# ---- block 1 ----
block_1/clock_wires.png
(4 px per um)
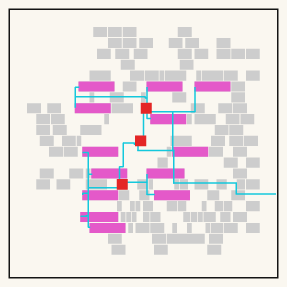
block_1/gates.png
(4 px per um)
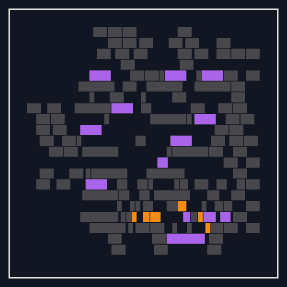
**src/rtl/fifo_wr_arbiter.sv**
```systemverilog
// Round-robin arbiter sharing one sync_fifo write port among NUM_REQ producers.
// Optional packet lock via `FIFO_ARB_LOCK_EN (keeps multi-beat packets contiguous).
module fifo_wr_arbiter #(
    parameter int NUM_REQ    = 4,
    parameter int DATA_WIDTH = 8,
    parameter int FIFO_SIZE  = 8,
    localparam int CNTW      = $clog2(FIFO_SIZE) + 1,
    localparam int IDW       = (NUM_REQ > 1) ? $clog2(NUM_REQ) : 1
) (
    input  logic                          clk,
    input  logic                          reset,
    input  logic [NUM_REQ-1:0]            req_valid,
    input  logic [NUM_REQ*DATA_WIDTH-1:0] req_data,
`ifdef FIFO_ARB_LOCK_EN
    input  logic [NUM_REQ-1:0]            req_last,
`endif
    output logic [NUM_REQ-1:0]            req_ready,
    input  logic [CNTW-1:0]               fifo_count,
    output logic                          fifo_wr_en,
    output logic [DATA_WIDTH-1:0]         fifo_data_in,
    output logic [IDW-1:0]                grant_id
);

    logic [IDW-1:0]        rr_last;
    logic [IDW-1:0]        win_id;
    logic                  any_win;
    logic                  space;
    logic                  grant;
    logic [CNTW:0]         occupancy;
    logic [NUM_REQ-1:0]    elig_valid;
    logic [DATA_WIDTH-1:0] win_data;

    function automatic logic [IDW-1:0] rr_idx(input logic [IDW-1:0] base, input int k);
        int s;
        s = int'(base) + k;
        if (s >= NUM_REQ) s = s - NUM_REQ;
        return IDW'(s);
    endfunction

    // In-flight registered write counts as occupied; FIFO reads are ignored (conservative).
    assign occupancy = {1'b0, fifo_count} + {{CNTW{1'b0}}, fifo_wr_en};
    assign space     = occupancy < (CNTW+1)'(FIFO_SIZE);

`ifdef FIFO_ARB_LOCK_EN
    // state  | meaning
    // IDLE   | arbitrate round-robin among all valid producers
    // LOCKED | packet in progress, only lock_id may be granted
    typedef enum logic {IDLE = 1'b0, LOCKED = 1'b1} state_t;

    state_t         state;
    state_t         state_nxt;
    logic [IDW-1:0] lock_id;

    always_ff @(posedge clk or negedge reset) begin
        if (!reset) begin
            state   <= IDLE;
            lock_id <= '0;
        end else begin
            state <= state_nxt;
            if (grant && state == IDLE) lock_id <= win_id;
        end
    end

    always_comb begin
        state_nxt = state;
        case (state)
            IDLE:    if (grant && !req_last[win_id]) state_nxt = LOCKED;
            LOCKED:  if (grant && req_last[lock_id]) state_nxt = IDLE;
            default: state_nxt = IDLE;
        endcase
    end

    always_comb begin
        elig_valid = req_valid;
        if (state == LOCKED) elig_valid = req_valid & (NUM_REQ'(1) << lock_id);
    end
`else
    assign elig_valid = req_valid;
`endif

    // Walk downwards so the nearest requester after rr_last overrides farther ones.
    always_comb begin
        win_id  = '0;
        any_win = 1'b0;
        for (int k = NUM_REQ; k >= 1; k--) begin
            if (elig_valid[rr_idx(rr_last, k)]) begin
                win_id  = rr_idx(rr_last, k);
                any_win = 1'b1;
            end
        end
    end

    always_comb begin
        win_data = '0;
        for (int i = 0; i < NUM_REQ; i++) begin
            if (win_id == IDW'(i)) win_data = req_data[i*DATA_WIDTH +: DATA_WIDTH];
        end
    end

    assign grant     = reset & space & any_win;
    assign req_ready = grant ? (NUM_REQ'(1) << win_id) : '0;

    always_ff @(posedge clk or negedge reset) begin
        if (!reset) begin
            fifo_wr_en   <= 1'b0;
            fifo_data_in <= '0;
            grant_id     <= '0;
            rr_last      <= IDW'(NUM_REQ - 1);
        end else begin
            fifo_wr_en <= grant;
            if (grant) begin
                fifo_data_in <= win_data;
                grant_id     <= win_id;
                rr_last      <= win_id;
            end
        end
    end

endmodule

```
**config.mk**
```make
export PLATFORM = sky130hd
export DESIGN_NAME = fifo_wr_arbiter
export DESIGN_NICKNAME = d
export VERILOG_FILES = /design/src/rtl/fifo_wr_arbiter.sv
export SDC_FILE = /design/constraint.sdc
export NUM_CORES = 1
export LEC_CHECK = 0
export ABC_CLOCK_PERIOD_IN_PS = 3000
export CAP_MARGIN = 20
export CORE_MARGIN = 4
export CORE_UTILIZATION = 25
export DETAILED_ROUTE_END_ITERATION = 6
export PLACE_DENSITY = 0.55
export SLEW_MARGIN = 20
export SYNTH_ARGS = -nofsm -noshare
export SYNTH_HDL_FRONTEND = slang
export SYNTH_SLANG_ARGS = --single-unit
```
**constraint.sdc**
```tcl
create_clock -name clk -period 3 [get_ports clk]
set_input_delay 0.3 -clock clk [delete_from_list [all_inputs] [get_ports clk]]
set_output_delay 0.3 -clock clk [all_outputs]
set_load 0.005 [all_outputs]
```
==> flow_metrics.tcl <==
# flow metrics
set metrics [dict create \
    grt_usage_pct 12.1 \
    most-common-layout-cells "clkdlybuf4s50_1, nand2_1, mux2i_1" \
    drt_wl_total_um 2520 \
    adder_share_pct 0 \
    critPathBufInv 2 \
    compound_area_share_pct 20.9 \
    cts_resized 0 \
    worst_setup_path_start_kind "input pin" \
    dieWidth_um 66.7 \
    nClkBuffers 4 \
    cts.sinks 13 \
    rows 21 \
    regArea_um2 328 \
    relSlewSlack_pct 61.1 \
    largestClassByArea "buffers" \
    n_all_buffers 60 \
    antenna_found_initial 0 \
    drc_errors 0 \
    cts_root_buf "clkbuf_4" \
    grt_max_degree 14 \
    crit_type "input pin to output pin" \
    ioPinCount 57 \
    crit_chain "clkdlybuf4s50_1 > nor2b_1 > o21ai_1 > a311oi_4 > nand2_1 > nor2_1 > clkdlybuf4s50_1" \
    hold_viol_final 0 \
    h-tree-depth 1 \
    final_antenna_net_count 0 \
    cpPeakStageDelay_ns 0.54 \
    cts.path.max_buffers 2 \
    largest_register "fifo_data_in" \
    p_total_uw 727 \
    grt_overflow_total 0 \
    synth_cell_types 25 \
    top_regs "fifo_data_in: 8 flops, grant_id: 2 flops, rr_last: 2 flops" \
    placed_cell_area_um2 1490 \
    place.gp.congestion 0.773 \
    area_growth_pct 75.3 \
    outcome "finished, final reports clean" \
    final_nets 184 \
    leakagePower_uw 0.000625 \
    power_density_nw_per_um2 481 \
    ys_sh_mux_pct 19.7 \
    flop_cell "dfrtp_1" \
    drv_slew 0 \
    synth_area_per_cell_um2 10.5 \
    viasPerCell 4.57 \
]
## Picture notes: block_1/clock_wires.png
legend:
  flip-flops:
    colour: magenta
    count: 13
  clock wires:
    colour: cyan
    length: 178 um
  clock-net drivers:
    colour: red
    count: 3
routed clock nets: 4
later-pin clock latency in the skew report: 0.26 ns
clock power share: 14.3%
clock network power: 104 uW
Max Clock Skew: 0.00233 ns

## Picture notes: block_1/gates.png
legend:
  aoi and oai cells:
    colour: purple
    cells: 13
    most_used: o221ai_2
  nor cells:
    colour: orange
    cells: 6
    most_used: nor2_1
    where: bottom centre
fin cells: 187
Comb/total area: 33.2%
most numerous logic cell after layout: clkdlybuf4s50_1

## path summary, 6_finish.rpt
| kind | from | to | slack [ns] | depth (start not counted) |
|---|---|---|---|---|
| worst max-delay path | req_valid[3] | req_ready[2] | 0.49 | 7 |
| worst min-delay path | reset | fifo_data_in[5] | 0.37 | 2 |
| worst max register to register | rr_last[1] | fifo_data_in[0] | 1.07 | 5 |
| worst min register to register | grant_id[1] | grant_id[1] | 0.49 | 2 |
| max in group asynchronous | reset | rr_last[1] | 2.39 | 2 |
| min in group clk | grant_id[1] | grant_id[1] | 0.49 | 2 |
## power breakdown
group          internal [uW]  switching, uW  leakage, uW  total, uW
Clock                   51.4           52.4    0.0000150        104
Sequential               227           31.5     0.000157        259
Combinational            221            144     0.000453        365
## worst register-to-register path, delay by kind of cell (launching register included)
family,cells,cell delay [ns]
muxes,1,0.27
DFF,1,0.60
and+or+nand+nor,1,0.11
AOI/OAI and AO/OA,2,0.51
buffers and inverters,1,0.31
## logic make-up after synthesis
logic type | count (synthesis)
AND/OR/NAND/NOR | 30
multiplexers | 17
AND-OR/OR-AND | 15
flip-flops | 13
buffers and inverters | 7

# ---- block 2 ----
block_2/clock_nets.png
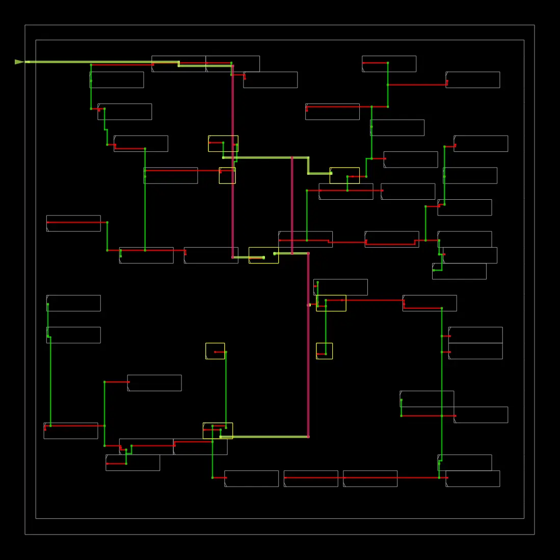
block_2/gates.png
(3 px per um)
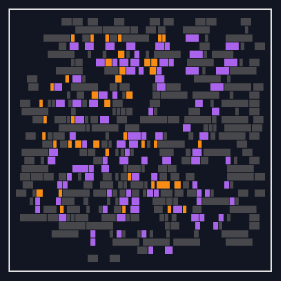
block_2/floorplan.png
(4 px per um) Pins as bars on the die edge.
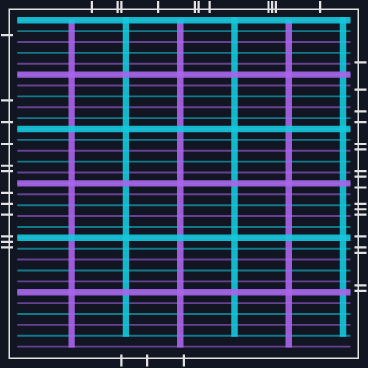
==> config.mk <==
export PLATFORM = sky130hd
export DESIGN_NAME = fp16_normalize_round_flat
export DESIGN_NICKNAME = d
export VERILOG_FILES = /design/src/rtl/fp16_normalize_round_if.sv /design/src/rtl/fp16_normalize_round.sv /design/src/flat_wrapper.sv
export SDC_FILE = /design/constraint.sdc
export NUM_CORES = 1
export LEC_CHECK = 0
export CAP_MARGIN = 20
export CORE_MARGIN = 1.5
export CORE_UTILIZATION = 40
export DETAILED_ROUTE_END_ITERATION = 7
export GPL_ROUTABILITY_DRIVEN = 0
export GPL_TIMING_DRIVEN = 0
export MAX_ROUTING_LAYER = met4
export PLACE_DENSITY_LB_ADDON = 0.12
export SLEW_MARGIN = 20
export SYNTH_ARGS = -nofsm -noshare
export SYNTH_HDL_FRONTEND = slang
export SYNTH_SLANG_ARGS = --single-unit
==> constraint.sdc <==
create_clock -name clk -period 2.55 [get_ports clk]
set_input_delay 0.255 -clock clk [delete_from_list [all_inputs] [get_ports clk]]
set_output_delay 0.255 -clock clk [all_outputs]
set_load 0.02 [all_outputs]
==> src/rtl/fp16_normalize_round_if.sv <==
// Handshake and data bundle between the FPU sequencer and the fp16
// normalize/round stage.
//   master : sequencer side (drives start and the raw sum, watches status)
//   slave  : normalize/round stage
interface fp16_normalize_round_if #(
    parameter int EXP_W = 5,
    parameter int MAN_W = 10
);
    logic                   start;
    logic                   sign_in;
    logic [EXP_W-1:0]       exp_in;
    logic [MAN_W+3:0]       man_in;   // carry, hidden, fraction, guard, sticky
    logic                   busy;
    logic                   done;
    logic [EXP_W+MAN_W:0]   result;   // {sign, exp, frac}
    logic [1:0]             OFUF;     // 10 overflow, 01 underflow

    modport master (
        output start, sign_in, exp_in, man_in,
        input  busy, done, result, OFUF
    );

    modport slave (
        input  start, sign_in, exp_in, man_in,
        output busy, done, result, OFUF
    );
endinterface

==> src/rtl/fp16_normalize_round.sv <==
// fp16_normalize_round: post-add normalization and rounding stage for the
// half-precision FPU. Takes the raw aligned sum (sign, biased exponent,
// extended mantissa with carry/hidden/guard/sticky) and produces a packed
// fp16 result plus overflow/underflow flags.
//
// Sequencing: IDLE -> NORM (one left shift per clock) -> ROUND -> DONE.
// Zero and underflow results skip ROUND. done is a one-cycle pulse; busy is
// high from the capture edge until the DONE state exits.
//
// Configuration macro: ROUND_NEAREST_EN
//   defined   : round-to-nearest-even in ROUND
//   undefined : truncate (guard/sticky ignored); ROUND still takes one cycle
//
// Denormals are never produced: anything that would need an exponent below
// 1 is flushed to a signed zero with the underflow flag set.
module fp16_normalize_round #(
    parameter int EXP_W = 5,    // only the default is supported
    parameter int MAN_W = 10    // only the default is supported
) (
    input  logic                  clk,
    input  logic                  reset,
    fp16_normalize_round_if.slave bus
);

    // Extended mantissa width: carry + hidden + fraction + guard + sticky.
    localparam int MW = MAN_W + 4;
    // One extra exponent bit so that an increment from all-ones cannot wrap.
    localparam int XW = EXP_W + 1;

    localparam logic [XW-1:0] EXP_ONE = XW'(1);
    localparam logic [XW-1:0] EXP_MAX = XW'((1 << EXP_W) - 1);

    typedef enum logic [1:0] {
        IDLE  = 2'd0,
        NORM  = 2'd1,
        ROUND = 2'd2,
        DONE  = 2'd3
    } state_t;

    state_t                 state;
    logic                   sgn;
    logic [XW-1:0]          exp_r;
    logic [MW-1:0]          man_r;
    logic                   busy_r;
    logic                   done_r;
    logic [EXP_W+MAN_W:0]   result_r;
    logic [1:0]             ofuf_r;

    logic                   round_up;
    logic [MW-1:0]          man_rnd;
    logic [XW-1:0]          exp_rnd;

    assign bus.busy   = busy_r;
    assign bus.done   = done_r;
    assign bus.result = result_r;
    assign bus.OFUF   = ofuf_r;

    // Rounded mantissa/exponent as seen by the ROUND state. man_r[MW-2] is
    // set whenever ROUND is entered, so a carry out of the increment lands
    // exactly in the carry bit and is renormalized with a single right shift.
    always_comb begin
        round_up = 1'b0;
        man_rnd  = man_r;
        exp_rnd  = exp_r;
`ifdef ROUND_NEAREST_EN
        // Nearest-even: round up above the halfway point, or at exactly
        // halfway when the kept LSB is odd.
        round_up = man_r[1] & (man_r[0] | man_r[2]);
`else
        round_up = 1'b0;
`endif
        if (round_up) begin
            man_rnd = {man_r[MW-1:2] + (MW-2)'(1), man_r[1:0]};
        end
        if (man_rnd[MW-1]) begin
            man_rnd = {1'b0, man_rnd[MW-1:1]};
            exp_rnd = exp_r + XW'(1);
        end
    end

    // Control FSM and datapath registers; all outputs are registered.
    always_ff @(posedge clk or posedge reset) begin
        if (reset) begin
            state    <= IDLE;
            sgn      <= 1'b0;
            exp_r    <= '0;
            man_r    <= '0;
            busy_r   <= 1'b0;
            done_r   <= 1'b0;
            result_r <= '0;
            ofuf_r   <= 2'b00;
        end else begin
            case (state)
                IDLE: begin
                    done_r <= 1'b0;
                    if (bus.start) begin
                        sgn    <= bus.sign_in;
                        exp_r  <= {1'b0, bus.exp_in};
                        man_r  <= bus.man_in;
                        ofuf_r <= 2'b00;
                        busy_r <= 1'b1;
                        state  <= NORM;
                    end
                end

                NORM: begin
                    if (man_r == '0) begin
                        // Exact cancellation: always +0, sign dropped.
                        result_r <= '0;
                        done_r   <= 1'b1;
                        state    <= DONE;
                    end else if (man_r[MW-1]) begin
                        // Carry out of the add: shift right once and fold the
                        // bit falling off the end into sticky.
                        man_r <= {1'b0, man_r[MW-1:2], man_r[1] | man_r[0]};
                        exp_r <= exp_r + XW'(1);
                        state <= ROUND;
                    end else if (man_r[MW-2]) begin
                        state <= ROUND;
                    end else if (exp_r <= EXP_ONE) begin
                        // Further left shifts would need a denormal: flush.
                        result_r <= {sgn, (EXP_W + MAN_W)'(0)};
                        ofuf_r   <= 2'b01;
                        done_r   <= 1'b1;
                        state    <= DONE;
                    end else begin
                        man_r <= man_r << 1;
                        exp_r <= exp_r - XW'(1);
                    end
                end

                ROUND: begin
                    if (exp_rnd >= EXP_MAX) begin
                        result_r <= {sgn, {EXP_W{1'b1}}, {MAN_W{1'b0}}};
                        ofuf_r   <= 2'b10;
                    end else begin
                        result_r <= {sgn, exp_rnd[EXP_W-1:0], man_rnd[MW-3:2]};
                    end
                    man_r  <= man_rnd;
                    exp_r  <= exp_rnd;
                    done_r <= 1'b1;
                    state  <= DONE;
                end

                DONE: begin
                    // start is deliberately not looked at here.
                    done_r <= 1'b0;
                    busy_r <= 1'b0;
                    state  <= IDLE;
                end

                default: begin
                    state <= IDLE;
                end
            endcase
        end
    end

endmodule

==> src/flat_wrapper.sv <==
// flat-port wrapper written by rule: the top's interface ports become plain ports
module fp16_normalize_round_flat 
#(
    parameter int EXP_W = 5,                                    
    parameter int MAN_W = 10                                    
)
  (clk, reset, bus_start, bus_sign_in, bus_exp_in, bus_man_in, bus_busy, bus_done, bus_result, bus_OFUF);
  fp16_normalize_round_if #(.EXP_W(EXP_W), .MAN_W(MAN_W)) bus_i ();
  input  logic clk;
  input  logic reset;
  input wire logic [$bits(bus_i.start)-1:0] bus_start;
  input wire logic [$bits(bus_i.sign_in)-1:0] bus_sign_in;
  input wire logic [$bits(bus_i.exp_in)-1:0] bus_exp_in;
  input wire logic [$bits(bus_i.man_in)-1:0] bus_man_in;
  output wire logic [$bits(bus_i.busy)-1:0] bus_busy;
  output wire logic [$bits(bus_i.done)-1:0] bus_done;
  output wire logic [$bits(bus_i.result)-1:0] bus_result;
  output wire logic [$bits(bus_i.OFUF)-1:0] bus_OFUF;
  assign bus_i.start = bus_start;
  assign bus_i.sign_in = bus_sign_in;
  assign bus_i.exp_in = bus_exp_in;
  assign bus_i.man_in = bus_man_in;
  assign bus_busy = bus_i.busy;
  assign bus_done = bus_i.done;
  assign bus_result = bus_i.result;
  assign bus_OFUF = bus_i.OFUF;
  fp16_normalize_round #(.EXP_W(EXP_W), .MAN_W(MAN_W)) u_core (.clk(clk), .reset(reset), .bus(bus_i));
endmodule
==> flow_metrics.tcl <==
# flow metrics
set metrics [dict create \
    viasPerCell 5.53 \
    r2r_slack_ns 0.27 \
    route.met3.wl_um 251 \
    hold_buffers 0 \
    critPathLaunch "u_core.exp_r[0]" \
    relSlewSlack_pct 60.0 \
    logic_family "AND-OR/OR-AND gates" \
    dp_slack_ns 0.321 \
    p_clk_share_pct 9.4 \
    setup_violations 0 \
    switching_share_pct 50.9 \
    postSynthSeqShare_pct 38.2 \
    placed_cell_area_um2 3370 \
    outcome "finished, final reports clean" \
    wl_met2_um 3200 \
    compound_area_share_pct 28.9 \
    ys.flops 43 \
    comb-power_uw 3280 \
    openroad.warnings 32 \
    yosys.area.top_type "dfrtp_1" \
    ys_cells 318 \
    cts_resized 0 \
    rsz0062_at_grt "false" \
    regArea_um2 1080 \
    globalRouteMet3Util_pct 3.13 \
    grt_overflow_total 0 \
    fill_cells 658 \
    synth-simple-area-share_pct 16.9 \
    seq_power_uw 1250 \
    clock.fmax_mhz 438 \
    dp_cells 457 \
    h-tree-depth 2 \
    comb_area_um2 1560 \
    n_antenna_cell 0 \
    fin_crit_sh_pct 89.4 \
    switching_power_uw 2550 \
    edf_count 0 \
    cts_setup_buffers 0 \
    drt-initial-drc-count 207 \
    most-common-layout-cells "nand2_1, dfrtp_1, clkdlybuf4s50_1" \
    area_growth_pct 23.2 \
    final_nets 400 \
]
## Picture notes: block_2/clock_nets.png
clock network power: 471 uW
registers: 43
# clock sinks: 43
later-pin clock latency in the skew report: 0.31 ns

## Picture notes: block_2/gates.png
legend:
  aoi and oai cells:
    colour: purple
    cells: 96
    most_used: o21ai_0
  nor cells:
    colour: orange
    cells: 41
    most_used: nor2_1
Comb/total area: 45.1%
most numerous logic cell after layout: nand2_1
fin cells: 465

## Picture notes: block_2/floorplan.png
legend:
  VDD:
    colour: cyan
  VSS:
    colour: purple
signal pins: 43
met5 straps: 6
met4 straps: 6
Core ar.: 6790 um^2
Die W: 86.9 um

-- worst reg2reg max path: stages (launching register included) --
cell and delay (ns):
dfrtp_1 0.49, inv_1 0.15, ha_1 0.29, or2_2 0.36, a21oi_1 0.19, o221ai_2 0.16
nor2_1 0.18, mux2_2 0.36
-- flip-flops by register name, indices dropped and copies added (netlist names) --
name / cells
u_core.bus.result: 16
u_core.man_r: 14
u_core.sgn: 1
u_core.state: 2
u_core.bus.busy: 1
u_core.bus.done: 1
u_core.bus.OFUF: 2
u_core.exp_r: 6
-- layout make-up --
cell class / count / share of cell area, %
multi-input combinational: 238 / 45.1
clock inverter: 3 / 0.686
inverter: 9 / 0.974
buffer: 28 / 4.08
sequential: 43 / 31.0
clock buffer: 5 / 1.98
timing repair buffer: 43 / 12.7
tap: 96 / 3.46
-- worst max-delay path by stage --
stage                 endpoint  slack [ns]  cells past startpoint
2_1_floorplan  u_core.man_r[0]        0.54                      7
3_3_place_gp   u_core.man_r[1]        0.30                      7
3_5_place_dp   u_core.man_r[1]        0.32                      7
4_1_cts        u_core.man_r[1]        0.30                      7
5_1_grt        u_core.man_r[3]        0.15                      8
6_report       u_core.man_r[1]        0.27                      7

# ---- block 3 ----
block_3/floorplan.png
(8 px per um) Pins as bars on the die edge.
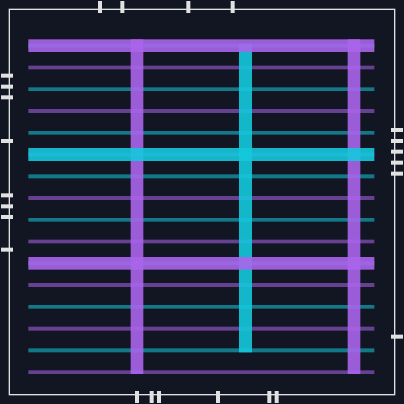
block_3/clock_wires.png
(6 px per um)
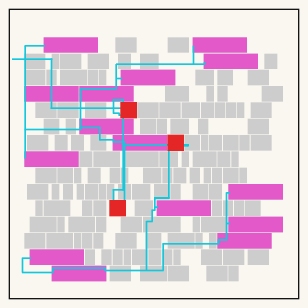
block_3/layers.png
(10 px per um)
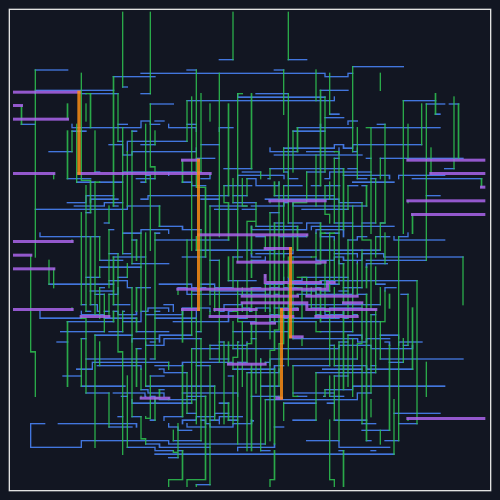
`config.mk`:
```
export PLATFORM = sky130hd
export DESIGN_NAME = scan_select_sequencer
export DESIGN_NICKNAME = d
export VERILOG_FILES = /design/src/rtl/scan_select_sequencer.sv
export SDC_FILE = /design/constraint.sdc
export NUM_CORES = 1
export LEC_CHECK = 0
export ABC_CLOCK_PERIOD_IN_PS = 4900
export CAP_MARGIN = 0
export CORE_MARGIN = 2
export CORE_UTILIZATION = 56
export CTS_BUF_LIST = sky130_fd_sc_hd__clkbuf_4 sky130_fd_sc_hd__clkbuf_8
export CTS_CLUSTER_DIAMETER = 100
export DETAILED_ROUTE_END_ITERATION = 8
export PLACE_DENSITY_LB_ADDON = 0.08
export SYNTH_ARGS = -nofsm -noshare
export SYNTH_HDL_FRONTEND = slang
export SYNTH_SLANG_ARGS = --single-unit
```
`constraint.sdc`:
```
create_clock -name clk -period 4.9 [get_ports clk]
set_clock_uncertainty 0.2 [all_clocks]
set_input_delay 0.98 -clock clk [delete_from_list [all_inputs] [get_ports clk]]
set_output_delay 0.98 -clock clk [all_outputs]
set_load 0.005 [all_outputs]
```
`src/rtl/scan_select_sequencer.sv`:
```
// Select/enable sequencer for a 3-to-8 decoder: walks codes 0..7 with a
// programmable dwell per code and a one-cycle blank between codes.
module scan_select_sequencer #(
    parameter int DWELL_W = 8
) (
    input  logic               clk,
    input  logic               rst_n,
    input  logic               start,
    input  logic               stop,
    input  logic               step_mode,
    input  logic               step,
    input  logic [DWELL_W-1:0] dwell,
    input  logic               load,
    input  logic [2:0]         load_sel,
    output logic               a,
    output logic               b,
    output logic               c,
    output logic               en,
    output logic               busy,
    output logic               wrap
);

    typedef enum logic [1:0] {
        IDLE  = 2'd0,
        DRIVE = 2'd1,
        BLANK = 2'd2
    } state_t;

    state_t             state_q, state_d;
    logic [2:0]         sel_q, sel_d;
    logic [DWELL_W-1:0] cnt_q, cnt_d;
    logic               en_q, en_d;
    logic               busy_q, busy_d;
    logic               wrap_q, wrap_d;
    logic [DWELL_W-1:0] dwell_eff;

    // A dwell of 0 still drives the code for one cycle.
    assign dwell_eff = (dwell == '0) ? DWELL_W'(1) : dwell;

    always_comb begin
        state_d = state_q;
        sel_d   = sel_q;
        cnt_d   = cnt_q;
        en_d    = en_q;
        busy_d  = busy_q;
        wrap_d  = 1'b0;
        if (stop) begin
            state_d = IDLE;
            en_d    = 1'b0;
            busy_d  = 1'b0;
            if (state_q == IDLE && load) sel_d = load_sel;
        end else begin
            case (state_q)
                IDLE: begin
                    if (load) sel_d = load_sel;
                    if (start) begin
                        state_d = DRIVE;
                        cnt_d   = dwell_eff;
                        en_d    = 1'b1;
                        busy_d  = 1'b1;
                    end
                end
                DRIVE: begin
                    if (step_mode) begin
                        // Count is held so switching back to auto resumes it.
                        if (step) begin
                            state_d = BLANK;
                            en_d    = 1'b0;
                        end
                    end else if (cnt_q <= DWELL_W'(1)) begin
                        state_d = BLANK;
                        en_d    = 1'b0;
                    end else begin
                        cnt_d = cnt_q - DWELL_W'(1);
                    end
                end
                BLANK: begin
                    // Advance on the way out so a stop during blank keeps the code.
                    state_d = DRIVE;
                    sel_d   = sel_q + 3'd1;
                    cnt_d   = dwell_eff;
                    en_d    = 1'b1;
                    wrap_d  = (sel_q == 3'd7);
                end
                default: begin
                    state_d = IDLE;
                    en_d    = 1'b0;
                    busy_d  = 1'b0;
                end
            endcase
        end
    end

    always_ff @(posedge clk or negedge rst_n) begin
        if (!rst_n) begin
            state_q <= IDLE;
            sel_q   <= 3'd0;
            cnt_q   <= '0;
            en_q    <= 1'b0;
            busy_q  <= 1'b0;
            wrap_q  <= 1'b0;
        end else begin
            state_q <= state_d;
            sel_q   <= sel_d;
            cnt_q   <= cnt_d;
            en_q    <= en_d;
            busy_q  <= busy_d;
            wrap_q  <= wrap_d;
        end
    end

    assign a    = sel_q[2];
    assign b    = sel_q[1];
    assign c    = sel_q[0];
    assign en   = en_q;
    assign busy = busy_q;
    assign wrap = wrap_q;

endmodule
```
==> flow_metrics.tcl <==
# flow metrics
set metrics [dict create \
    largest_register_ffs 8 \
    clkTransAtPathRegs_ns 0.10 \
    switching_share_pct 44.0 \
    port_buffers 23 \
    critPathCaptureType "output pin" \
    grt_pass1_wl_um 4210 \
    top_regs "cnt_q: 8 flops, sel_q: 3 flops, state_q: 2 flops" \
    hold_viol_final 0 \
    globalRouteMet3Util_pct 4.53 \
    area_growth_pct 25.6 \
    critPathMaxFanout 6 \
    outcome "finished, final reports clean" \
    layout-drive-gt1-share_pct 6.21 \
    rsz0062_at_grt "false" \
    r2r-end "cnt_q[0]" \
    ys_sh_mux_pct 2.77 \
    crit_slowest_cell "clkdlybuf4s50_1" \
    power.group.top "combinational logic" \
    logic_family "AND-OR/OR-AND gates" \
    hold_buffers 0 \
    drt_wl_total_um 2670 \
    grt_pass1_vias 979 \
    fin_cells 170 \
    flop_cell "dfrtp_1" \
    cp_top_family "buffers and inverters" \
    rows 15 \
    grt_usage_pct 26.0 \
    synth.cellmix.xorXnorShare_pct 0 \
    holdPathEnd "sel_q[1]" \
    cp.required_ns 3.72 \
    r2r_slack_ns 2.64 \
    critPathLaunch "state_q[0]" \
]
## Picture notes: block_3/floorplan.png
legend:
  VSS:
    colour: purple
  VDD:
    colour: cyan
signal pins: 24
met4 straps: 3
rows: 15
met5 straps: 3
Max VDD drop: 0.000307 V
Die W: 48.0 um
die height: 48.0 um
Core ar.: 1760 um^2

## Picture notes: block_3/clock_wires.png
legend:
  clock-net drivers:
    colour: red
    count: 3
  flip-flops:
    colour: magenta
    count: 15
  clock wires:
    colour: cyan
    length: 236 um
routed clock nets: 4
later-pin clock latency in the skew report: 0.30 ns
clock network power: 77.9 uW
clock power share: 13.1%

## Picture notes: block_3/layers.png
legend:
  M2:
    colour: green
    wire_length: 1,340 um
  M4:
    colour: orange
    wire_length: 40.8 um
  M1:
    colour: blue
    wire_length: 1,100 um
  M3:
    colour: purple
    wire_length: 193 um
WL/cell: 15.7 um
total number of vias: 1,072

## area by class of cell
| type | instances | area (um^2) |
|---|---|---|
| Sequential cell | 15 | 375 |
| Clock inverter | 1 | 5.00 |
| Clock buffer | 3 | 22.5 |
| Tap cell | 25 | 31.3 |
| Timing Repair Buffer | 23 | 230 |
| Fill cell | 135 | 403 |
| Multi-Input combinational cell | 94 | 663 |
| Inverter | 9 | 33.8 |
## Yosys cell counts, drive strengths merged, types with 2 or more instances
library cell	instances
inv	9
ha	8
nor4	3
and3	2
nand2	4
nor2b	4
o221ai	2
o2bb2ai	3
or3	2
nor3	4
nor2	10
a21oi	9
nand3	4
o211ai	3
clkbuf	3
nand2b	2
o31ai	2
and2	2
o21ai	10
dfrtp	15
a22oi	2
mux2i	3
a211oi	3
## cells in the final DEF (no fill, tap or decap), types with 2 or more instances in the layout
cell	n
a211oi_1	3
a21oi_1	9
a22oi_1	2
and3_1	2
clkbuf_4	3
clkdlybuf4s50_1	23
dfrtp_1	15
ha_1	8
inv_1	9
mux2i_1	3
nand2_1	4
nand2b_1	2
nand3_1	4
nor2_1	10
nor2b_1	4
nor3_1	4
nor4_1	3
o211ai_1	3
o21ai_0	9
o221ai_1	2
o2bb2ai_1	3
or3_4	2

# ---- block 4 ----
block_4/clock_wires.png
(1 px per um)
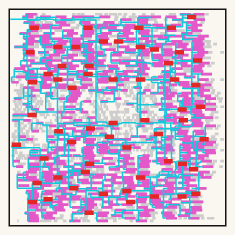
block_4/layers.png
(2 px per um)
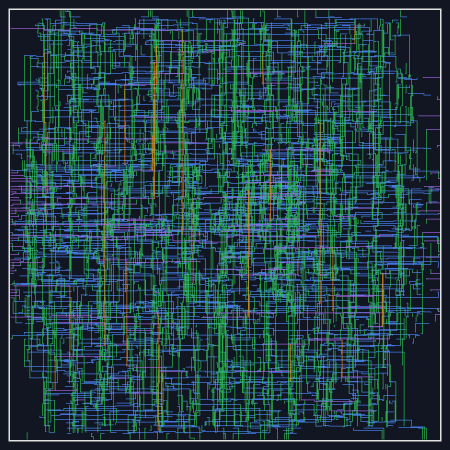
===== src/rtl/out_pack_writer.sv =====
// out_pack_writer
// Downstream stage of the bilinear core. Packs the per-pixel byte write
// stream into 32-bit little-endian words with byte enables, buffers them in
// a first-word-fall-through FIFO and presents them on a valid/ready write
// port. flush emits any partial word; flush_done pulses once everything
// flushed has drained.
// Optional: define OUT_PACK_PERF_EN to add the perf_words / perf_stall
// saturating counters.
module out_pack_writer #(
    parameter int FIFO_DEPTH = 8,
    parameter int ADDR_W     = 32
) (
    input  logic              clk,
    input  logic              rst_n,
    input  logic              clear,
    input  logic              in_valid,
    input  logic [ADDR_W-1:0] in_addr,
    input  logic [7:0]        in_data,
    input  logic              flush,
    output logic              m_valid,
    input  logic              m_ready,
    output logic [ADDR_W-1:0] m_addr,
    output logic [31:0]       m_data,
    output logic [3:0]        m_be,
    output logic              busy,
    output logic              overflow,
    output logic              flush_done
`ifdef OUT_PACK_PERF_EN
    ,
    output logic [31:0]       perf_words,
    output logic [31:0]       perf_stall
`endif
);

    localparam int PW   = $clog2(FIFO_DEPTH);
    localparam int WA_W = ADDR_W - 2;
    localparam logic [PW:0] DEPTH_C = (PW + 1)'(FIFO_DEPTH);

    // Write one byte lane of a little-endian word.
    function automatic logic [31:0] lane_write(input logic [31:0] word,
                                               input logic [1:0]  lane,
                                               input logic [7:0]  value);
        logic [31:0] res;
        res = word;
        case (lane)
            2'd0:    res[7:0]   = value;
            2'd1:    res[15:8]  = value;
            2'd2:    res[23:16] = value;
            default: res[31:24] = value;
        endcase
        return res;
    endfunction

    // Pack register and control state
    logic            pack_valid_r;
    logic [WA_W-1:0] pack_waddr_r;
    logic [31:0]     pack_data_r;
    logic [3:0]      pack_be_r;
    logic            flush_pending_r;
    logic            armed_r;
    logic            overflow_r;
    logic            flush_done_r;

    // FIFO state
    logic [WA_W-1:0] fifo_addr_r [FIFO_DEPTH];
    logic [31:0]     fifo_data_r [FIFO_DEPTH];
    logic [3:0]      fifo_be_r   [FIFO_DEPTH];
    logic [PW-1:0]   wr_ptr_r;
    logic [PW-1:0]   rd_ptr_r;
    logic [PW:0]     count_r;

    // Next-state / datapath signals
    logic            srst_s;
    logic [WA_W-1:0] in_waddr_s;
    logic [1:0]      in_lane_s;
    logic [3:0]      lane_be_s;
    logic [31:0]     merged_data_s;
    logic [3:0]      merged_be_s;
    logic            pk_valid_s;
    logic [WA_W-1:0] pk_waddr_s;
    logic [31:0]     pk_data_s;
    logic [3:0]      pk_be_s;
    logic            push_s;
    logic [WA_W-1:0] push_waddr_s;
    logic [31:0]     push_data_s;
    logic [3:0]      push_be_s;
    logic            pending_next_s;
    logic            armed_next_s;
    logic            done_cond_s;
    logic            pop_s;
    logic            full_s;
    logic            wr_en_s;
    logic            drop_s;

    assign srst_s     = !rst_n || clear;
    assign in_waddr_s = in_addr[ADDR_W-1:2];
    assign in_lane_s  = in_addr[1:0];
    assign lane_be_s  = 4'b0001 << in_lane_s;

    assign m_valid    = (count_r != {(PW + 1){1'b0}});
    assign m_addr     = {fifo_addr_r[rd_ptr_r], 2'b00};
    assign m_data     = fifo_data_r[rd_ptr_r];
    assign m_be       = fifo_be_r[rd_ptr_r];
    assign busy       = pack_valid_r || m_valid || flush_pending_r;
    assign overflow   = overflow_r;
    assign flush_done = flush_done_r;

    assign pop_s   = m_valid && m_ready;
    assign full_s  = (count_r == DEPTH_C);
    assign wr_en_s = push_s && (!full_s || pop_s);
    assign drop_s  = push_s && full_s && !pop_s;

    // Merge the incoming byte, decide the single emit of this cycle and the flush bookkeeping
    always_comb begin
        pk_valid_s     = pack_valid_r;
        pk_waddr_s     = pack_waddr_r;
        pk_data_s      = pack_data_r;
        pk_be_s        = pack_be_r;
        push_s         = 1'b0;
        push_waddr_s   = pack_waddr_r;
        push_data_s    = pack_data_r;
        push_be_s      = pack_be_r;
        pending_next_s = flush_pending_r;
        merged_data_s  = lane_write(pack_valid_r ? pack_data_r : 32'h0, in_lane_s, in_data);
        merged_be_s    = (pack_valid_r ? pack_be_r : 4'h0) | lane_be_s;

        if (in_valid) begin
            if (pack_valid_r && (pack_waddr_r != in_waddr_s)) begin
                // Address discontinuity: old pack goes out, byte starts a fresh pack
                push_s     = 1'b1;
                pk_valid_s = 1'b1;
                pk_waddr_s = in_waddr_s;
                pk_data_s  = lane_write(32'h0, in_lane_s, in_data);
                pk_be_s    = lane_be_s;
            end else if (merged_be_s == 4'hF) begin
                // Word completed: emit it straight away
                push_s       = 1'b1;
                push_waddr_s = in_waddr_s;
                push_data_s  = merged_data_s;
                push_be_s    = merged_be_s;
                pk_valid_s   = 1'b0;
                pk_be_s      = 4'h0;
            end else begin
                pk_valid_s = 1'b1;
                pk_waddr_s = in_waddr_s;
                pk_data_s  = merged_data_s;
                pk_be_s    = merged_be_s;
            end
        end else begin
            pk_valid_s = pack_valid_r;
        end

        if (flush || flush_pending_r) begin
            if (push_s) begin
                // Emit slot already taken; retry the remaining pack next cycle
                pending_next_s = 1'b1;
            end else if (pk_valid_s) begin
                pending_next_s = 1'b0;
                push_s         = 1'b1;
                push_waddr_s   = pk_waddr_s;
                push_data_s    = pk_data_s;
                push_be_s      = pk_be_s;
                pk_valid_s     = 1'b0;
                pk_be_s        = 4'h0;
            end else begin
                pending_next_s = 1'b0;
            end
        end else begin
            pending_next_s = flush_pending_r;
        end

        done_cond_s = armed_r && !pack_valid_r && !m_valid && !push_s && !flush_pending_r;

        if (flush) begin
            armed_next_s = 1'b1;
        end else if (done_cond_s) begin
            armed_next_s = 1'b0;
        end else begin
            armed_next_s = armed_r;
        end
    end

    // Pack register, flush/completion tracking and sticky overflow
    always_ff @(posedge clk) begin
        if (srst_s) begin
            pack_valid_r    <= 1'b0;
            pack_waddr_r    <= {WA_W{1'b0}};
            pack_data_r     <= 32'h0;
            pack_be_r       <= 4'h0;
            flush_pending_r <= 1'b0;
            armed_r         <= 1'b0;
            overflow_r      <= 1'b0;
            flush_done_r    <= 1'b0;
        end else begin
            pack_valid_r    <= pk_valid_s;
            pack_waddr_r    <= pk_waddr_s;
            pack_data_r     <= pk_data_s;
            pack_be_r       <= pk_be_s;
            flush_pending_r <= pending_next_s;
            armed_r         <= armed_next_s;
            flush_done_r    <= done_cond_s;
            overflow_r      <= overflow_r || drop_s;
        end
    end

    // FIFO pointers and occupancy count
    always_ff @(posedge clk) begin
        if (srst_s) begin
            wr_ptr_r <= {PW{1'b0}};
            rd_ptr_r <= {PW{1'b0}};
            count_r  <= {(PW + 1){1'b0}};
        end else begin
            if (wr_en_s) begin
                wr_ptr_r <= wr_ptr_r + PW'(1);
            end
            if (pop_s) begin
                rd_ptr_r <= rd_ptr_r + PW'(1);
            end
            count_r <= count_r + (PW + 1)'(wr_en_s) - (PW + 1)'(pop_s);
        end
    end

    // FIFO storage; contents are only visible through the reset pointers
    always_ff @(posedge clk) begin
        if (wr_en_s) begin
            fifo_addr_r[wr_ptr_r] <= push_waddr_s;
            fifo_data_r[wr_ptr_r] <= push_data_s;
            fifo_be_r[wr_ptr_r]   <= push_be_s;
        end
    end

`ifdef OUT_PACK_PERF_EN
    logic [31:0] perf_words_r;
    logic [31:0] perf_stall_r;

    assign perf_words = perf_words_r;
    assign perf_stall = perf_stall_r;

    // Saturating counters of accepted words and stalled cycles
    always_ff @(posedge clk) begin
        if (srst_s) begin
            perf_words_r <= 32'h0;
            perf_stall_r <= 32'h0;
        end else begin
            if (pop_s && (perf_words_r != 32'hFFFF_FFFF)) begin
                perf_words_r <= perf_words_r + 32'h1;
            end
            if (m_valid && !m_ready && (perf_stall_r != 32'hFFFF_FFFF)) begin
                perf_stall_r <= perf_stall_r + 32'h1;
            end
        end
    end
`endif

endmodule


===== config.mk =====
export PLATFORM = sky130hd
export DESIGN_NAME = out_pack_writer
export DESIGN_NICKNAME = d
export VERILOG_FILES = /design/src/rtl/out_pack_writer.sv
export SDC_FILE = /design/constraint.sdc
export NUM_CORES = 1
export LEC_CHECK = 0
export CAP_MARGIN = 20
export CORE_UTILIZATION = 54
export CTS_CLUSTER_SIZE = 40
export DETAILED_ROUTE_END_ITERATION = 10
export PLACE_DENSITY_LB_ADDON = 0.1
export SLEW_MARGIN = 20
export SYNTH_ARGS = -nofsm -noshare
export SYNTH_HDL_FRONTEND = slang
export SYNTH_SLANG_ARGS = --single-unit

===== constraint.sdc =====
create_clock -name clk -period 12.19 [get_ports clk]
set_clock_uncertainty 0.1 [all_clocks]
set_input_delay 3.657 -clock clk [delete_from_list [all_inputs] [get_ports clk]]
set_output_delay 3.657 -clock clk [all_outputs]
set_load 0.02 [all_outputs]

==> flow_metrics.tcl <==
# flow metrics
set metrics [dict create \
    yosys.area.top_type "edfxtp_1" \
    cpPeakStageDelay_ns 1.00 \
    worst_slew_pin_slew_ns 1.08 \
    hp-class "flip-flop to flip-flop" \
    seq_power_share_pct 52.7 \
    setup_ws_ns 4.55 \
    cts.path.max_buffers 3 \
    synth_cell_types 63 \
    openroad.warnings 28 \
    outcome "finished, final reports clean" \
    drt-initial-drc-count 930 \
    flop_cell "edfxtp_1" \
    grt_pass1_vias 12700 \
    syn_inst 1288 \
    fin_cells 2049 \
    postSynthSeqShare_pct 71.5 \
    clock.fmax_mhz 131 \
    setup_violations 0 \
    area_growth_pct 14.9 \
    cts.sinks 612 \
    r2r-end "fifo_data_r[7][15]" \
    edf_count 528 \
    grt_overflow_total 0 \
    cts_root_buf "clkbuf_16" \
    ioPinCount 118 \
    cts_tree "done" \
    crit_type "flip-flop to output pin" \
    cts_resized 0 \
]
About block_4/clock_wires.png:
legend:
  clock wires:
    colour: cyan
    length: 6,520 um
  clock-net drivers:
    colour: red
    count: 59
  flip-flops:
    colour: magenta
    count: 612
flops lie: widely spread
later-pin clock latency in the skew report: 0.61 ns
clock power share: 39.4%
clock network power: 1730 uW

About block_4/layers.png:
legend:
  M2:
    colour: green
    wire_length: 24.5 mm
  M1:
    colour: blue
    wire_length: 22.0 mm
  M3:
    colour: purple
    wire_length: 2,500 um
  M4:
    colour: orange
    wire_length: 1,050 um
final WL: 50,000 um
WL/cell: 24.4 um
total number of vias: 12,300
GRT Util Overall: 22.2%

==> final cells by class <==
class	instances	area [um^2]
antenna	1	2.50
clock buffer	88	1660
timing repair buffer	136	1340
fill	3159	16300
multi-input combinational	592	6680
inverter	8	30.0
tap	592	741
clock inverter	20	174
sequential	612	17500
==> tightest hold or removal path: cells and delay by family (launching register included) <==
kind             cells  cell delay, ns
DFF                  1            0.31
and+or+nand+nor      2            0.09
==> worst max-delay path by stage <==
stage               start                end  slack (ns)  cells after the start
2_1_floorplan  in_addr[1]  fifo_addr_r[1][0]       -0.09                      7
3_3_place_gp   in_addr[0]  fifo_data_r[4][3]        4.38                      8
3_5_place_dp   in_addr[0]  fifo_data_r[4][3]        4.34                      8
4_1_cts         flip-flop          m_data[5]        4.18                      4
5_1_grt         flip-flop         m_addr[18]        4.37                      4
6_report        flip-flop         m_addr[18]        4.55                      4
==> layer usage <==
| metal | track usage (%) | share of wire (%) | up-vias |
|---|---|---|---|
| li1 | - | - | 5459 |
| met1 | 31.3 | 44 | 6469 |
| met2 | 36.3 | 49 | 316 |
| met3 | 3.45 | 5.0 | 66 |
| met4 | 6.60 | 2.1 | 0 |
| met5 | 0 | 0 | - |

# ---- block 5 ----
[config.mk]
export PLATFORM = sky130hd
export DESIGN_NAME = imem_arbiter
export DESIGN_NICKNAME = d
export VERILOG_FILES = /design/src/rtl/imem_arbiter.sv
export SDC_FILE = /design/constraint.sdc
export NUM_CORES = 1
export LEC_CHECK = 0
export ABC_AREA = 0
export CAP_MARGIN = 40
export CORE_ASPECT_RATIO = 1.25
export CORE_MARGIN = 3
export CORE_UTILIZATION = 38
export CTS_CLUSTER_DIAMETER = 80
export DETAILED_ROUTE_END_ITERATION = 10
export PLACE_DENSITY = 0.82
export SLEW_MARGIN = 40
export SYNTH_ARGS = -nofsm -noshare
export SYNTH_HDL_FRONTEND = slang
export SYNTH_SLANG_ARGS = --single-unit
[constraint.sdc]
create_clock -name clk_i -period 2.1 [get_ports clk_i]
set_input_delay 0.42 -clock clk_i [delete_from_list [all_inputs] [get_ports clk_i]]
set_output_delay 0.42 -clock clk_i [all_outputs]
set_load 0.02 [all_outputs]
[src/rtl/imem_arbiter.sv]
// imem_arbiter: shares the instruction memory between IF fetch and the program loader, sequencing boot/drain/run
module imem_arbiter #(
  parameter int ADDR_W       = 5,
  parameter int DATA_W       = 32,
  parameter int LD_MAX_BURST = 4
) (
  input  logic              clk_i,
  input  logic              reset_i,
  input  logic              boot_done_i,
  input  logic              boot_req_i,
  input  logic              if_req_i,
  input  logic [31:0]       if_addr_i,
  output logic              if_gnt_o,
  output logic              if_rvalid_o,
  output logic [DATA_W-1:0] if_rdata_o,
  input  logic              ld_req_i,
  input  logic              ld_we_i,
  input  logic [31:0]       ld_addr_i,
  input  logic [DATA_W-1:0] ld_wdata_i,
  output logic              ld_gnt_o,
  output logic              ld_rvalid_o,
  output logic [DATA_W-1:0] ld_rdata_o,
  output logic              mem_en_o,
  output logic              mem_we_o,
  output logic [ADDR_W-1:0] mem_addr_o,
  output logic [DATA_W-1:0] mem_wdata_o,
  input  logic [DATA_W-1:0] mem_rdata_i,
  output logic              cpu_stall_o,
  output logic [1:0]        state_o
);
  typedef enum logic [1:0] {BOOT = 2'd0, DRAIN = 2'd1, RUN = 2'd2} state_t;
  localparam logic [DATA_W-1:0] NOP = DATA_W'(32'h0000_0013);
  localparam int CW = $clog2(LD_MAX_BURST + 1);
  localparam logic [CW-1:0] MAX = CW'(LD_MAX_BURST);
  state_t state, state_nxt;
  logic [CW-1:0] burst_cnt, burst_nxt;
  logic ld_win, if_ok, ld_ok;
  logic rd_if, rd_ld, rd_nop;
  logic [DATA_W-1:0] if_hold, ld_hold;
  assign if_ok = if_addr_i[31:ADDR_W+2] == '0;
  assign ld_ok = ld_addr_i[31:ADDR_W+2] == '0;
  // Out-of-range accesses are granted but never reach the memory
  assign mem_en_o    = if_gnt_o ? if_ok : ld_gnt_o & ld_ok;
  assign mem_we_o    = ld_gnt_o & ld_we_i & ld_ok;
  assign mem_addr_o  = if_gnt_o ? if_addr_i[ADDR_W+1:2] : ld_addr_i[ADDR_W+1:2];
  assign mem_wdata_o = ld_wdata_i;
  // Read data comes straight from memory in the response cycle, otherwise the last response is held
  assign if_rvalid_o = rd_if;
  assign ld_rvalid_o = rd_ld;
  assign if_rdata_o  = rd_if ? (rd_nop ? NOP : mem_rdata_i) : if_hold;
  assign ld_rdata_o  = rd_ld ? (rd_nop ? NOP : mem_rdata_i) : ld_hold;
  assign state_o     = state;
  // Grant arbitration, stall and next-state; grants are forced low while reset is held
  always_comb begin
    state_nxt   = state;
    burst_nxt   = '0;
    ld_win      = 1'b0;
    ld_gnt_o    = 1'b0;
    if_gnt_o    = 1'b0;
    cpu_stall_o = 1'b1;
    case (state)
      BOOT: begin
        ld_gnt_o  = ld_req_i & reset_i;
        state_nxt = boot_done_i ? DRAIN : BOOT;
      end
      DRAIN: state_nxt = RUN;
      RUN: begin
        ld_win      = ld_req_i & (burst_cnt < MAX || !if_req_i);
        ld_gnt_o    = ld_win & reset_i;
        if_gnt_o    = if_req_i & ~ld_win & reset_i;
        cpu_stall_o = if_req_i & ~if_gnt_o;
        burst_nxt   = (if_gnt_o || !ld_req_i) ? '0 :
                      (ld_gnt_o && if_req_i && burst_cnt < MAX) ? burst_cnt + 1'b1 : burst_cnt;
        state_nxt   = boot_req_i ? BOOT : RUN;
      end
      default: state_nxt = BOOT;
    endcase
  end
  // State, burst counter and in-flight read tracking
  always_ff @(posedge clk_i or negedge reset_i) begin
    if (!reset_i) begin
      state     <= BOOT;
      burst_cnt <= '0;
      rd_if     <= 1'b0;
      rd_ld     <= 1'b0;
      rd_nop    <= 1'b0;
      if_hold   <= '0;
      ld_hold   <= '0;
    end else begin
      state     <= state_nxt;
      burst_cnt <= burst_nxt;
      rd_if     <= if_gnt_o;
      rd_ld     <= ld_gnt_o & ~ld_we_i;
      rd_nop    <= if_gnt_o ? ~if_ok : ~ld_ok;
      if (rd_if) if_hold <= if_rdata_o;
      if (rd_ld) ld_hold <= ld_rdata_o;
    end
  end
endmodule

block_5/layers.png
(4 px per um)
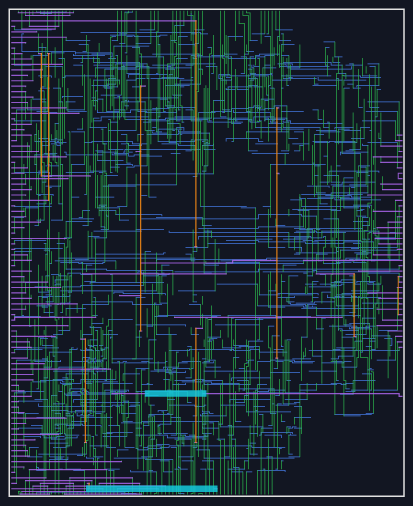
legend:
  M5:
    colour: cyan
    wire_length: 45.1 um
  M1:
    colour: blue
    wire_length: 4,560 um
  M2:
    colour: green
    wire_length: 6,400 um
  M4:
    colour: orange
    wire_length: 328 um
  M3:
    colour: purple
    wire_length: 1,150 um
total number of vias: 3,448
WL/cell: 18.2 um

==> flow_metrics.tcl <==
# flow metrics
set metrics [dict create \
    hold_viol_final 0 \
    compound_area_share_pct 2.29 \
    core_area_um2 10300 \
    largestClassByArea "buffers" \
    hold_buffers 0 \
    numCtsBuffers 9 \
    yosysWarnings 0 \
    reg2reg_depth 3 \
    grt_usage_pct 20.4 \
    fill_cells 802 \
    grt_overflow_total 0 \
    synthTopCellsByCount "mux2_2, dfrtp_1, buf_4" \
    p_clk_share_pct 41.5 \
    viasPerCell 5.03 \
    ys.flops 72 \
    drc_errors 0 \
    bufAreaShareNonClock_pct 34.7 \
    outcome "finished, final reports clean" \
    place.gp.congestion 0.834 \
    stdcell_area_um2 6620 \
    h-tree-depth 3 \
    drv_cap 0 \
    grt_pass1_wl_um 18900 \
    critPathCaptureType "output pin" \
    crit_type "flip-flop to output pin" \
    flop_cell "dfrtp_1" \
    ioPinCount 245 \
    nWellTaps 129 \
    logic_family "multiplexers" \
    drt_wl_total_um 12500 \
    adder_share_pct 0.309 \
    insertion_delay_ns 0.33 \
    top_area_share_pct 44.5 \
    share_comb_of_total_power_pct 19.3 \
    synth_area_per_cell_um2 11.9 \
    fin_crit_sh_pct 99.3 \
    final_antenna_net_count 0 \
    vdd_drop_max_v 0.000336 \
    crit_end "mem_addr_o[3]" \
    ff_count 72 \
]
[state kept, by name (all words and copies together), names as in the netlist]
name	flops
burst_cnt	3
if_hold	32
if_rvalid_o	1
ld_hold	32
ld_rvalid_o	1
rd_nop	1
state_o	2
[metal layers]
metal / up-vias / part of all wire, % / GRT usage, %
met1: 1642 / 36 / 22.1
met2: 177 / 51 / 35.4
met3: 27 / 9.2 / 7.36
met4: 4 / 2.6 / 9.05
li1: 1598 / - / -
met5: - / 0.36 / 2.26
[metrics by stage]
stage	util (%)	cells	setup TNS [ns]	hold WS (ns)
2_1_floorplan	-	339	0	0.124
3_3_place_gp	59.4	644	-14.27	0.485
6_report	64.5	685	0	0.324
5_1_grt	64.5	685	-0.252	0.385
4_1_cts	63.6	671	-0.0109	0.340
3_5_place_dp	59.4	644	-15.46	0.493
[critical path, stage by stage (launching register included)]
cell	delay, ns
dfrtp_1	0.38
nand2b_4	0.16
nor3_4	0.14
buf_6	0.13
buf_4	0.10
mux2_4	0.29
buf_6	0.13
[what timing repair did]
| action | in CTS | in global routing |
|---|---|---|
| pin swaps | 18 | 3 |
| endpoints found under the setup margin | 75 | 54 |
| setup buffers | 9 | 11 |
| resized | 261 | 66 |
| gates cloned | 2 | 3 |

# ---- block 6 ----
**src/rtl/pipe_hazard_ctrl_if.sv**
```systemverilog
// rtl/pipe_hazard_ctrl_if.sv - pipeline control bundle between core datapath and hazard controller
interface pipe_hazard_ctrl_if #(
    parameter int CNT_W = 16
);
    logic             start_i;
    logic             IDEX_MemRead_i;
    logic [4:0]       IDEX_RDaddr_i;
    logic [4:0]       IFID_RS1addr_i;
    logic [4:0]       IFID_RS2addr_i;
    logic             IFID_UsesRS2_i;
    logic             Branch_i;
    logic             EXMEM_MemAccess_i;
    logic             DMem_ack_i;
    logic             PCWrite_o;
    logic             IFIDWrite_o;
    logic             IFIDFlush_o;
    logic             IDEXWrite_o;
    logic             IDEXBubble_o;
    logic             EXMEMWrite_o;
    logic             MEMWBBubble_o;
    logic             DMem_req_o;
    logic             Err_o;
    logic [CNT_W-1:0] StallCnt_o;
    logic [CNT_W-1:0] FlushCnt_o;

    modport master (
        output start_i, IDEX_MemRead_i, IDEX_RDaddr_i, IFID_RS1addr_i, IFID_RS2addr_i,
               IFID_UsesRS2_i, Branch_i, EXMEM_MemAccess_i, DMem_ack_i,
        input  PCWrite_o, IFIDWrite_o, IFIDFlush_o, IDEXWrite_o, IDEXBubble_o,
               EXMEMWrite_o, MEMWBBubble_o, DMem_req_o, Err_o, StallCnt_o, FlushCnt_o
    );

    modport slave (
        input  start_i, IDEX_MemRead_i, IDEX_RDaddr_i, IFID_RS1addr_i, IFID_RS2addr_i,
               IFID_UsesRS2_i, Branch_i, EXMEM_MemAccess_i, DMem_ack_i,
        output PCWrite_o, IFIDWrite_o, IFIDFlush_o, IDEXWrite_o, IDEXBubble_o,
               EXMEMWrite_o, MEMWBBubble_o, DMem_req_o, Err_o, StallCnt_o, FlushCnt_o
    );
endinterface

```
**src/rtl/pipe_hazard_ctrl.sv**
```systemverilog
// rtl/pipe_hazard_ctrl.sv - 5-stage pipeline stall/flush sequencer with memory-wait freeze and timeout trap
module pipe_hazard_ctrl #(
    parameter int CNT_W       = 16,
    parameter int MEM_TIMEOUT = 255
) (
    input  logic              clk_i,
    input  logic              rst_i,
    pipe_hazard_ctrl_if.slave bus
);
    localparam int WAIT_W = $clog2(MEM_TIMEOUT + 1);

    typedef enum logic [1:0] {
        IDLE     = 2'd0,
        RUN      = 2'd1,
        MEM_WAIT = 2'd2,
        ERROR    = 2'd3
    } state_t;

    state_t             state, state_nx;
    logic [WAIT_W-1:0]  wait_cnt, wait_cnt_nx;
    logic [CNT_W-1:0]   stall_cnt, flush_cnt;
    logic               hz_lu, hz_mem;
    logic               pc_write, ifid_write, ifid_flush, idex_write, idex_bubble;
    logic               exmem_write, memwb_bubble, dmem_req;

    assign hz_lu = bus.IDEX_MemRead_i && (bus.IDEX_RDaddr_i != 5'd0) &&
                   ((bus.IDEX_RDaddr_i == bus.IFID_RS1addr_i) ||
                    (bus.IFID_UsesRS2_i && (bus.IDEX_RDaddr_i == bus.IFID_RS2addr_i)));
    assign hz_mem = bus.EXMEM_MemAccess_i && !bus.DMem_ack_i;

    always_comb begin
        state_nx     = state;
        wait_cnt_nx  = wait_cnt;
        pc_write     = 1'b1;
        ifid_write   = 1'b1;
        ifid_flush   = 1'b0;
        idex_write   = 1'b1;
        idex_bubble  = 1'b0;
        exmem_write  = 1'b1;
        memwb_bubble = 1'b0;
        dmem_req     = 1'b0;
        case (state)
            IDLE: begin
                pc_write    = 1'b0;
                ifid_write  = 1'b0;
                idex_bubble = 1'b1;
                if (bus.start_i) state_nx = RUN;
            end
            RUN: begin
                dmem_req = bus.EXMEM_MemAccess_i;
                if (hz_mem) begin
                    pc_write     = 1'b0;
                    ifid_write   = 1'b0;
                    idex_write   = 1'b0;
                    exmem_write  = 1'b0;
                    memwb_bubble = 1'b1;
                    wait_cnt_nx  = '0;
                    state_nx     = MEM_WAIT;
                end else if (hz_lu) begin
                    pc_write    = 1'b0;
                    ifid_write  = 1'b0;
                    idex_bubble = 1'b1;
                end else if (bus.Branch_i) begin
                    ifid_flush = 1'b1;
                end
            end
            MEM_WAIT: begin
                dmem_req = 1'b1;
                if (!bus.DMem_ack_i) begin
                    pc_write     = 1'b0;
                    ifid_write   = 1'b0;
                    idex_write   = 1'b0;
                    exmem_write  = 1'b0;
                    memwb_bubble = 1'b1;
                    // Count this no-ack cycle; trap once MEM_TIMEOUT of them have elapsed
                    if (wait_cnt == WAIT_W'(MEM_TIMEOUT - 1)) begin
                        state_nx = ERROR;
                    end else begin
                        wait_cnt_nx = wait_cnt + 1'b1;
                    end
                end else begin
                    state_nx = RUN;
                    if (hz_lu) begin
                        pc_write    = 1'b0;
                        ifid_write  = 1'b0;
                        idex_bubble = 1'b1;
                    end else if (bus.Branch_i) begin
                        ifid_flush = 1'b1;
                    end
                end
            end
            default: begin
                pc_write     = 1'b0;
                ifid_write   = 1'b0;
                idex_write   = 1'b0;
                exmem_write  = 1'b0;
                idex_bubble  = 1'b1;
                memwb_bubble = 1'b1;
            end
        endcase
    end

    always_ff @(posedge clk_i or negedge rst_i) begin
        if (!rst_i) begin
            state     <= IDLE;
            wait_cnt  <= '0;
            stall_cnt <= '0;
            flush_cnt <= '0;
        end else begin
            state    <= state_nx;
            wait_cnt <= wait_cnt_nx;
            if (((state == RUN) || (state == MEM_WAIT)) && !pc_write && (stall_cnt != '1)) begin
                stall_cnt <= stall_cnt + 1'b1;
            end
            if (ifid_flush && (flush_cnt != '1)) begin
                flush_cnt <= flush_cnt + 1'b1;
            end
        end
    end

    assign bus.PCWrite_o     = pc_write;
    assign bus.IFIDWrite_o   = ifid_write;
    assign bus.IFIDFlush_o   = ifid_flush;
    assign bus.IDEXWrite_o   = idex_write;
    assign bus.IDEXBubble_o  = idex_bubble;
    assign bus.EXMEMWrite_o  = exmem_write;
    assign bus.MEMWBBubble_o = memwb_bubble;
    assign bus.DMem_req_o    = dmem_req;
    assign bus.Err_o         = (state == ERROR);
    assign bus.StallCnt_o    = stall_cnt;
    assign bus.FlushCnt_o    = flush_cnt;
endmodule

```
**src/flat_wrapper.sv**
```systemverilog
// flat-port wrapper written by rule: the top's interface ports become plain ports
module pipe_hazard_ctrl_flat 
#(
    parameter int CNT_W       = 16,
    parameter int MEM_TIMEOUT = 255
)
  (clk_i, rst_i, bus_start_i, bus_IDEX_MemRead_i, bus_IDEX_RDaddr_i, bus_IFID_RS1addr_i, bus_IFID_RS2addr_i, bus_IFID_UsesRS2_i, bus_Branch_i, bus_EXMEM_MemAccess_i, bus_DMem_ack_i, bus_PCWrite_o, bus_IFIDWrite_o, bus_IFIDFlush_o, bus_IDEXWrite_o, bus_IDEXBubble_o, bus_EXMEMWrite_o, bus_MEMWBBubble_o, bus_DMem_req_o, bus_Err_o, bus_StallCnt_o, bus_FlushCnt_o);
  pipe_hazard_ctrl_if #(.CNT_W(CNT_W)) bus_i ();
  input  logic clk_i;
  input  logic rst_i;
  input wire logic [$bits(bus_i.start_i)-1:0] bus_start_i;
  input wire logic [$bits(bus_i.IDEX_MemRead_i)-1:0] bus_IDEX_MemRead_i;
  input wire logic [$bits(bus_i.IDEX_RDaddr_i)-1:0] bus_IDEX_RDaddr_i;
  input wire logic [$bits(bus_i.IFID_RS1addr_i)-1:0] bus_IFID_RS1addr_i;
  input wire logic [$bits(bus_i.IFID_RS2addr_i)-1:0] bus_IFID_RS2addr_i;
  input wire logic [$bits(bus_i.IFID_UsesRS2_i)-1:0] bus_IFID_UsesRS2_i;
  input wire logic [$bits(bus_i.Branch_i)-1:0] bus_Branch_i;
  input wire logic [$bits(bus_i.EXMEM_MemAccess_i)-1:0] bus_EXMEM_MemAccess_i;
  input wire logic [$bits(bus_i.DMem_ack_i)-1:0] bus_DMem_ack_i;
  output wire logic [$bits(bus_i.PCWrite_o)-1:0] bus_PCWrite_o;
  output wire logic [$bits(bus_i.IFIDWrite_o)-1:0] bus_IFIDWrite_o;
  output wire logic [$bits(bus_i.IFIDFlush_o)-1:0] bus_IFIDFlush_o;
  output wire logic [$bits(bus_i.IDEXWrite_o)-1:0] bus_IDEXWrite_o;
  output wire logic [$bits(bus_i.IDEXBubble_o)-1:0] bus_IDEXBubble_o;
  output wire logic [$bits(bus_i.EXMEMWrite_o)-1:0] bus_EXMEMWrite_o;
  output wire logic [$bits(bus_i.MEMWBBubble_o)-1:0] bus_MEMWBBubble_o;
  output wire logic [$bits(bus_i.DMem_req_o)-1:0] bus_DMem_req_o;
  output wire logic [$bits(bus_i.Err_o)-1:0] bus_Err_o;
  output wire logic [$bits(bus_i.StallCnt_o)-1:0] bus_StallCnt_o;
  output wire logic [$bits(bus_i.FlushCnt_o)-1:0] bus_FlushCnt_o;
  assign bus_i.start_i = bus_start_i;
  assign bus_i.IDEX_MemRead_i = bus_IDEX_MemRead_i;
  assign bus_i.IDEX_RDaddr_i = bus_IDEX_RDaddr_i;
  assign bus_i.IFID_RS1addr_i = bus_IFID_RS1addr_i;
  assign bus_i.IFID_RS2addr_i = bus_IFID_RS2addr_i;
  assign bus_i.IFID_UsesRS2_i = bus_IFID_UsesRS2_i;
  assign bus_i.Branch_i = bus_Branch_i;
  assign bus_i.EXMEM_MemAccess_i = bus_EXMEM_MemAccess_i;
  assign bus_i.DMem_ack_i = bus_DMem_ack_i;
  assign bus_PCWrite_o = bus_i.PCWrite_o;
  assign bus_IFIDWrite_o = bus_i.IFIDWrite_o;
  assign bus_IFIDFlush_o = bus_i.IFIDFlush_o;
  assign bus_IDEXWrite_o = bus_i.IDEXWrite_o;
  assign bus_IDEXBubble_o = bus_i.IDEXBubble_o;
  assign bus_EXMEMWrite_o = bus_i.EXMEMWrite_o;
  assign bus_MEMWBBubble_o = bus_i.MEMWBBubble_o;
  assign bus_DMem_req_o = bus_i.DMem_req_o;
  assign bus_Err_o = bus_i.Err_o;
  assign bus_StallCnt_o = bus_i.StallCnt_o;
  assign bus_FlushCnt_o = bus_i.FlushCnt_o;
  pipe_hazard_ctrl #(.CNT_W(CNT_W), .MEM_TIMEOUT(MEM_TIMEOUT)) u_core (.clk_i(clk_i), .rst_i(rst_i), .bus(bus_i));
endmodule
```
**config.mk**
```make
export PLATFORM = sky130hd
export DESIGN_NAME = pipe_hazard_ctrl_flat
export DESIGN_NICKNAME = d
export VERILOG_FILES = /design/src/rtl/pipe_hazard_ctrl_if.sv /design/src/rtl/pipe_hazard_ctrl.sv /design/src/flat_wrapper.sv
export SDC_FILE = /design/constraint.sdc
export NUM_CORES = 1
export LEC_CHECK = 0
export CAP_MARGIN = 20
export CELL_PAD_IN_SITES_DETAIL_PLACEMENT = 0
export CELL_PAD_IN_SITES_GLOBAL_PLACEMENT = 2
export CORE_MARGIN = 2
export CORE_UTILIZATION = 29
export DETAILED_ROUTE_END_ITERATION = 12
export PLACE_DENSITY = 0.9
export SETUP_SLACK_MARGIN = 0.2
export SKIP_CTS_REPAIR_TIMING = 1
export SYNTH_ARGS = -nofsm -noshare
export SYNTH_HDL_FRONTEND = slang
export SYNTH_SLANG_ARGS = --single-unit
```
**constraint.sdc**
```tcl
create_clock -name clk_i -period 2.7 [get_ports clk_i]
set_clock_uncertainty 0.2 [all_clocks]
set_input_delay 0.54 -clock clk_i [delete_from_list [all_inputs] [get_ports clk_i]]
set_output_delay 0.54 -clock clk_i [all_outputs]
set_load 0.005 [all_outputs]
```
block_6/clock_wires.png
(3 px per um)
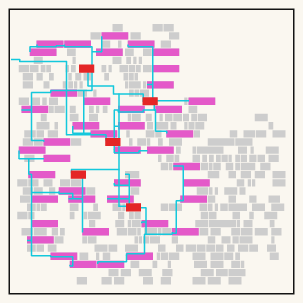
legend:
  flip-flops:
    colour: magenta
    count: 42
  clock-net drivers:
    colour: red
    count: 5
  clock wires:
    colour: cyan
    length: 571 um
routed clock nets: 6
clock network power: 402 uW
later-pin clock latency in the skew report: 0.29 ns
clock power share: 16.1%

==> flow_metrics.tcl <==
# flow metrics
set metrics [dict create \
    arrival_ns 1.83 \
    synthTopCellsByCount "dfrtp_1, xnor2_1, nand3_1" \
    min_delay_path_depth 1 \
    setup_tns_ns 0 \
    outcome "finished, final reports clean" \
    crit_slowest_cell "or4_4" \
    hold_viol_final 0 \
    logic_family "simple AND/OR/NAND/NOR gates" \
    vias 2012 \
    comb_area_um2 1330 \
    worst_setup_path_start_kind "input pin" \
    critPathMaxFanout 3 \
    clkCellAreaFrac_pct 2.34 \
    grt_pass1_wl_um 9280 \
    yosysChipArea_um2 2370 \
    m1WireLength_um 2560 \
    reg2reg_depth 11 \
    grt_usage_pct 12.9 \
    dieArea_um2 8900 \
    drt_pass1_iterations 4 \
    hp-class "flip-flop to flip-flop" \
    ioPinCount 64 \
    drv_cap 0 \
    cts_tree "done" \
    fin_cells 434 \
    ff_count 42 \
    final_antenna_net_count 0 \
    synth_area_per_cell_um2 9.94 \
    r2r-end "u_core.bus.FlushCnt_o[1]" \
    die_y_um 94.3 \
]
==> how the worst max path moves through the flow <==
| stage | endpoint | slack [ns] | depth (start not counted) | from |
|---|---|---|---|---|
| after floorplan | bus_PCWrite_o | 0.12 | 7 | bus_IDEX_RDaddr_i[0] |
| after detailed placement | bus_IFIDWrite_o | -0.64 | 7 | bus_IDEX_RDaddr_i[3] |
| after global placement | bus_PCWrite_o | -0.61 | 7 | bus_IDEX_RDaddr_i[0] |
| after global routing | bus_PCWrite_o | 0.04 | 7 | bus_IDEX_RDaddr_i[2] |
| after CTS | bus_IFIDWrite_o | -0.64 | 7 | bus_IDEX_RDaddr_i[3] |
| final | bus_PCWrite_o | 0.13 | 7 | bus_IDEX_RDaddr_i[2] |
==> power breakdown <==
part	internal [uW]	total [uW]	switching (uW)
clock	197	402	205
combinational	668	1250	580
sequential	724	841	117
==> state kept, by name, indices dropped and copies added, names as in the netlist <==
name / count
u_core.bus.FlushCnt_o: 16
u_core.bus.StallCnt_o: 16
u_core.state: 2
u_core.wait_cnt: 8

# ---- block 7 ----
block_7/clock_wires.png
(1 px per um)
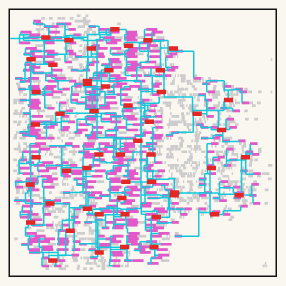
block_7/floorplan.png
(1.5 px per um) Pins as bars on the die edge.
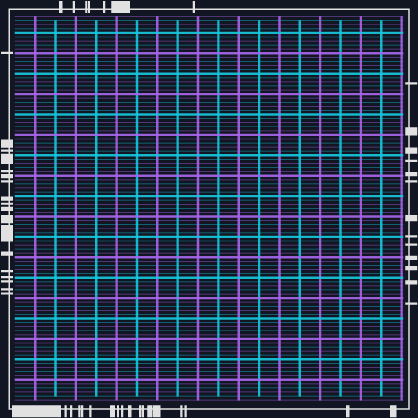
===== src/rtl/gpu_raster_engine.sv =====
// gpu_raster_engine: APB-programmed pixel/rectangle/clear rasterizer fed by a command FIFO
module gpu_raster_engine #(
  parameter int XW    = 11,
  parameter int YW    = 10,
  parameter int CW    = 8,
  parameter int DEPTH = 4,
  parameter int XMAX  = 639,
  parameter int YMAX  = 479
) (
  input  logic          clk,
  input  logic          n_rst,
  input  logic [31:0]   pAddr_i,
  input  logic [31:0]   pDataWrite_i,
  input  logic          pSel_i,
  input  logic          pEnable_i,
  input  logic          pWrite_i,
  output logic [31:0]   pDataRead_o,
  output logic [XW-1:0] x_o,
  output logic [YW-1:0] y_o,
  output logic [CW-1:0] r_o,
  output logic [CW-1:0] g_o,
  output logic [CW-1:0] b_o,
  output logic          pix_valid_o,
  input  logic          pix_ready_i
);
  localparam int AW = (DEPTH > 1) ? $clog2(DEPTH) : 1;
  localparam logic [1:0] IDLE = 2'd0, LOAD = 2'd1, RUN = 2'd2;
  localparam logic [1:0] OP_NOP = 2'd0, OP_PIXEL = 2'd1, OP_RECT = 2'd2;
  localparam logic [XW-1:0] XM = XW'(XMAX);
  localparam logic [YW-1:0] YM = YW'(YMAX);
  localparam logic [AW:0] FULL_CNT = (AW+1)'(DEPTH);

  typedef struct packed {
    logic [1:0]      op;
    logic [XW-1:0]   ax;
    logic [YW-1:0]   ay;
    logic [XW-1:0]   bx;
    logic [YW-1:0]   by;
    logic [3*CW-1:0] col;
  } cmd_t;

  cmd_t            mem_q [DEPTH];
  cmd_t            cur_q, cur_d;
  logic [3*CW-1:0] col_q, col_d;
  logic [XW-1:0]   pax_q, pax_d, pbx_q, pbx_d;
  logic [YW-1:0]   pay_q, pay_d, pby_q, pby_d;
  logic [AW-1:0]   wp_q, rp_q;
  logic [AW:0]     cnt_q, cnt_d;
  logic            ovf_q, ovf_d;
  logic [1:0]      state_q, state_d;
  logic [XW-1:0]   x_q, x_d, xlo_q, xlo_d, xhi_q, xhi_d;
  logic [YW-1:0]   y_q, y_d, yhi_q, yhi_d;
  logic            valid_q, valid_d;
  logic [2:0]      a;
  logic            wr, cmd_wr, push, pop, full, empty;
  logic [31:0]     status;
  logic [XW-1:0]   ax, bx, xl, xh;
  logic [YW-1:0]   ay, by, yl, yh;
  logic            unused_ok;

  assign unused_ok = ^{pAddr_i, pDataWrite_i};
  assign a      = pAddr_i[4:2];
  assign wr     = pSel_i & pEnable_i & pWrite_i;
  assign cmd_wr = wr & (a == 3'd3);
  assign full   = cnt_q == FULL_CNT;
  assign empty  = cnt_q == '0;
  // fullness is judged before any same-cycle pop
  assign push   = cmd_wr & ~full;
  assign pop    = (state_q == IDLE) & ~empty;
  assign cnt_d  = cnt_q + (AW+1)'(push) - (AW+1)'(pop);
  assign ovf_d  = (wr & (a == 3'd4)) ? 1'b0 : ovf_q | (cmd_wr & full);

  assign col_d = (wr & (a == 3'd0)) ? pDataWrite_i[3*CW-1:0] : col_q;
  assign pax_d = (wr & (a == 3'd1)) ? pDataWrite_i[XW-1:0] : pax_q;
  assign pay_d = (wr & (a == 3'd1)) ? pDataWrite_i[16+YW-1:16] : pay_q;
  assign pbx_d = (wr & (a == 3'd2)) ? pDataWrite_i[XW-1:0] : pbx_q;
  assign pby_d = (wr & (a == 3'd2)) ? pDataWrite_i[16+YW-1:16] : pby_q;

  assign status = {16'd0, 8'(cnt_q), 4'd0, ovf_q, state_q != IDLE, full, empty};
  assign pDataRead_o = (a == 3'd0) ? 32'(col_q)
                     : (a == 3'd1) ? (32'(pay_q) << 16) | 32'(pax_q)
                     : (a == 3'd2) ? (32'(pby_q) << 16) | 32'(pbx_q)
                     : (a == 3'd3) ? status
                     : 32'd0;

  assign ax = (cur_q.ax > XM) ? XM : cur_q.ax;
  assign bx = (cur_q.bx > XM) ? XM : cur_q.bx;
  assign ay = (cur_q.ay > YM) ? YM : cur_q.ay;
  assign by = (cur_q.by > YM) ? YM : cur_q.by;
  // CLEAR (op 3) falls through to the full-screen bounds
  assign xl = (cur_q.op == OP_RECT) ? ((ax < bx) ? ax : bx) : (cur_q.op == OP_PIXEL) ? ax : '0;
  assign xh = (cur_q.op == OP_RECT) ? ((ax < bx) ? bx : ax) : (cur_q.op == OP_PIXEL) ? ax : XM;
  assign yl = (cur_q.op == OP_RECT) ? ((ay < by) ? ay : by) : (cur_q.op == OP_PIXEL) ? ay : '0;
  assign yh = (cur_q.op == OP_RECT) ? ((ay < by) ? by : ay) : (cur_q.op == OP_PIXEL) ? ay : YM;

  always_comb begin
    state_d = state_q;
    cur_d   = pop ? mem_q[rp_q] : cur_q;
    x_d     = x_q;
    y_d     = y_q;
    xlo_d   = xlo_q;
    xhi_d   = xhi_q;
    yhi_d   = yhi_q;
    valid_d = valid_q;
    if (state_q == IDLE) begin
      state_d = pop ? LOAD : IDLE;
    end else if (state_q == LOAD) begin
      if (cur_q.op == OP_NOP) begin
        state_d = IDLE;
      end else begin
        x_d     = xl;
        y_d     = yl;
        xlo_d   = xl;
        xhi_d   = xh;
        yhi_d   = yh;
        valid_d = 1'b1;
        state_d = RUN;
      end
    end else if (valid_q & pix_ready_i) begin
      if (x_q == xhi_q) begin
        x_d = xlo_q;
        if (y_q == yhi_q) begin
          valid_d = 1'b0;
          state_d = IDLE;
        end else begin
          y_d = y_q + 1'b1;
        end
      end else begin
        x_d = x_q + 1'b1;
      end
    end
  end

  always_ff @(posedge clk) begin
    if (!n_rst) begin
      cur_q   <= '0;
      col_q   <= '0;
      pax_q   <= '0;
      pay_q   <= '0;
      pbx_q   <= '0;
      pby_q   <= '0;
      wp_q    <= '0;
      rp_q    <= '0;
      cnt_q   <= '0;
      ovf_q   <= 1'b0;
      state_q <= IDLE;
      x_q     <= '0;
      y_q     <= '0;
      xlo_q   <= '0;
      xhi_q   <= '0;
      yhi_q   <= '0;
      valid_q <= 1'b0;
    end else begin
      cur_q   <= cur_d;
      col_q   <= col_d;
      pax_q   <= pax_d;
      pay_q   <= pay_d;
      pbx_q   <= pbx_d;
      pby_q   <= pby_d;
      wp_q    <= wp_q + AW'(push);
      rp_q    <= rp_q + AW'(pop);
      cnt_q   <= cnt_d;
      ovf_q   <= ovf_d;
      state_q <= state_d;
      x_q     <= x_d;
      y_q     <= y_d;
      xlo_q   <= xlo_d;
      xhi_q   <= xhi_d;
      yhi_q   <= yhi_d;
      valid_q <= valid_d;
    end
  end

  always_ff @(posedge clk) begin
    if (push) mem_q[wp_q] <= {pDataWrite_i[1:0], pax_q, pay_q, pbx_q, pby_q, col_q};
  end

  assign x_o               = x_q;
  assign y_o               = y_q;
  assign {r_o, g_o, b_o}   = cur_q.col;
  assign pix_valid_o       = valid_q;
endmodule


===== config.mk =====
export PLATFORM = sky130hd
export DESIGN_NAME = gpu_raster_engine
export DESIGN_NICKNAME = d
export VERILOG_FILES = /design/src/rtl/gpu_raster_engine.sv
export SDC_FILE = /design/constraint.sdc
export NUM_CORES = 1
export LEC_CHECK = 0
export CAP_MARGIN = 20
export CORE_MARGIN = 3
export CORE_UTILIZATION = 30
export CTS_CLUSTER_SIZE = 12
export DETAILED_ROUTE_END_ITERATION = 6
export PLACE_DENSITY = 0.45
export SYNTH_ARGS = -nofsm -noshare
export SYNTH_HDL_FRONTEND = slang
export SYNTH_SLANG_ARGS = --single-unit

===== constraint.sdc =====
create_clock -name clk -period 12.6 [get_ports clk]
set_clock_uncertainty 0.15 [all_clocks]
set_input_delay 3.78 -clock clk [delete_from_list [all_inputs] [get_ports clk]]
set_output_delay 3.78 -clock clk [all_outputs]
set_load 0.1 [all_outputs]

==> flow_metrics.tcl <==
# flow metrics
set metrics [dict create \
    synthTopCellsByCount "nand2_1, edfxtp_1, dfxtp_1" \
    compound_area_share_pct 12.2 \
    relSlewSlack_pct 32.1 \
    h-tree-depth 2 \
    adder_share_pct 1.65 \
    holdPathEnd "xlo_q[0]" \
    grt_pass1_vias 13200 \
    setup_tns_ns 0 \
    drv_slew 0 \
    wl_met2_um 23600 \
    dieArea_um2 70500 \
    drt_wl_total_um 50800 \
    grtUsageMet1_pct 19.7 \
    numCtsBuffers 52 \
    flop_cell "edfxtp_1" \
    outcome "finished, final reports clean" \
    logic_family "AND-OR/OR-AND gates" \
    drv_cap 0 \
    reg2reg_depth 12 \
    worst_setup_path_start_kind "input pin" \
    r2r-start "cur_q[62]" \
    cp.required_ns 8.67 \
    synth_cell_types 71 \
    synth-simple-area-share_pct 11.6 \
    clkTransAtPathRegs_ns 0.05 \
    hold_buffers 0 \
    leakagePower_uw 0.00793 \
    ys_cells 1670 \
    crit_type "input pin to output pin" \
    syn_area_um2 20200 \
    globalRouteMet3Util_pct 2.48 \
    cts_root_buf "clkbuf_16" \
]
## Picture notes: block_7/clock_wires.png
legend:
  flip-flops:
    colour: magenta
    count: 470
  clock wires:
    colour: cyan
    length: 6,340 um
  clock-net drivers:
    colour: red
    count: 52
flops lie: widely spread
routed clock nets: 53
clock network power: 1470 uW
later-pin clock latency in the skew report: 0.60 ns
clock power share: 27.0%

## Picture notes: block_7/floorplan.png
legend:
  VSS:
    colour: purple
  VDD:
    colour: cyan
signal pins: 148
met1 rails: 95
rows: 94
met4 straps: 19
met5 straps: 18
Core ar.: 66,200 um^2
Max VDD drop: 0.000149 V

## registers in the layout, indices dropped and copies added (netlist names), 2 cells and up
register	flops
r_o	8
x_o	11
pax_q	11
cur_q	44
b_o	8
xlo_q	11
pay_q	10
mem_q	272
pbx_q	11
g_o	8
xhi_q	11
cnt_q	3
y_o	10
yhi_q	10
pby_q	10
wp_q	2
rp_q	2
col_q	24
state_q	2
## power breakdown
| part | internal, uW | switching, uW | leakage (uW) | total (uW) |
|---|---|---|---|---|
| Clock | 852 | 616 | 0.000798 | 1470 |
| Sequential | 1770 | 176 | 0.00388 | 1950 |
| Combinational | 657 | 1370 | 0.00325 | 2030 |
## layout make-up
class / count / area [um^2] / share of cell area [%]
repair buffers: 132 / 1220 / 5.19
clock inverters: 15 / 170 / 0.723
inverters: 23 / 86.3 / 0.367
multi-input cells: 1048 / 7360 / 31.3
well taps: 864 / 1080 / 4.59
clock buffers: 82 / 1480 / 6.30
flip-flops and latches: 470 / 12100 / 51.6
## worst max-delay path: stages
cell and delay (ns):
clkdlybuf4s50_1 0.92, mux4_2 0.63, nor2b_1 0.15, clkdlybuf4s50_1 0.98

# ---- block 8 ----
block_8/layers.png
(4 px per um)
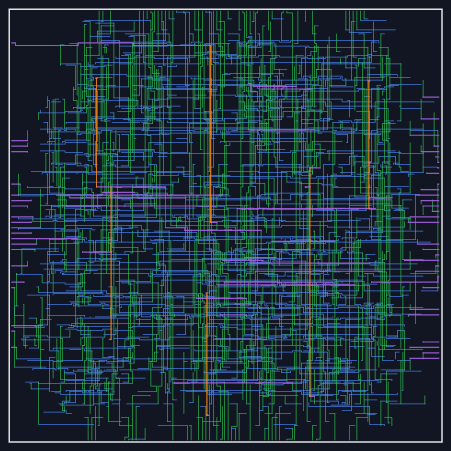
block_8/gates.png
(2 px per um)
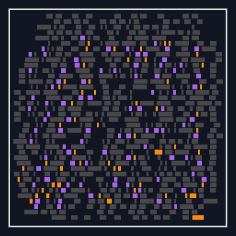
block_8/clock_wires.png
(2 px per um)
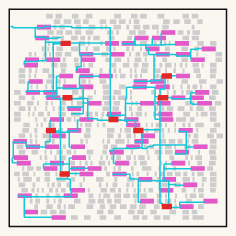
[src/rtl/regblock_mem_wb_pipe.sv]
// Memory-to-write-back pipeline register with valid/ready handshake, one-entry skid buffer,
// flush, write-back data mux, forwarding lookup and a saturating stall counter.
module regblock_mem_wb_pipe #(
  parameter int unsigned DATA_W = 16,
  parameter int unsigned ADDR_W = 4,
  parameter int unsigned CNT_W  = 8
) (
  input  logic              clk_in,
  input  logic              rst_in,
  input  logic              flush_in,
  input  logic              valid_in,
  output logic              ready_out,
  input  logic [DATA_W-1:0] alu_result_in,
  input  logic [DATA_W-1:0] ld_data_in,
  input  logic [ADDR_W-1:0] wb_addr_in,
  input  logic              wr_back_sel_in,
  input  logic              reg_wr_in,
  output logic              valid_out,
  input  logic              ready_in,
  output logic [DATA_W-1:0] alu_result_out,
  output logic [DATA_W-1:0] ld_data_out,
  output logic [ADDR_W-1:0] wb_addr_out,
  output logic              wr_back_sel_out,
  output logic              reg_wr_out,
  output logic [DATA_W-1:0] wb_data_out,
  output logic              wb_en_out,
  input  logic [ADDR_W-1:0] fwd_addr_in,
  output logic              fwd_hit_out,
  output logic [DATA_W-1:0] fwd_data_out,
  output logic [CNT_W-1:0]  stall_cnt_out
);

  logic [DATA_W-1:0] m_alu_q, m_alu_d, m_ld_q, m_ld_d;
  logic [ADDR_W-1:0] m_addr_q, m_addr_d;
  logic              m_sel_q, m_sel_d, m_rw_q, m_rw_d, mv_q, mv_d;
  logic [DATA_W-1:0] s_alu_q, s_alu_d, s_ld_q, s_ld_d;
  logic [ADDR_W-1:0] s_addr_q, s_addr_d;
  logic              s_sel_q, s_sel_d, s_rw_q, s_rw_d, sv_q, sv_d;
  logic [CNT_W-1:0]  cnt_q, cnt_d;
  logic              accept;

  assign accept = valid_in & ~sv_q;

  always_comb begin
    m_alu_d  = m_alu_q;
    m_ld_d   = m_ld_q;
    m_addr_d = m_addr_q;
    m_sel_d  = m_sel_q;
    m_rw_d   = m_rw_q;
    mv_d     = mv_q;
    s_alu_d  = s_alu_q;
    s_ld_d   = s_ld_q;
    s_addr_d = s_addr_q;
    s_sel_d  = s_sel_q;
    s_rw_d   = s_rw_q;
    sv_d     = sv_q;
    cnt_d    = cnt_q;
    if (flush_in) begin
      // Payload is left in place; only the valid bits are dropped.
      mv_d = 1'b0;
      sv_d = 1'b0;
    end else if (mv_q && !ready_in) begin
      if (cnt_q != {CNT_W{1'b1}}) cnt_d = cnt_q + CNT_W'(1);
      if (accept) begin
        s_alu_d  = alu_result_in;
        s_ld_d   = ld_data_in;
        s_addr_d = wb_addr_in;
        s_sel_d  = wr_back_sel_in;
        s_rw_d   = reg_wr_in;
        sv_d     = 1'b1;
      end
    end else if (sv_q) begin
      m_alu_d  = s_alu_q;
      m_ld_d   = s_ld_q;
      m_addr_d = s_addr_q;
      m_sel_d  = s_sel_q;
      m_rw_d   = s_rw_q;
      mv_d     = 1'b1;
      sv_d     = 1'b0;
    end else if (accept) begin
      m_alu_d  = alu_result_in;
      m_ld_d   = ld_data_in;
      m_addr_d = wb_addr_in;
      m_sel_d  = wr_back_sel_in;
      m_rw_d   = reg_wr_in;
      mv_d     = 1'b1;
    end else begin
      mv_d = 1'b0;
    end
  end

  always_ff @(posedge clk_in) begin
    if (rst_in) begin
      m_alu_q  <= '0;
      m_ld_q   <= '0;
      m_addr_q <= '0;
      m_sel_q  <= 1'b0;
      m_rw_q   <= 1'b0;
      mv_q     <= 1'b0;
      s_alu_q  <= '0;
      s_ld_q   <= '0;
      s_addr_q <= '0;
      s_sel_q  <= 1'b0;
      s_rw_q   <= 1'b0;
      sv_q     <= 1'b0;
      cnt_q    <= '0;
    end else begin
      m_alu_q  <= m_alu_d;
      m_ld_q   <= m_ld_d;
      m_addr_q <= m_addr_d;
      m_sel_q  <= m_sel_d;
      m_rw_q   <= m_rw_d;
      mv_q     <= mv_d;
      s_alu_q  <= s_alu_d;
      s_ld_q   <= s_ld_d;
      s_addr_q <= s_addr_d;
      s_sel_q  <= s_sel_d;
      s_rw_q   <= s_rw_d;
      sv_q     <= sv_d;
      cnt_q    <= cnt_d;
    end
  end

  assign ready_out       = ~sv_q;
  assign valid_out       = mv_q;
  assign alu_result_out  = m_alu_q;
  assign ld_data_out     = m_ld_q;
  assign wb_addr_out     = m_addr_q;
  assign wr_back_sel_out = m_sel_q;
  assign reg_wr_out      = m_rw_q;
  assign wb_data_out     = m_sel_q ? m_ld_q : m_alu_q;
  assign wb_en_out       = mv_q & ready_in & m_rw_q;
  assign stall_cnt_out   = cnt_q;

  // Skid entry is younger than main, so it wins the lookup.
  always_comb begin
    fwd_hit_out  = 1'b0;
    fwd_data_out = '0;
    if (sv_q && s_rw_q && (s_addr_q == fwd_addr_in)) begin
      fwd_hit_out  = 1'b1;
      fwd_data_out = s_sel_q ? s_ld_q : s_alu_q;
    end else if (mv_q && m_rw_q && (m_addr_q == fwd_addr_in)) begin
      fwd_hit_out  = 1'b1;
      fwd_data_out = wb_data_out;
    end
  end

endmodule

[config.mk]
export PLATFORM = sky130hd
export DESIGN_NAME = regblock_mem_wb_pipe
export DESIGN_NICKNAME = d
export VERILOG_FILES = /design/src/rtl/regblock_mem_wb_pipe.sv
export SDC_FILE = /design/constraint.sdc
export NUM_CORES = 1
export LEC_CHECK = 0
export CELL_PAD_IN_SITES_DETAIL_PLACEMENT = 1
export CELL_PAD_IN_SITES_GLOBAL_PLACEMENT = 1
export CORE_UTILIZATION = 37
export CTS_CLUSTER_DIAMETER = 120
export DETAILED_ROUTE_END_ITERATION = 8
export GPL_ROUTABILITY_DRIVEN = 0
export GPL_TIMING_DRIVEN = 0
export PLACE_DENSITY_LB_ADDON = 0.1
export SLEW_MARGIN = 20
export SYNTH_ARGS = -nofsm -noshare
export SYNTH_HDL_FRONTEND = slang
export SYNTH_SLANG_ARGS = --single-unit
[constraint.sdc]
create_clock -name clk_in -period 2.98 [get_ports clk_in]
set_clock_uncertainty 0.15 [all_clocks]
set_input_delay 0.447 -clock clk_in [delete_from_list [all_inputs] [get_ports clk_in]]
set_output_delay 0.447 -clock clk_in [all_outputs]
set_load 0.005 [all_outputs]
==> flow_metrics.tcl <==
# flow metrics
set metrics [dict create \
    cts.sinks 86 \
    period_minus_slack_ns 2.85 \
    critPathCaptureType "output pin" \
    drt-initial-drc-count 162 \
    ys_sh_mux_pct 21.5 \
    hold_buffers 0 \
    topCellsByArea "dfxtp_1, mux2i_1, nand2_1, a211oi_1, a21oi_1" \
    adder_share_pct 0.302 \
    logic_family "multiplexers" \
    flop_cell "dfxtp_1" \
    power_density_nw_per_um2 411 \
    placed_cell_area_um2 5590 \
    synth.cellmix.xorXnorShare_pct 2.11 \
    yosys.area.top_type "dfxtp_1" \
    drc_errors 0 \
    critPathBufInv 4 \
    outcome "finished, final reports clean" \
    hp-class "flip-flop to flip-flop" \
    grt_max_degree 19 \
    seq_power_share_pct 51.3 \
    final_nets 673 \
]
## Picture notes: block_8/layers.png
legend:
  M4:
    colour: orange
    wire_length: 229 um
  M1:
    colour: blue
    wire_length: 6,910 um
  M2:
    colour: green
    wire_length: 7,500 um
  M3:
    colour: purple
    wire_length: 778 um
WL/cell: 20.1 um
final WL: 15,400 um
total number of vias: 4,149
GRT Util Overall: 27.7%

## Picture notes: block_8/gates.png
legend:
  nor cells:
    colour: orange
    cells: 55
    most_used: nor2_1
    where: widely spread
  aoi and oai cells:
    colour: purple
    cells: 89
    most_used: a21oi_1
    where: widely spread
Comb/total area: 38.6%
most numerous logic cell after layout: clkdlybuf4s50_1
fin cells: 769

## Picture notes: block_8/clock_wires.png
legend:
  clock wires:
    colour: cyan
    length: 1,160 um
  flip-flops:
    colour: magenta
    count: 86
  clock-net drivers:
    colour: red
    count: 9
flops lie: widely spread
later-pin clock latency in the skew report: 0.37 ns
clock network power: 769 uW

[cell type report]
class / count / area (um^2)
timing repair buffer: 134 / 1310
tap: 140 / 175
clock buffer: 11 / 151
fill: 1320 / 5030
clock inverter: 4 / 22.5
sequential: 86 / 1720
multi-input combinational: 352 / 2260
buffer: 38 / 199
inverter: 4 / 15.0
[worst reg2reg max path, cell delays in order, from the launching register on]
cell and delay, ns:
dfxtp_1 0.41, nor3b_1 0.63, nand3_1 0.20, clkbuf_1 0.38, clkbuf_1 0.35, nand2_1 0.13, a21oi_1 0.08
[metrics by stage]
step | hold slack, ns | util (%) | worst slack, ns | power [uW]
3_3_place_gp | 0.304 | 51.3 | -0.634 | 1640
3_5_place_dp | 0.321 | 51.3 | -0.730 | 1640
5_1_grt | 0.360 | 53.8 | 0.0628 | 2500
2_1_floorplan | 0.298 | - | 0.895 | 1400
6_report | 0.335 | 53.8 | 0.128 | 2400
4_1_cts | 0.331 | 53.7 | 0.000248 | 2410
[per-layer routing]
metal / GRT usage, % / routed length, um / up-vias
met5: 0 / 0 / -
met4: 9.88 / 229 / 0
met3: 3.87 / 777 / 16
met2: 46.8 / 7500 / 120
met1: 35.8 / 6910 / 2048
li1: - / - / 1965

# ---- block 9 ----
[config.mk]
export PLATFORM = sky130hd
export DESIGN_NAME = frame_sync_ctrl
export DESIGN_NICKNAME = d
export VERILOG_FILES = /design/src/rtl/frame_sync_ctrl.sv
export SDC_FILE = /design/constraint.sdc
export NUM_CORES = 1
export LEC_CHECK = 0
export CELL_PAD_IN_SITES_DETAIL_PLACEMENT = 1
export CELL_PAD_IN_SITES_GLOBAL_PLACEMENT = 1
export CORE_UTILIZATION = 45
export CTS_CLUSTER_SIZE = 12
export DETAILED_ROUTE_END_ITERATION = 10
export PLACE_DENSITY = 0.91
export SYNTH_ARGS = -nofsm -noshare
export SYNTH_HDL_FRONTEND = slang
export SYNTH_SLANG_ARGS = --single-unit
[constraint.sdc]
create_clock -name clk -period 3.86 [get_ports clk]
set_input_delay 0.579 -clock clk [delete_from_list [all_inputs] [get_ports clk]]
set_output_delay 0.579 -clock clk [all_outputs]
set_load 0.02 [all_outputs]
[src/rtl/frame_sync_ctrl.sv]
// Frame-alignment controller: hunts for a sync word, verifies it, then holds lock
// with a flywheel that tolerates up to MISS_MAX-1 consecutive missed sync words.
module frame_sync_ctrl #(
  parameter int FRAME_LEN  = 64,
  parameter int VERIFY_CNT = 2,
  parameter int MISS_MAX   = 3,
  parameter int CNT_WIDTH  = 16
) (
  input  logic                 clk,
  input  logic                 rst,
  input  logic                 en,
  input  logic                 hit,
  output logic                 det_en,
  output logic                 det_clr,
  output logic                 locked,
  output logic [1:0]           state,
  output logic [CNT_WIDTH-1:0] bit_pos,
  output logic                 frame_start,
  output logic                 sync_err,
  output logic                 lock_lost
);

  typedef enum logic [1:0] {
    HUNT     = 2'd0,
    VERIFY   = 2'd1,
    LOCKED   = 2'd2,
    FLYWHEEL = 2'd3
  } state_t;

  localparam logic [CNT_WIDTH-1:0] LAST_POS = CNT_WIDTH'(FRAME_LEN - 1);
  localparam logic [CNT_WIDTH-1:0] VER_TGT  = CNT_WIDTH'(VERIFY_CNT);
  localparam logic [CNT_WIDTH-1:0] MISS_TGT = CNT_WIDTH'(MISS_MAX);
  localparam logic [CNT_WIDTH-1:0] ONE      = CNT_WIDTH'(1);

  state_t               state_q, state_d;
  logic [CNT_WIDTH-1:0] pos_q, pos_d;
  logic [CNT_WIDTH-1:0] ver_q, ver_d;
  logic [CNT_WIDTH-1:0] miss_q, miss_d;
  logic                 fs_d, se_d, ll_d, clr_d;
  logic                 checkpoint;

  assign checkpoint = (pos_q == LAST_POS);

  always_comb begin
    state_d = state_q;
    pos_d   = pos_q;
    ver_d   = ver_q;
    miss_d  = miss_q;
    fs_d    = 1'b0;
    se_d    = 1'b0;
    ll_d    = 1'b0;
    clr_d   = 1'b0;
    if (en) begin
      if (state_q != HUNT) begin
        pos_d = checkpoint ? '0 : pos_q + ONE;
      end
      unique case (state_q)
        HUNT: begin
          if (hit) begin
            state_d = VERIFY;
            pos_d   = '0;
            ver_d   = '0;
          end
        end
        VERIFY: begin
          if (checkpoint) begin
            if (hit) begin
              ver_d = ver_q + ONE;
              if (ver_q + ONE == VER_TGT) begin
                state_d = LOCKED;
                fs_d    = 1'b1;
              end
            end else begin
              state_d = HUNT;
              se_d    = 1'b1;
              clr_d   = 1'b1;
            end
          end
        end
        LOCKED: begin
          if (checkpoint) begin
            if (hit) begin
              fs_d = 1'b1;
            end else if (MISS_MAX > 1) begin
              // Keep framing on the local count while the sync word is absent.
              state_d = FLYWHEEL;
              miss_d  = ONE;
              se_d    = 1'b1;
              fs_d    = 1'b1;
            end else begin
              state_d = HUNT;
              ll_d    = 1'b1;
              clr_d   = 1'b1;
            end
          end
        end
        FLYWHEEL: begin
          if (checkpoint) begin
            if (hit) begin
              state_d = LOCKED;
              miss_d  = '0;
              fs_d    = 1'b1;
            end else if (miss_q + ONE == MISS_TGT) begin
              state_d = HUNT;
              ll_d    = 1'b1;
              clr_d   = 1'b1;
            end else begin
              miss_d = miss_q + ONE;
              se_d   = 1'b1;
              fs_d   = 1'b1;
            end
          end
        end
        default: state_d = HUNT;
      endcase
      // Every entry into HUNT restarts position and both counters.
      if (state_d == HUNT) begin
        pos_d  = '0;
        ver_d  = '0;
        miss_d = '0;
      end
    end
  end

  always_ff @(posedge clk or posedge rst) begin
    if (rst) begin
      state_q     <= HUNT;
      pos_q       <= '0;
      ver_q       <= '0;
      miss_q      <= '0;
      det_en      <= 1'b0;
      det_clr     <= 1'b0;
      locked      <= 1'b0;
      frame_start <= 1'b0;
      sync_err    <= 1'b0;
      lock_lost   <= 1'b0;
    end else begin
      state_q     <= state_d;
      pos_q       <= pos_d;
      ver_q       <= ver_d;
      miss_q      <= miss_d;
      det_en      <= ~clr_d;
      det_clr     <= clr_d;
      locked      <= (state_d == LOCKED) || (state_d == FLYWHEEL);
      frame_start <= fs_d;
      sync_err    <= se_d;
      lock_lost   <= ll_d;
    end
  end

  assign state   = state_q;
  assign bit_pos = pos_q;

endmodule
==> flow_metrics.tcl <==
# flow metrics
set metrics [dict create \
    arrival_ns 3.86 \
    leakagePower_uw 0.00181 \
    synth.cellmix.xorXnorShare_pct 1.98 \
    path_common_cell "o31a_1" \
    switching_power_uw 959 \
    drv_cap 0 \
    synth_cell_types 65 \
    power_density_nw_per_um2 480 \
    critPathMaxFanout 9 \
    openroad.warnings 31 \
    outcome "finished, final reports clean" \
    p_total_uw 2130 \
    synth-simple-area-share_pct 29.3 \
    drt_pass1_iterations 4 \
    routed.top_layer "met4" \
    ioPinCount 28 \
    n_antenna_cell 0 \
]
[sequential cells by signal, indices dropped and copies added, names as in the netlist, named ones only]
signal       cells
frame_start      1
ver_q           16
sync_err         1
det_en           1
miss_q          16
bit_pos         16
det_clr          1
lock_lost        1
[power groups by stage]
stage	logic [uW]	registers (uW)	clock network, uW
after detailed placement	998	704	0
final	1030	695	409
after global routing	1110	704	436
after global placement	961	701	0
after CTS	1010	693	415
after floorplan	649	713	0
[layout make-up]
| cell class | count | area (um^2) | area share, % |
|---|---|---|---|
| inverter | 20 | 75.1 | 1.69 |
| clock inverter | 3 | 46.3 | 1.04 |
| timing repair buffer | 39 | 360 | 8.11 |
| multi-input combinational | 360 | 2380 | 53.7 |
| clock buffer | 5 | 68.8 | 1.55 |
| sequential | 55 | 1380 | 31.0 |
| tap | 105 | 131 | 2.96 |
[layer usage]
layer  up-vias  track usage, %
met4         0            9.33
met1      1995            35.6
met5         -               0
li1       1778               -
met2       113            46.7
met3        24            3.87
block_9/clock_nets.png
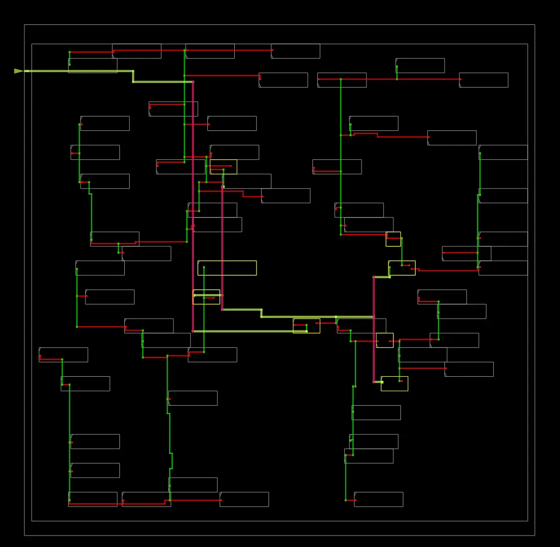
Max Clock Skew: 0.0275 ns
# clock sinks: 55
clock network power: 409 uW
later-pin clock latency in the skew report: 0.33 ns

block_9/gates.png
(3 px per um)
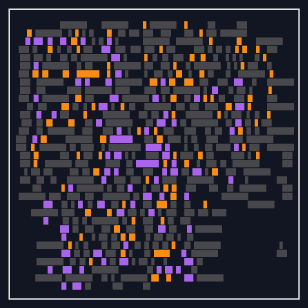
legend:
  aoi and oai cells:
    colour: purple
    cells: 82
    most_used: o21ai_0
  nor cells:
    colour: orange
    cells: 93
    most_used: nor2_1
    where: widely spread
fin cells: 587
Comb/total area: 53.7%
most numerous logic cell after layout: dfrtp_1


# ---- block 10 ----
===== src/rtl/instr_fetch.sv =====
// Instruction fetch stage: owns the PC, issues reads to a 1-cycle synchronous
// instruction memory and queues returned words in a 2-entry buffer for decode.
module instr_fetch #(
  parameter logic [31:0] RESET_PC  = 32'h0000_0000,
  parameter logic [31:0] NOP_INSTR = 32'h0000_0013
) (
  input  logic        p_Clk,
  input  logic        p_Rst_n,
  input  logic        p_Redirect_In,
  input  logic [31:0] p_RedirectPc_In,
  output logic        p_MemReadEn_Out,
  output logic [31:0] p_MemAddr_Out,
  input  logic [31:0] p_MemData_In,
  output logic        p_Valid_Out,
  input  logic        p_Ready_In,
  output logic [31:0] p_Instr_Out,
  output logic [31:0] p_Pc_Out,
  output logic        p_MisalignErr_Out
);

  typedef enum logic [1:0] {
    S_BOOT,
    S_RUN,
    S_ERR
  } state_t;

  state_t      r_State;
  logic [31:0] r_Pc;
  logic [31:0] r_PendPc;
  logic        r_Pending;
  logic [1:0]  r_Count;
  logic        r_Head;
  logic        r_MisalignErr;
  logic [31:0] r_FifoInstr [2];
  logic [31:0] r_FifoPc    [2];

  logic        w_Pop;
  logic        w_Push;
  logic        w_Req;
  logic [2:0]  w_Occ;
  logic        w_WrIdx;
  logic        w_Aligned;

  // Handshake, occupancy and request decisions for the current cycle
  always_comb begin
    w_Pop     = (r_Count != 2'd0) && p_Ready_In;
    w_Push    = r_Pending && !p_Redirect_In;
    // Occupancy counts the in-flight response so the buffer can never overflow
    w_Occ     = {1'b0, r_Count} + {2'b00, r_Pending} - {2'b00, w_Pop};
    w_Req     = (r_State == S_RUN) && !p_Redirect_In && (w_Occ < 3'd2);
    // Tail slot is head + count (mod 2); with count 2 this is the slot being freed by the pop
    w_WrIdx   = r_Head ^ r_Count[0];
    w_Aligned = (p_RedirectPc_In[1:0] == 2'b00);
  end

  assign p_MemReadEn_Out   = w_Req;
  assign p_MemAddr_Out     = r_Pc;
  assign p_Valid_Out       = (r_Count != 2'd0);
  assign p_Instr_Out       = p_Valid_Out ? r_FifoInstr[r_Head] : NOP_INSTR;
  assign p_Pc_Out          = p_Valid_Out ? r_FifoPc[r_Head] : '0;
  assign p_MisalignErr_Out = r_MisalignErr;

  // Control FSM: PC, pending response, buffer pointers and sticky error
  always_ff @(posedge p_Clk or negedge p_Rst_n) begin
    if (!p_Rst_n) begin
      r_State       <= S_BOOT;
      r_Pc          <= RESET_PC;
      r_PendPc      <= '0;
      r_Pending     <= 1'b0;
      r_Count       <= '0;
      r_Head        <= 1'b0;
      r_MisalignErr <= 1'b0;
    end else if (p_Redirect_In) begin
      r_Count   <= '0;
      r_Head    <= 1'b0;
      r_Pending <= 1'b0;
      if (!w_Aligned) begin
        r_State       <= S_ERR;
        r_MisalignErr <= 1'b1;
      end else begin
        r_Pc <= p_RedirectPc_In;
        if (r_State == S_BOOT) begin
          r_State <= S_RUN;
        end
      end
    end else begin
      if (r_State == S_BOOT) begin
        r_State <= S_RUN;
      end
      if (w_Req) begin
        r_Pc      <= r_Pc + 32'd4;
        r_PendPc  <= r_Pc;
        r_Pending <= 1'b1;
      end else begin
        r_Pending <= 1'b0;
      end
      r_Count <= r_Count + {1'b0, w_Push} - {1'b0, w_Pop};
      if (w_Pop) begin
        r_Head <= ~r_Head;
      end
    end
  end

  // Buffer storage: capture the returned word and its PC at the tail slot
  always_ff @(posedge p_Clk or negedge p_Rst_n) begin
    if (!p_Rst_n) begin
      for (int unsigned i = 0; i < 2; i++) begin
        r_FifoInstr[i] <= '0;
        r_FifoPc[i]    <= '0;
      end
    end else if (w_Push) begin
      r_FifoInstr[w_WrIdx] <= p_MemData_In;
      r_FifoPc[w_WrIdx]    <= r_PendPc;
    end
  end

endmodule


===== config.mk =====
export PLATFORM = sky130hd
export DESIGN_NAME = instr_fetch
export DESIGN_NICKNAME = d
export VERILOG_FILES = /design/src/rtl/instr_fetch.sv
export SDC_FILE = /design/constraint.sdc
export NUM_CORES = 1
export LEC_CHECK = 0
export CAP_MARGIN = 20
export CORE_UTILIZATION = 38
export DETAILED_ROUTE_END_ITERATION = 16
export SLEW_MARGIN = 20
export SYNTH_ARGS = -nofsm -noshare
export SYNTH_HDL_FRONTEND = slang
export SYNTH_SLANG_ARGS = --single-unit

===== constraint.sdc =====
create_clock -name p_Clk -period 8 [get_ports p_Clk]
set_input_delay 1.2 -clock p_Clk [delete_from_list [all_inputs] [get_ports p_Clk]]
set_output_delay 1.2 -clock p_Clk [all_outputs]
set_load 0.1 [all_outputs]

block_10/clock_nets.png
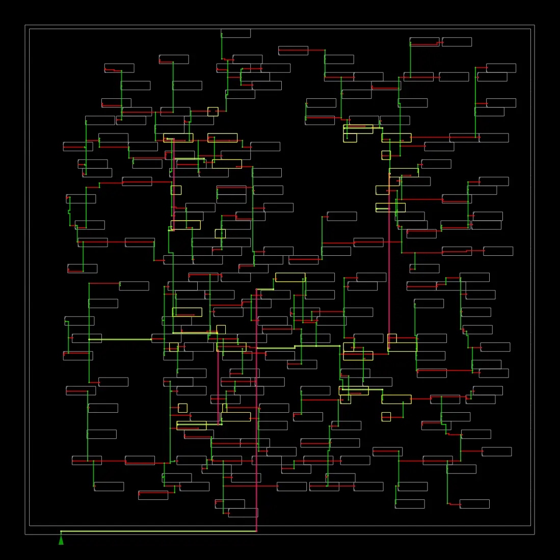
registers: 199
CTS Buf Count: 17
# clock sinks: 199

==> flow_metrics.tcl <==
# flow metrics
set metrics [dict create \
    leakagePower_uw 0.00523 \
    finish.utilization_pct 48.4 \
    postSynthSeqShare_pct 53.2 \
    drt_wl_total_um 21400 \
    nWellTaps 324 \
    period_minus_slack_ns 5.80 \
    route.met3.wl_um 791 \
    bufAreaShareNonClock_pct 14.8 \
    comb_area_um2 4040 \
    cts_root_buf "clkbuf_16" \
    cts_tree "done" \
    openroad.warnings 26 \
    holdCritStartpoint "p_MisalignErr_Out" \
    grt_usage_pct 17.8 \
    fill_cells 2267 \
    crit_slowest_cell "clkdlybuf4s50_1" \
    async_flop_share_pct 100 \
    n_all_buffers 175 \
    largestClassByArea "registers" \
    hold_buffers 0 \
    viasPerCell 5.02 \
    setup_tns_ns 0 \
    crit_type "input pin to output pin" \
    routed.top_layer "met4" \
    flop_cell "dfrtp_1" \
    drt-initial-drc-count 293 \
    adder_share_pct 0.615 \
    vdd_drop_max_v 0.0000956 \
    clkCellAreaFrac_pct 4.68 \
    outcome "finished, final reports clean" \
    clock.fmax_mhz 172 \
    logic_family "multiplexers" \
    setup_violations 0 \
    logic_gate_count 555 \
    die_y_um 159 \
    hp-class "flip-flop to flip-flop" \
]
==> power breakdown <==
| group | leakage, uW | internal [uW] | switching [uW] | total [uW] |
|---|---|---|---|---|
| Sequential | 0.00270 | 1050 | 65.4 | 1110 |
| Combinational | 0.00228 | 164 | 388 | 552 |
| Clock | 0.000249 | 406 | 399 | 805 |
==> stage by stage <==
step / setup slack (ns) / cell area [um^2] / instances
after global routing: 2.00 / 11700 / 1292
final: 2.20 / 11700 / 1292
after detailed placement: 2.20 / 11200 / 1260
after floorplan: 3.52 / 9360 / 812
after CTS: 2.18 / 11700 / 1292
after global placement: 2.19 / 11200 / 1260
==> Yosys cell counts, types with 9 or more instances <==
master	number	area, um^2
o21ai_0	11	55.1
buf_4	15	113
nor2_1	88	330
mux2_1	15	169
mux2_2	113	1270
o22ai_1	16	100
mux2i_1	79	791
nand3_1	14	70.1
nand4_1	12	75.1
a21oi_1	22	110
nand2_1	113	424
dfrtp_1	199	4980
a22oi_1	9	67.6
buf_2	14	70.1
clkbuf_1	14	52.6
==> layer usage <==
metal | vias up | GRT usage (%)
met2 | 176 | 27.1
met1 | 3178 | 25.9
met3 | 16 | 2.87
met5 | - | 0
met4 | 0 | 6.12
li1 | 3113 | -

# ---- block 11 ----
## src/rtl/decode.sv

```systemverilog
// decode: ARM instruction decoder; load-use hazard bubbles exist only with DECODE_HAZARD_EN defined.
// Latency: 1 cycle from inst_i to every output except stall_o, which is combinational.
// Backpressure: stall_i freezes outputs and the hazard counter; stall_o asks fetch to hold its PC.
module decode #(
  parameter int HAZARD_CYCLES = 1
) (
  input  logic        clk_i,
  input  logic        reset_i,
  input  logic        valid_i,
  input  logic [31:0] inst_i,
  input  logic [31:0] pc_i,
  input  logic        flush_i,
  input  logic        stall_i,
  output logic        stall_o,
  output logic        valid_o,
  output logic [31:0] pc_o,
  output logic [3:0]  cond_o,
  output logic [1:0]  class_o,
  output logic [3:0]  opcode_o,
  output logic        s_o,
  output logic        imm_o,
  output logic [3:0]  rn_o,
  output logic [3:0]  rd_o,
  output logic [3:0]  rm_o,
  output logic [11:0] operand2_o,
  output logic        load_o,
  output logic        store_o,
  output logic        branch_o,
  output logic        link_o,
  output logic [23:0] branch_offset_o,
  output logic        wb_pc_o
);

  if (HAZARD_CYCLES < 1 || HAZARD_CYCLES > 3) begin : g_bad_hazard_cycles
    $error("decode: HAZARD_CYCLES must be in 1..3");
  end

  typedef struct packed {
    logic [1:0] cls;
    logic       defined;
    logic       load;
    logic       store;
    logic       branch;
    logic       link;
    logic       wb_pc;
  } dec_t;

  logic is_dp;
  logic is_ls;
  logic is_br;
  logic take;
  dec_t dec;

  assign is_dp = (inst_i[27:26] == 2'b00);
  assign is_ls = (inst_i[27:26] == 2'b01);
  assign is_br = (inst_i[27:26] == 2'b10) && inst_i[25];

  always_comb begin
    dec         = '0;
    dec.cls     = 2'b11;
    dec.defined = is_dp | is_ls | is_br;
    if (is_dp) begin
      dec.cls = 2'b00;
    end else if (is_ls) begin
      dec.cls = 2'b01;
    end else if (is_br) begin
      dec.cls = 2'b10;
    end
    dec.load   = is_ls & inst_i[20];
    dec.store  = is_ls & ~inst_i[20];
    dec.branch = is_br;
    dec.link   = is_br & inst_i[24];
    // TST/TEQ/CMP/CMN (opcode 10xx) only set flags, so rd=15 does not write the PC
    dec.wb_pc  = (inst_i[15:12] == 4'hF) &&
                 ((is_dp && (inst_i[24:23] != 2'b10)) || (is_ls && inst_i[20]));
  end

`ifdef DECODE_HAZARD_EN
  typedef enum logic {IDLE, BUBBLE} state_e;

  localparam logic [1:0] HC_LOAD = 2'(HAZARD_CYCLES - 1);

  state_e     state;
  logic [1:0] cnt;
  logic       uses_rn;
  logic       uses_rm;
  logic       hazard;

  assign uses_rn = is_dp | is_ls;
  assign uses_rm = (is_dp & ~inst_i[25]) | (is_ls & inst_i[25]);
  assign hazard  = valid_o & load_o & valid_i &
                   ((uses_rn & (rd_o == inst_i[19:16])) |
                    (uses_rm & (rd_o == inst_i[3:0])));
  assign stall_o = ~reset_i & ~flush_i &
                   (((state == IDLE) & hazard) | (state == BUBBLE));

  // The detection cycle is itself the first bubble, so BUBBLE covers the remaining HAZARD_CYCLES-1.
  always_ff @(posedge clk_i) begin
    if (reset_i) begin
      state <= IDLE;
      cnt   <= 2'd0;
    end else if (flush_i) begin
      state <= IDLE;
      cnt   <= 2'd0;
    end else if (!stall_i) begin
      unique case (state)
        IDLE: begin
          if (hazard) begin
            cnt   <= HC_LOAD;
            state <= (HC_LOAD != 2'd0) ? BUBBLE : IDLE;
          end
        end
        BUBBLE: begin
          cnt <= cnt - 2'd1;
          if (cnt <= 2'd1) begin
            state <= IDLE;
          end
        end
        default: begin
          state <= IDLE;
          cnt   <= 2'd0;
        end
      endcase
    end
  end
`else
  assign stall_o = 1'b0;
`endif

  assign take = valid_i & ~flush_i & ~stall_o & dec.defined;

  always_ff @(posedge clk_i) begin
    if (reset_i) begin
      valid_o         <= 1'b0;
      pc_o            <= 32'd0;
      cond_o          <= 4'd0;
      class_o         <= 2'd0;
      opcode_o        <= 4'd0;
      s_o             <= 1'b0;
      imm_o           <= 1'b0;
      rn_o            <= 4'd0;
      rd_o            <= 4'd0;
      rm_o            <= 4'd0;
      operand2_o      <= 12'd0;
      load_o          <= 1'b0;
      store_o         <= 1'b0;
      branch_o        <= 1'b0;
      link_o          <= 1'b0;
      branch_offset_o <= 24'd0;
      wb_pc_o         <= 1'b0;
    end else if (!stall_i) begin
      valid_o  <= take;
      load_o   <= take & dec.load;
      store_o  <= take & dec.store;
      branch_o <= take & dec.branch;
      link_o   <= take & dec.link;
      wb_pc_o  <= take & dec.wb_pc;
      // Fields hold through a bubble so rd_o keeps naming the load's destination
      if (!stall_o) begin
        pc_o            <= pc_i;
        cond_o          <= inst_i[31:28];
        class_o         <= dec.cls;
        opcode_o        <= inst_i[24:21];
        s_o             <= inst_i[20];
        imm_o           <= inst_i[25];
        rn_o            <= inst_i[19:16];
        rd_o            <= inst_i[15:12];
        rm_o            <= inst_i[3:0];
        operand2_o      <= inst_i[11:0];
        branch_offset_o <= inst_i[23:0];
      end
    end
  end

endmodule

```

## config.mk

```make
export PLATFORM = sky130hd
export DESIGN_NAME = decode
export DESIGN_NICKNAME = d
export VERILOG_FILES = /design/src/rtl/decode.sv
export SDC_FILE = /design/constraint.sdc
export NUM_CORES = 1
export LEC_CHECK = 0
export CELL_PAD_IN_SITES_DETAIL_PLACEMENT = 0
export CELL_PAD_IN_SITES_GLOBAL_PLACEMENT = 1
export CORE_MARGIN = 4
export CORE_UTILIZATION = 28
export CTS_BUF_LIST = sky130_fd_sc_hd__clkbuf_4 sky130_fd_sc_hd__clkbuf_8
export CTS_CLUSTER_DIAMETER = 100
export DETAILED_ROUTE_END_ITERATION = 7
export HOLD_SLACK_MARGIN = 0.06
export PLACE_DENSITY_LB_ADDON = 0.1
export SYNTH_ARGS = -nofsm -noshare
export SYNTH_HDL_FRONTEND = slang
export SYNTH_SLANG_ARGS = --single-unit
```

## constraint.sdc

```tcl
create_clock -name clk_i -period 1.2 [get_ports clk_i]
set_input_delay 0.36 -clock clk_i [delete_from_list [all_inputs] [get_ports clk_i]]
set_output_delay 0.36 -clock clk_i [all_outputs]
set_load 0.02 [all_outputs]
```

==> flow_metrics.tcl <==
# flow metrics
set metrics [dict create \
    outcome "finished, violations left" \
    violations "setup timing" \
    vdd_drop_max_v 0.000468 \
    final_antenna_net_count 0 \
    power_density_nw_per_um2 1200 \
    p_total_uw 5960 \
    synthesis.nets 340 \
    dieArea_um2 11900 \
    setup_violations 2 \
    setup_ws_ns -0.00491 \
    wl_per_cell_um 13.8 \
    dp_cells 543 \
    holdCritStartpoint "stall_i" \
    route.met3.wl_um 698 \
    grt_usage_pct 12.7 \
    drv_cap 0 \
    cts_tree "done" \
    finish.utilization_pct 50.2 \
    grt_max_degree 27 \
]
sequential cells by signal, summed over array words and instances (netlist names), 2 cells and up:
name / flops
pc_o: 32
operand2_o: 8
branch_offset_o: 4
cond_o: 4
opcode_o: 4
rd_o: 3
rm_o: 3
rn_o: 3
class_o: 2
placed cells by master, fill, tap and decap left out, types with 2 or more instances in the layout:
cell type,instances
dfxtp_2,59
nor2_1,69
nand2b_1,2
a21oi_1,3
clkinv_2,2
inv_1,2
nand2b_4,2
buf_6,87
bufinv_16,2
mux2i_1,63
a22oi_1,3
clkdlybuf4s50_1,65
dfxtp_4,11
buf_4,28
clkbuf_4,2
buf_12,5
clkbuf_8,10
final timing paths:
| kind | endpoint | slack [ns] | depth (start not counted) |
|---|---|---|---|
| max | branch_offset_o[3] | -0.005 | 1 |
| max reg2reg | valid_o | 0.36 | 4 |
| min | store_o | 0.38 | 3 |
| min reg2reg | class_o[0] | 0.48 | 2 |
cells by family (layout without fill, tap and decap cells):
kind of cell           Yosys count  count (layout)  share of synthesized area [%]
flip-flops                      70              70                           48.9
AND-OR/OR-AND                    9               9                           2.36
multiplexers                    63              63                           22.0
AND/OR/NAND/NOR                 81              81                           12.4
other                            1               1                          0.131
buffers and inverters           47             205                           14.2
block_11/gates.png
(2 px per um)
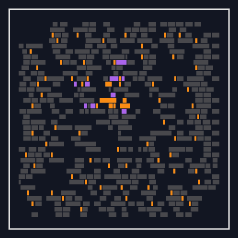
legend:
  aoi and oai cells:
    colour: purple
    cells: 9
  nor cells:
    colour: orange
    cells: 74
    most_used: nor2_1
    where: widely spread
Comb/total area: 21.9%
fin cells: 562
most numerous logic cell after layout: buf_6

block_11/clock_wires.png
(2 px per um)
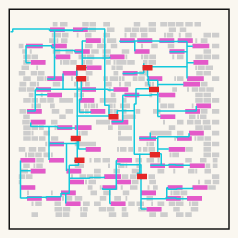
legend:
  clock-net drivers:
    colour: red
    count: 9
  flip-flops:
    colour: magenta
    count: 70
  clock wires:
    colour: cyan
    length: 1,020 um
flops lie: widely spread
clock network power: 2140 uW
Max Clock Skew: 0 ns
later-pin clock latency in the skew report: 0.33 ns
clock power share: 35.9%

block_11/layers.png
(4 px per um)
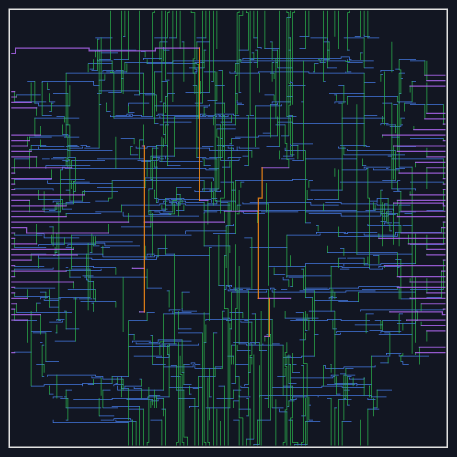
legend:
  M2:
    colour: green
    wire_length: 3,740 um
  M3:
    colour: purple
    wire_length: 699 um
  M1:
    colour: blue
    wire_length: 3,210 um
  M4:
    colour: orange
    wire_length: 123 um
final WL: 7780 um
total number of vias: 2,319


# ---- block 12 ----
File: src/rtl/led_fade_scheduler.sv
// led_fade_scheduler
//
// Ramps the PWM duty of NUM_CH LED channels toward commanded targets. Each
// rising edge of the 100 Hz slow_clk starts one update pass. A pass walks the
// channels in order, one per clk cycle, and moves each channel's duty toward
// its target by that channel's step. The duty never passes the target and
// never wraps.
//
// Ports
//   clk         system clock
//   rst         asynchronous active-high reset
//   slow_clk    100 Hz tick source, already in the clk domain
//   cmd_valid   command present
//   cmd_ready   high in IDLE; a command is taken when valid && ready at a clk edge
//   cmd_chan    channel index; indices >= NUM_CH are accepted and dropped
//   cmd_target  target duty
//   cmd_step    ramp step per tick (0 freezes the channel)
//   cmd_imm     also load the target straight into the current duty
//   duty        current duty, channel i in bits [8i+7:8i]
//   busy        per channel, current duty != target
//   done        one-cycle pulse after a ramp step lands exactly on the target
module led_fade_scheduler #(
    parameter int unsigned NUM_CH = 4,
    parameter int unsigned CH_W   = 3
) (
    input  logic                  clk,
    input  logic                  rst,
    input  logic                  slow_clk,
    input  logic                  cmd_valid,
    output logic                  cmd_ready,
    input  logic [CH_W-1:0]       cmd_chan,
    input  logic [7:0]            cmd_target,
    input  logic [3:0]            cmd_step,
    input  logic                  cmd_imm,
    output logic [NUM_CH*8-1:0]   duty,
    output logic [NUM_CH-1:0]     busy,
    output logic [NUM_CH-1:0]     done
);

    localparam int unsigned IDX_W = (NUM_CH > 1) ? $clog2(NUM_CH) : 1;

    typedef enum logic {IDLE, UPDATE} state_t;

    state_t           state_reg, state_next;
    logic [IDX_W-1:0] idx_reg, idx_next;
    logic             pending_reg, pending_next;
    logic             slow_q_reg, slow_d_reg;
    logic             tick;
    logic             cmd_accept;
    logic             chan_ok;
    logic             step_en;

    // slow_clk is sampled once, then delayed once more. tick is high in the
    // cycle after the edge that first sees slow_clk high. The FSM therefore
    // enters UPDATE one edge later, and channel i moves at E0+2+i.
    always_ff @(posedge clk or posedge rst) begin
        if (rst) begin
            slow_q_reg <= 1'b0;
            slow_d_reg <= 1'b0;
        end else begin
            slow_q_reg <= slow_clk;
            slow_d_reg <= slow_q_reg;
        end
    end

    assign tick = slow_q_reg & ~slow_d_reg;

    always_ff @(posedge clk or posedge rst) begin
        if (rst) begin
            state_reg   <= IDLE;
            idx_reg     <= '0;
            pending_reg <= 1'b0;
        end else begin
            state_reg   <= state_next;
            idx_reg     <= idx_next;
            pending_reg <= pending_next;
        end
    end

    always_comb begin
        state_next   = state_reg;
        idx_next     = idx_reg;
        pending_next = pending_reg;
        cmd_ready    = 1'b0;
        case (state_reg)
            IDLE: begin
                cmd_ready = 1'b1;
                if (tick || pending_reg) begin
                    state_next   = UPDATE;
                    idx_next     = '0;
                    pending_next = 1'b0;
                end
            end
            UPDATE: begin
                // A tick that lands mid-pass is remembered. It runs one more
                // pass straight after this one. Further ticks add nothing.
                if (tick) begin
                    pending_next = 1'b1;
                end
                if (idx_reg == IDX_W'(NUM_CH - 1)) begin
                    state_next = IDLE;
                end else begin
                    idx_next = idx_reg + IDX_W'(1);
                end
            end
            default: state_next = IDLE;
        endcase
    end

    assign cmd_accept = cmd_valid & cmd_ready;
    assign chan_ok    = 32'(cmd_chan) < NUM_CH;
    assign step_en    = (state_reg == UPDATE);

    generate
        for (genvar gi = 0; gi < NUM_CH; gi++) begin : g_ch
            logic [7:0] cur_reg, tgt_reg;
            logic [3:0] stp_reg;
            logic       done_reg;
            logic [8:0] diff;
            logic       neg;
            logic [7:0] mag;
            logic       reach;
            logic       moving;
            logic [7:0] cur_step;
            logic       sel;
            logic       wr;

            // The signed 9-bit difference gives the direction and the distance.
            // If the distance fits within one step, the duty snaps to the
            // target, so it never overshoots or wraps.
            always_comb begin
                diff     = {1'b0, tgt_reg} - {1'b0, cur_reg};
                neg      = diff[8];
                mag      = neg ? 8'(9'd0 - diff) : diff[7:0];
                reach    = (mag <= {4'd0, stp_reg});
                moving   = (stp_reg != 4'd0) && (mag != 8'd0);
                cur_step = cur_reg;
                if (moving) begin
                    if (reach) begin
                        cur_step = tgt_reg;
                    end else if (neg) begin
                        cur_step = cur_reg - {4'd0, stp_reg};
                    end else begin
                        cur_step = cur_reg + {4'd0, stp_reg};
                    end
                end
            end

            assign sel = step_en && (idx_reg == IDX_W'(gi));
            assign wr  = cmd_accept && chan_ok && (cmd_chan == CH_W'(gi));

            // Command writes happen only in IDLE and ramp steps only in UPDATE,
            // so the two branches never compete for the same cycle.
            always_ff @(posedge clk or posedge rst) begin
                if (rst) begin
                    cur_reg  <= 8'd0;
                    tgt_reg  <= 8'd0;
                    stp_reg  <= 4'd0;
                    done_reg <= 1'b0;
                end else begin
                    done_reg <= 1'b0;
                    if (wr) begin
                        tgt_reg <= cmd_target;
                        stp_reg <= cmd_step;
                        if (cmd_imm) begin
                            cur_reg <= cmd_target;
                        end
                    end else if (sel) begin
                        cur_reg  <= cur_step;
                        done_reg <= moving && reach;
                    end
                end
            end

            assign duty[8*gi +: 8] = cur_reg;
            assign busy[gi]        = (cur_reg != tgt_reg);
            assign done[gi]        = done_reg;
        end
    endgenerate

endmodule
File: config.mk
export PLATFORM = sky130hd
export DESIGN_NAME = led_fade_scheduler
export DESIGN_NICKNAME = d
export VERILOG_FILES = /design/src/rtl/led_fade_scheduler.sv
export SDC_FILE = /design/constraint.sdc
export NUM_CORES = 1
export LEC_CHECK = 0
export ABC_AREA = 1
export CAP_MARGIN = 20
export CORE_ASPECT_RATIO = 1.25
export CORE_MARGIN = 2
export CORE_UTILIZATION = 45
export DETAILED_ROUTE_END_ITERATION = 8
export SYNTH_ARGS = -nofsm -noshare
export SYNTH_HDL_FRONTEND = slang
export SYNTH_SLANG_ARGS = --single-unit
export TNS_END_PERCENT = 10
File: constraint.sdc
create_clock -name clk -period 4.2 [get_ports clk]
set_input_delay 1.26 -clock clk [delete_from_list [all_inputs] [get_ports clk]]
set_output_delay 1.26 -clock clk [all_outputs]
set_load 0.01 [all_outputs]
==> flow_metrics.tcl <==
# flow metrics
set metrics [dict create \
    outcome "finished, final reports clean" \
    grt_max_degree 53 \
    critPathBufInv 2 \
    critPathCaptureType "flip-flop" \
    placed_cell_area_um2 9830 \
    inv_count 199 \
    syn_inst 1375 \
    cts_root_buf "clkbuf_16" \
    hold_buffers 0 \
    cp.required_ns 4.44 \
    cp_top_family "simple AND/OR/NAND/NOR gates" \
    drt_wl_total_um 24100 \
    area_growth_pct 12.3 \
    syn_area_um2 9010 \
    dp_cells 1679 \
    wl_per_cell_um 14.2 \
    dp_hpwl_um 18900 \
    reg2reg_depth 17 \
    cts.path.max_buffers 2 \
    critPathMaxFanout 19 \
    fill_cells 2076 \
    drv_slew 0 \
    antenna_found_initial 0 \
    regArea_um2 2250 \
    clkCellAreaFrac_pct 2.84 \
    synth.cellmix.xorXnorShare_pct 3.01 \
    period_minus_slack_ns 3.61 \
    cp.depth 17 \
    setup_violations 0 \
    postSynthSeqShare_pct 25.0 \
    place.gp.congestion 0.928 \
]
==> cells in the mapped netlist (9+ instances only) <==
master    count
nand2_1     436
inv_1       180
nand3_1     143
nor2_1      123
ha_1         92
dfrtp_1      90
o21ai_0      54
a21oi_1      51
nand4_1      22
xor2_1       22
nand2_2      19
inv_2        16
clkbuf_1     13
o21ai_1      13
nor3_1       12
xnor2_1       9
==> routing by layer <==
layer / global-route usage (%) / wire [um] / up-vias
li1: - / - / 4499
met5: 0 / 0 / -
met3: 2.31 / 840 / 19
met1: 31.9 / 11100 / 3869
met2: 41.7 / 11700 / 145
met4: 6.38 / 378 / 0
==> worst min-delay path by stage <==
stage / start / to / slack (ns) / cells after the start
2_1_floorplan: slow_q_reg / slow_d_reg / 0.35 / 0
3_3_place_gp: slow_q_reg / slow_d_reg / 0.38 / 0
3_5_place_dp: slow_q_reg / slow_d_reg / 0.37 / 0
4_1_cts: slow_q_reg / slow_d_reg / 0.39 / 0
5_1_grt: slow_q_reg / slow_d_reg / 0.40 / 0
6_report: slow_q_reg / slow_d_reg / 0.39 / 0
block_12/clock_wires.png
(1.5 px per um)
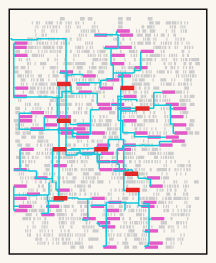
legend:
  clock wires:
    colour: cyan
    length: 1,440 um
  clock-net drivers:
    colour: red
    count: 9
  flip-flops:
    colour: magenta
    count: 90
routed clock nets: 10
flops lie: widely spread
Max Clock Skew: 0.00575 ns
later-pin clock latency in the skew report: 0.35 ns

block_12/gates.png
(1.5 px per um)
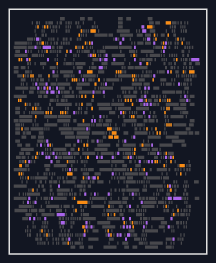
legend:
  nor cells:
    colour: orange
    cells: 148
    most_used: nor2_1
    where: widely spread
  aoi and oai cells:
    colour: purple
    cells: 134
    most_used: o21ai_0
    where: widely spread
most numerous logic cell after layout: nand2_1
Comb/total area: 57.6%
fin cells: 1,695

block_12/floorplan.png
(2 px per um) Pins as bars on the die edge.
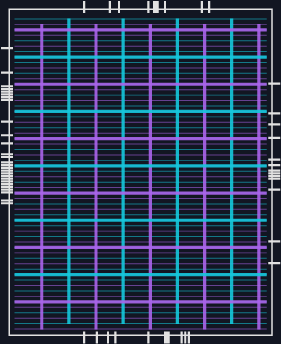
legend:
  VSS:
    colour: purple
  VDD:
    colour: cyan
met5 straps: 11
met4 straps: 9
rows: 57
die height: 162 um
Core ar.: 19,500 um^2
Die W: 131 um



==> screenshots <==
The clock network.
image #1
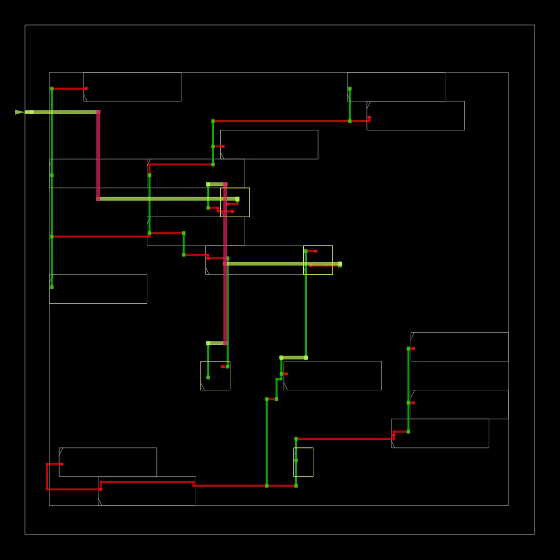
image #2
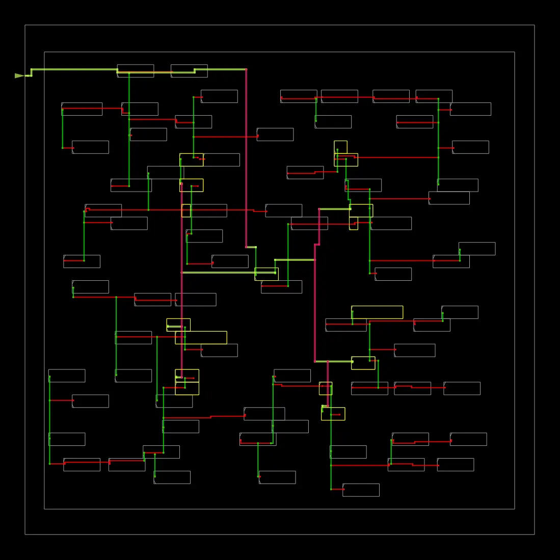
image #3
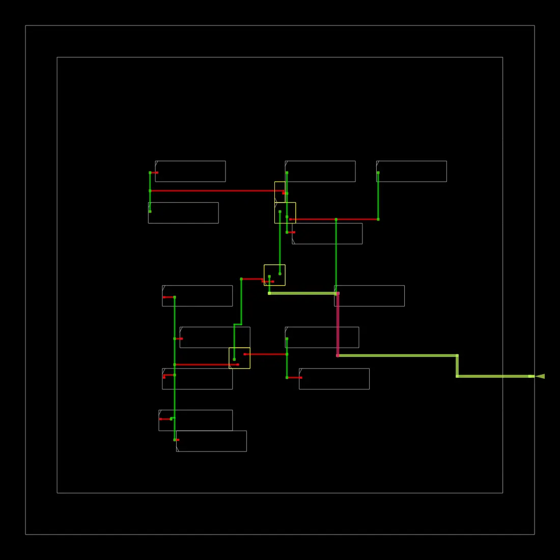
image #4
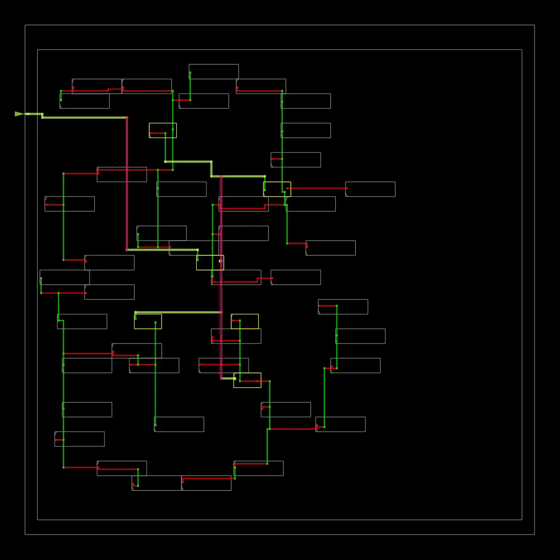
image #5
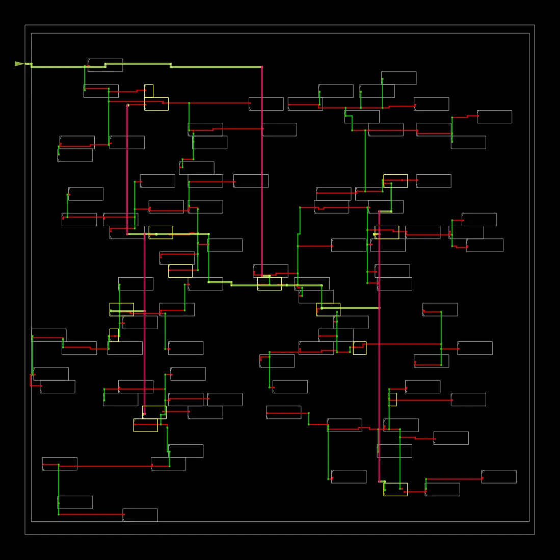
image #6
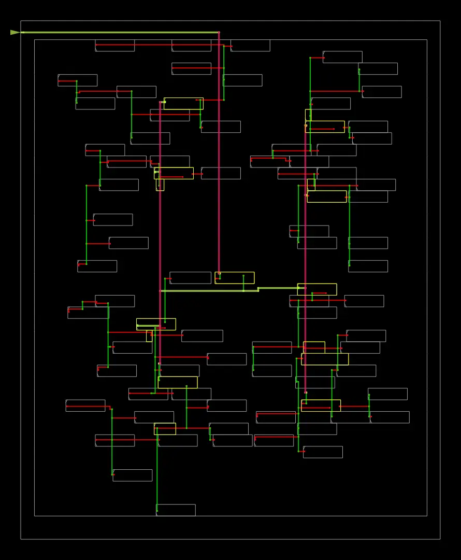
The one with the most sequential cells is image #5.
image #3: block 1
image #6: block 5
image #1: block 3
image #5: block 8
image #4: block 6
image #2: block 11


==> gallery <==
The clock network.
(a)
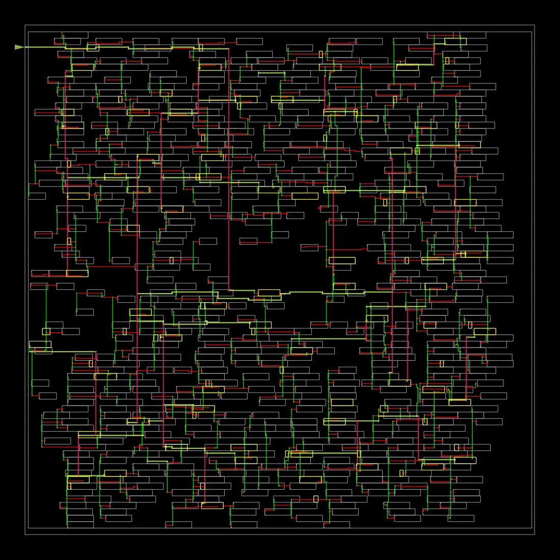
(b)
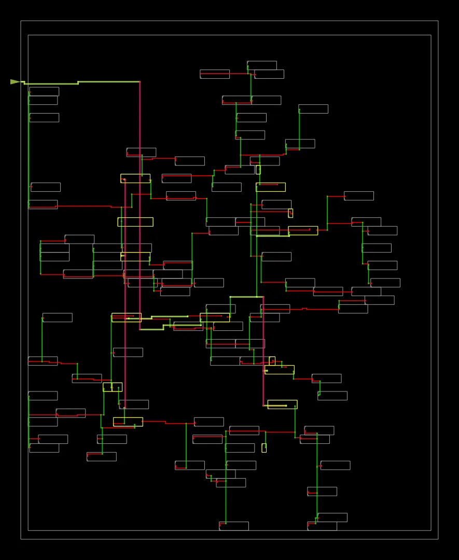
(c)
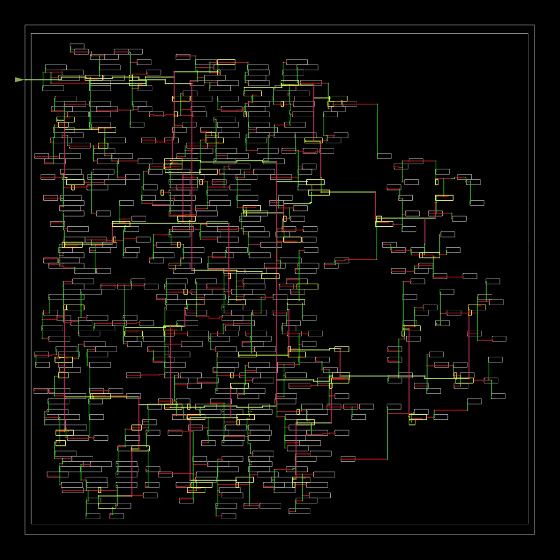
(a) is block 4.
(c) is block 7.
(b) is block 12.
The one with the most sequential cells is (a).
The one with the fewest sequential cells is (b).

Power and IR drop assume default switching activity.
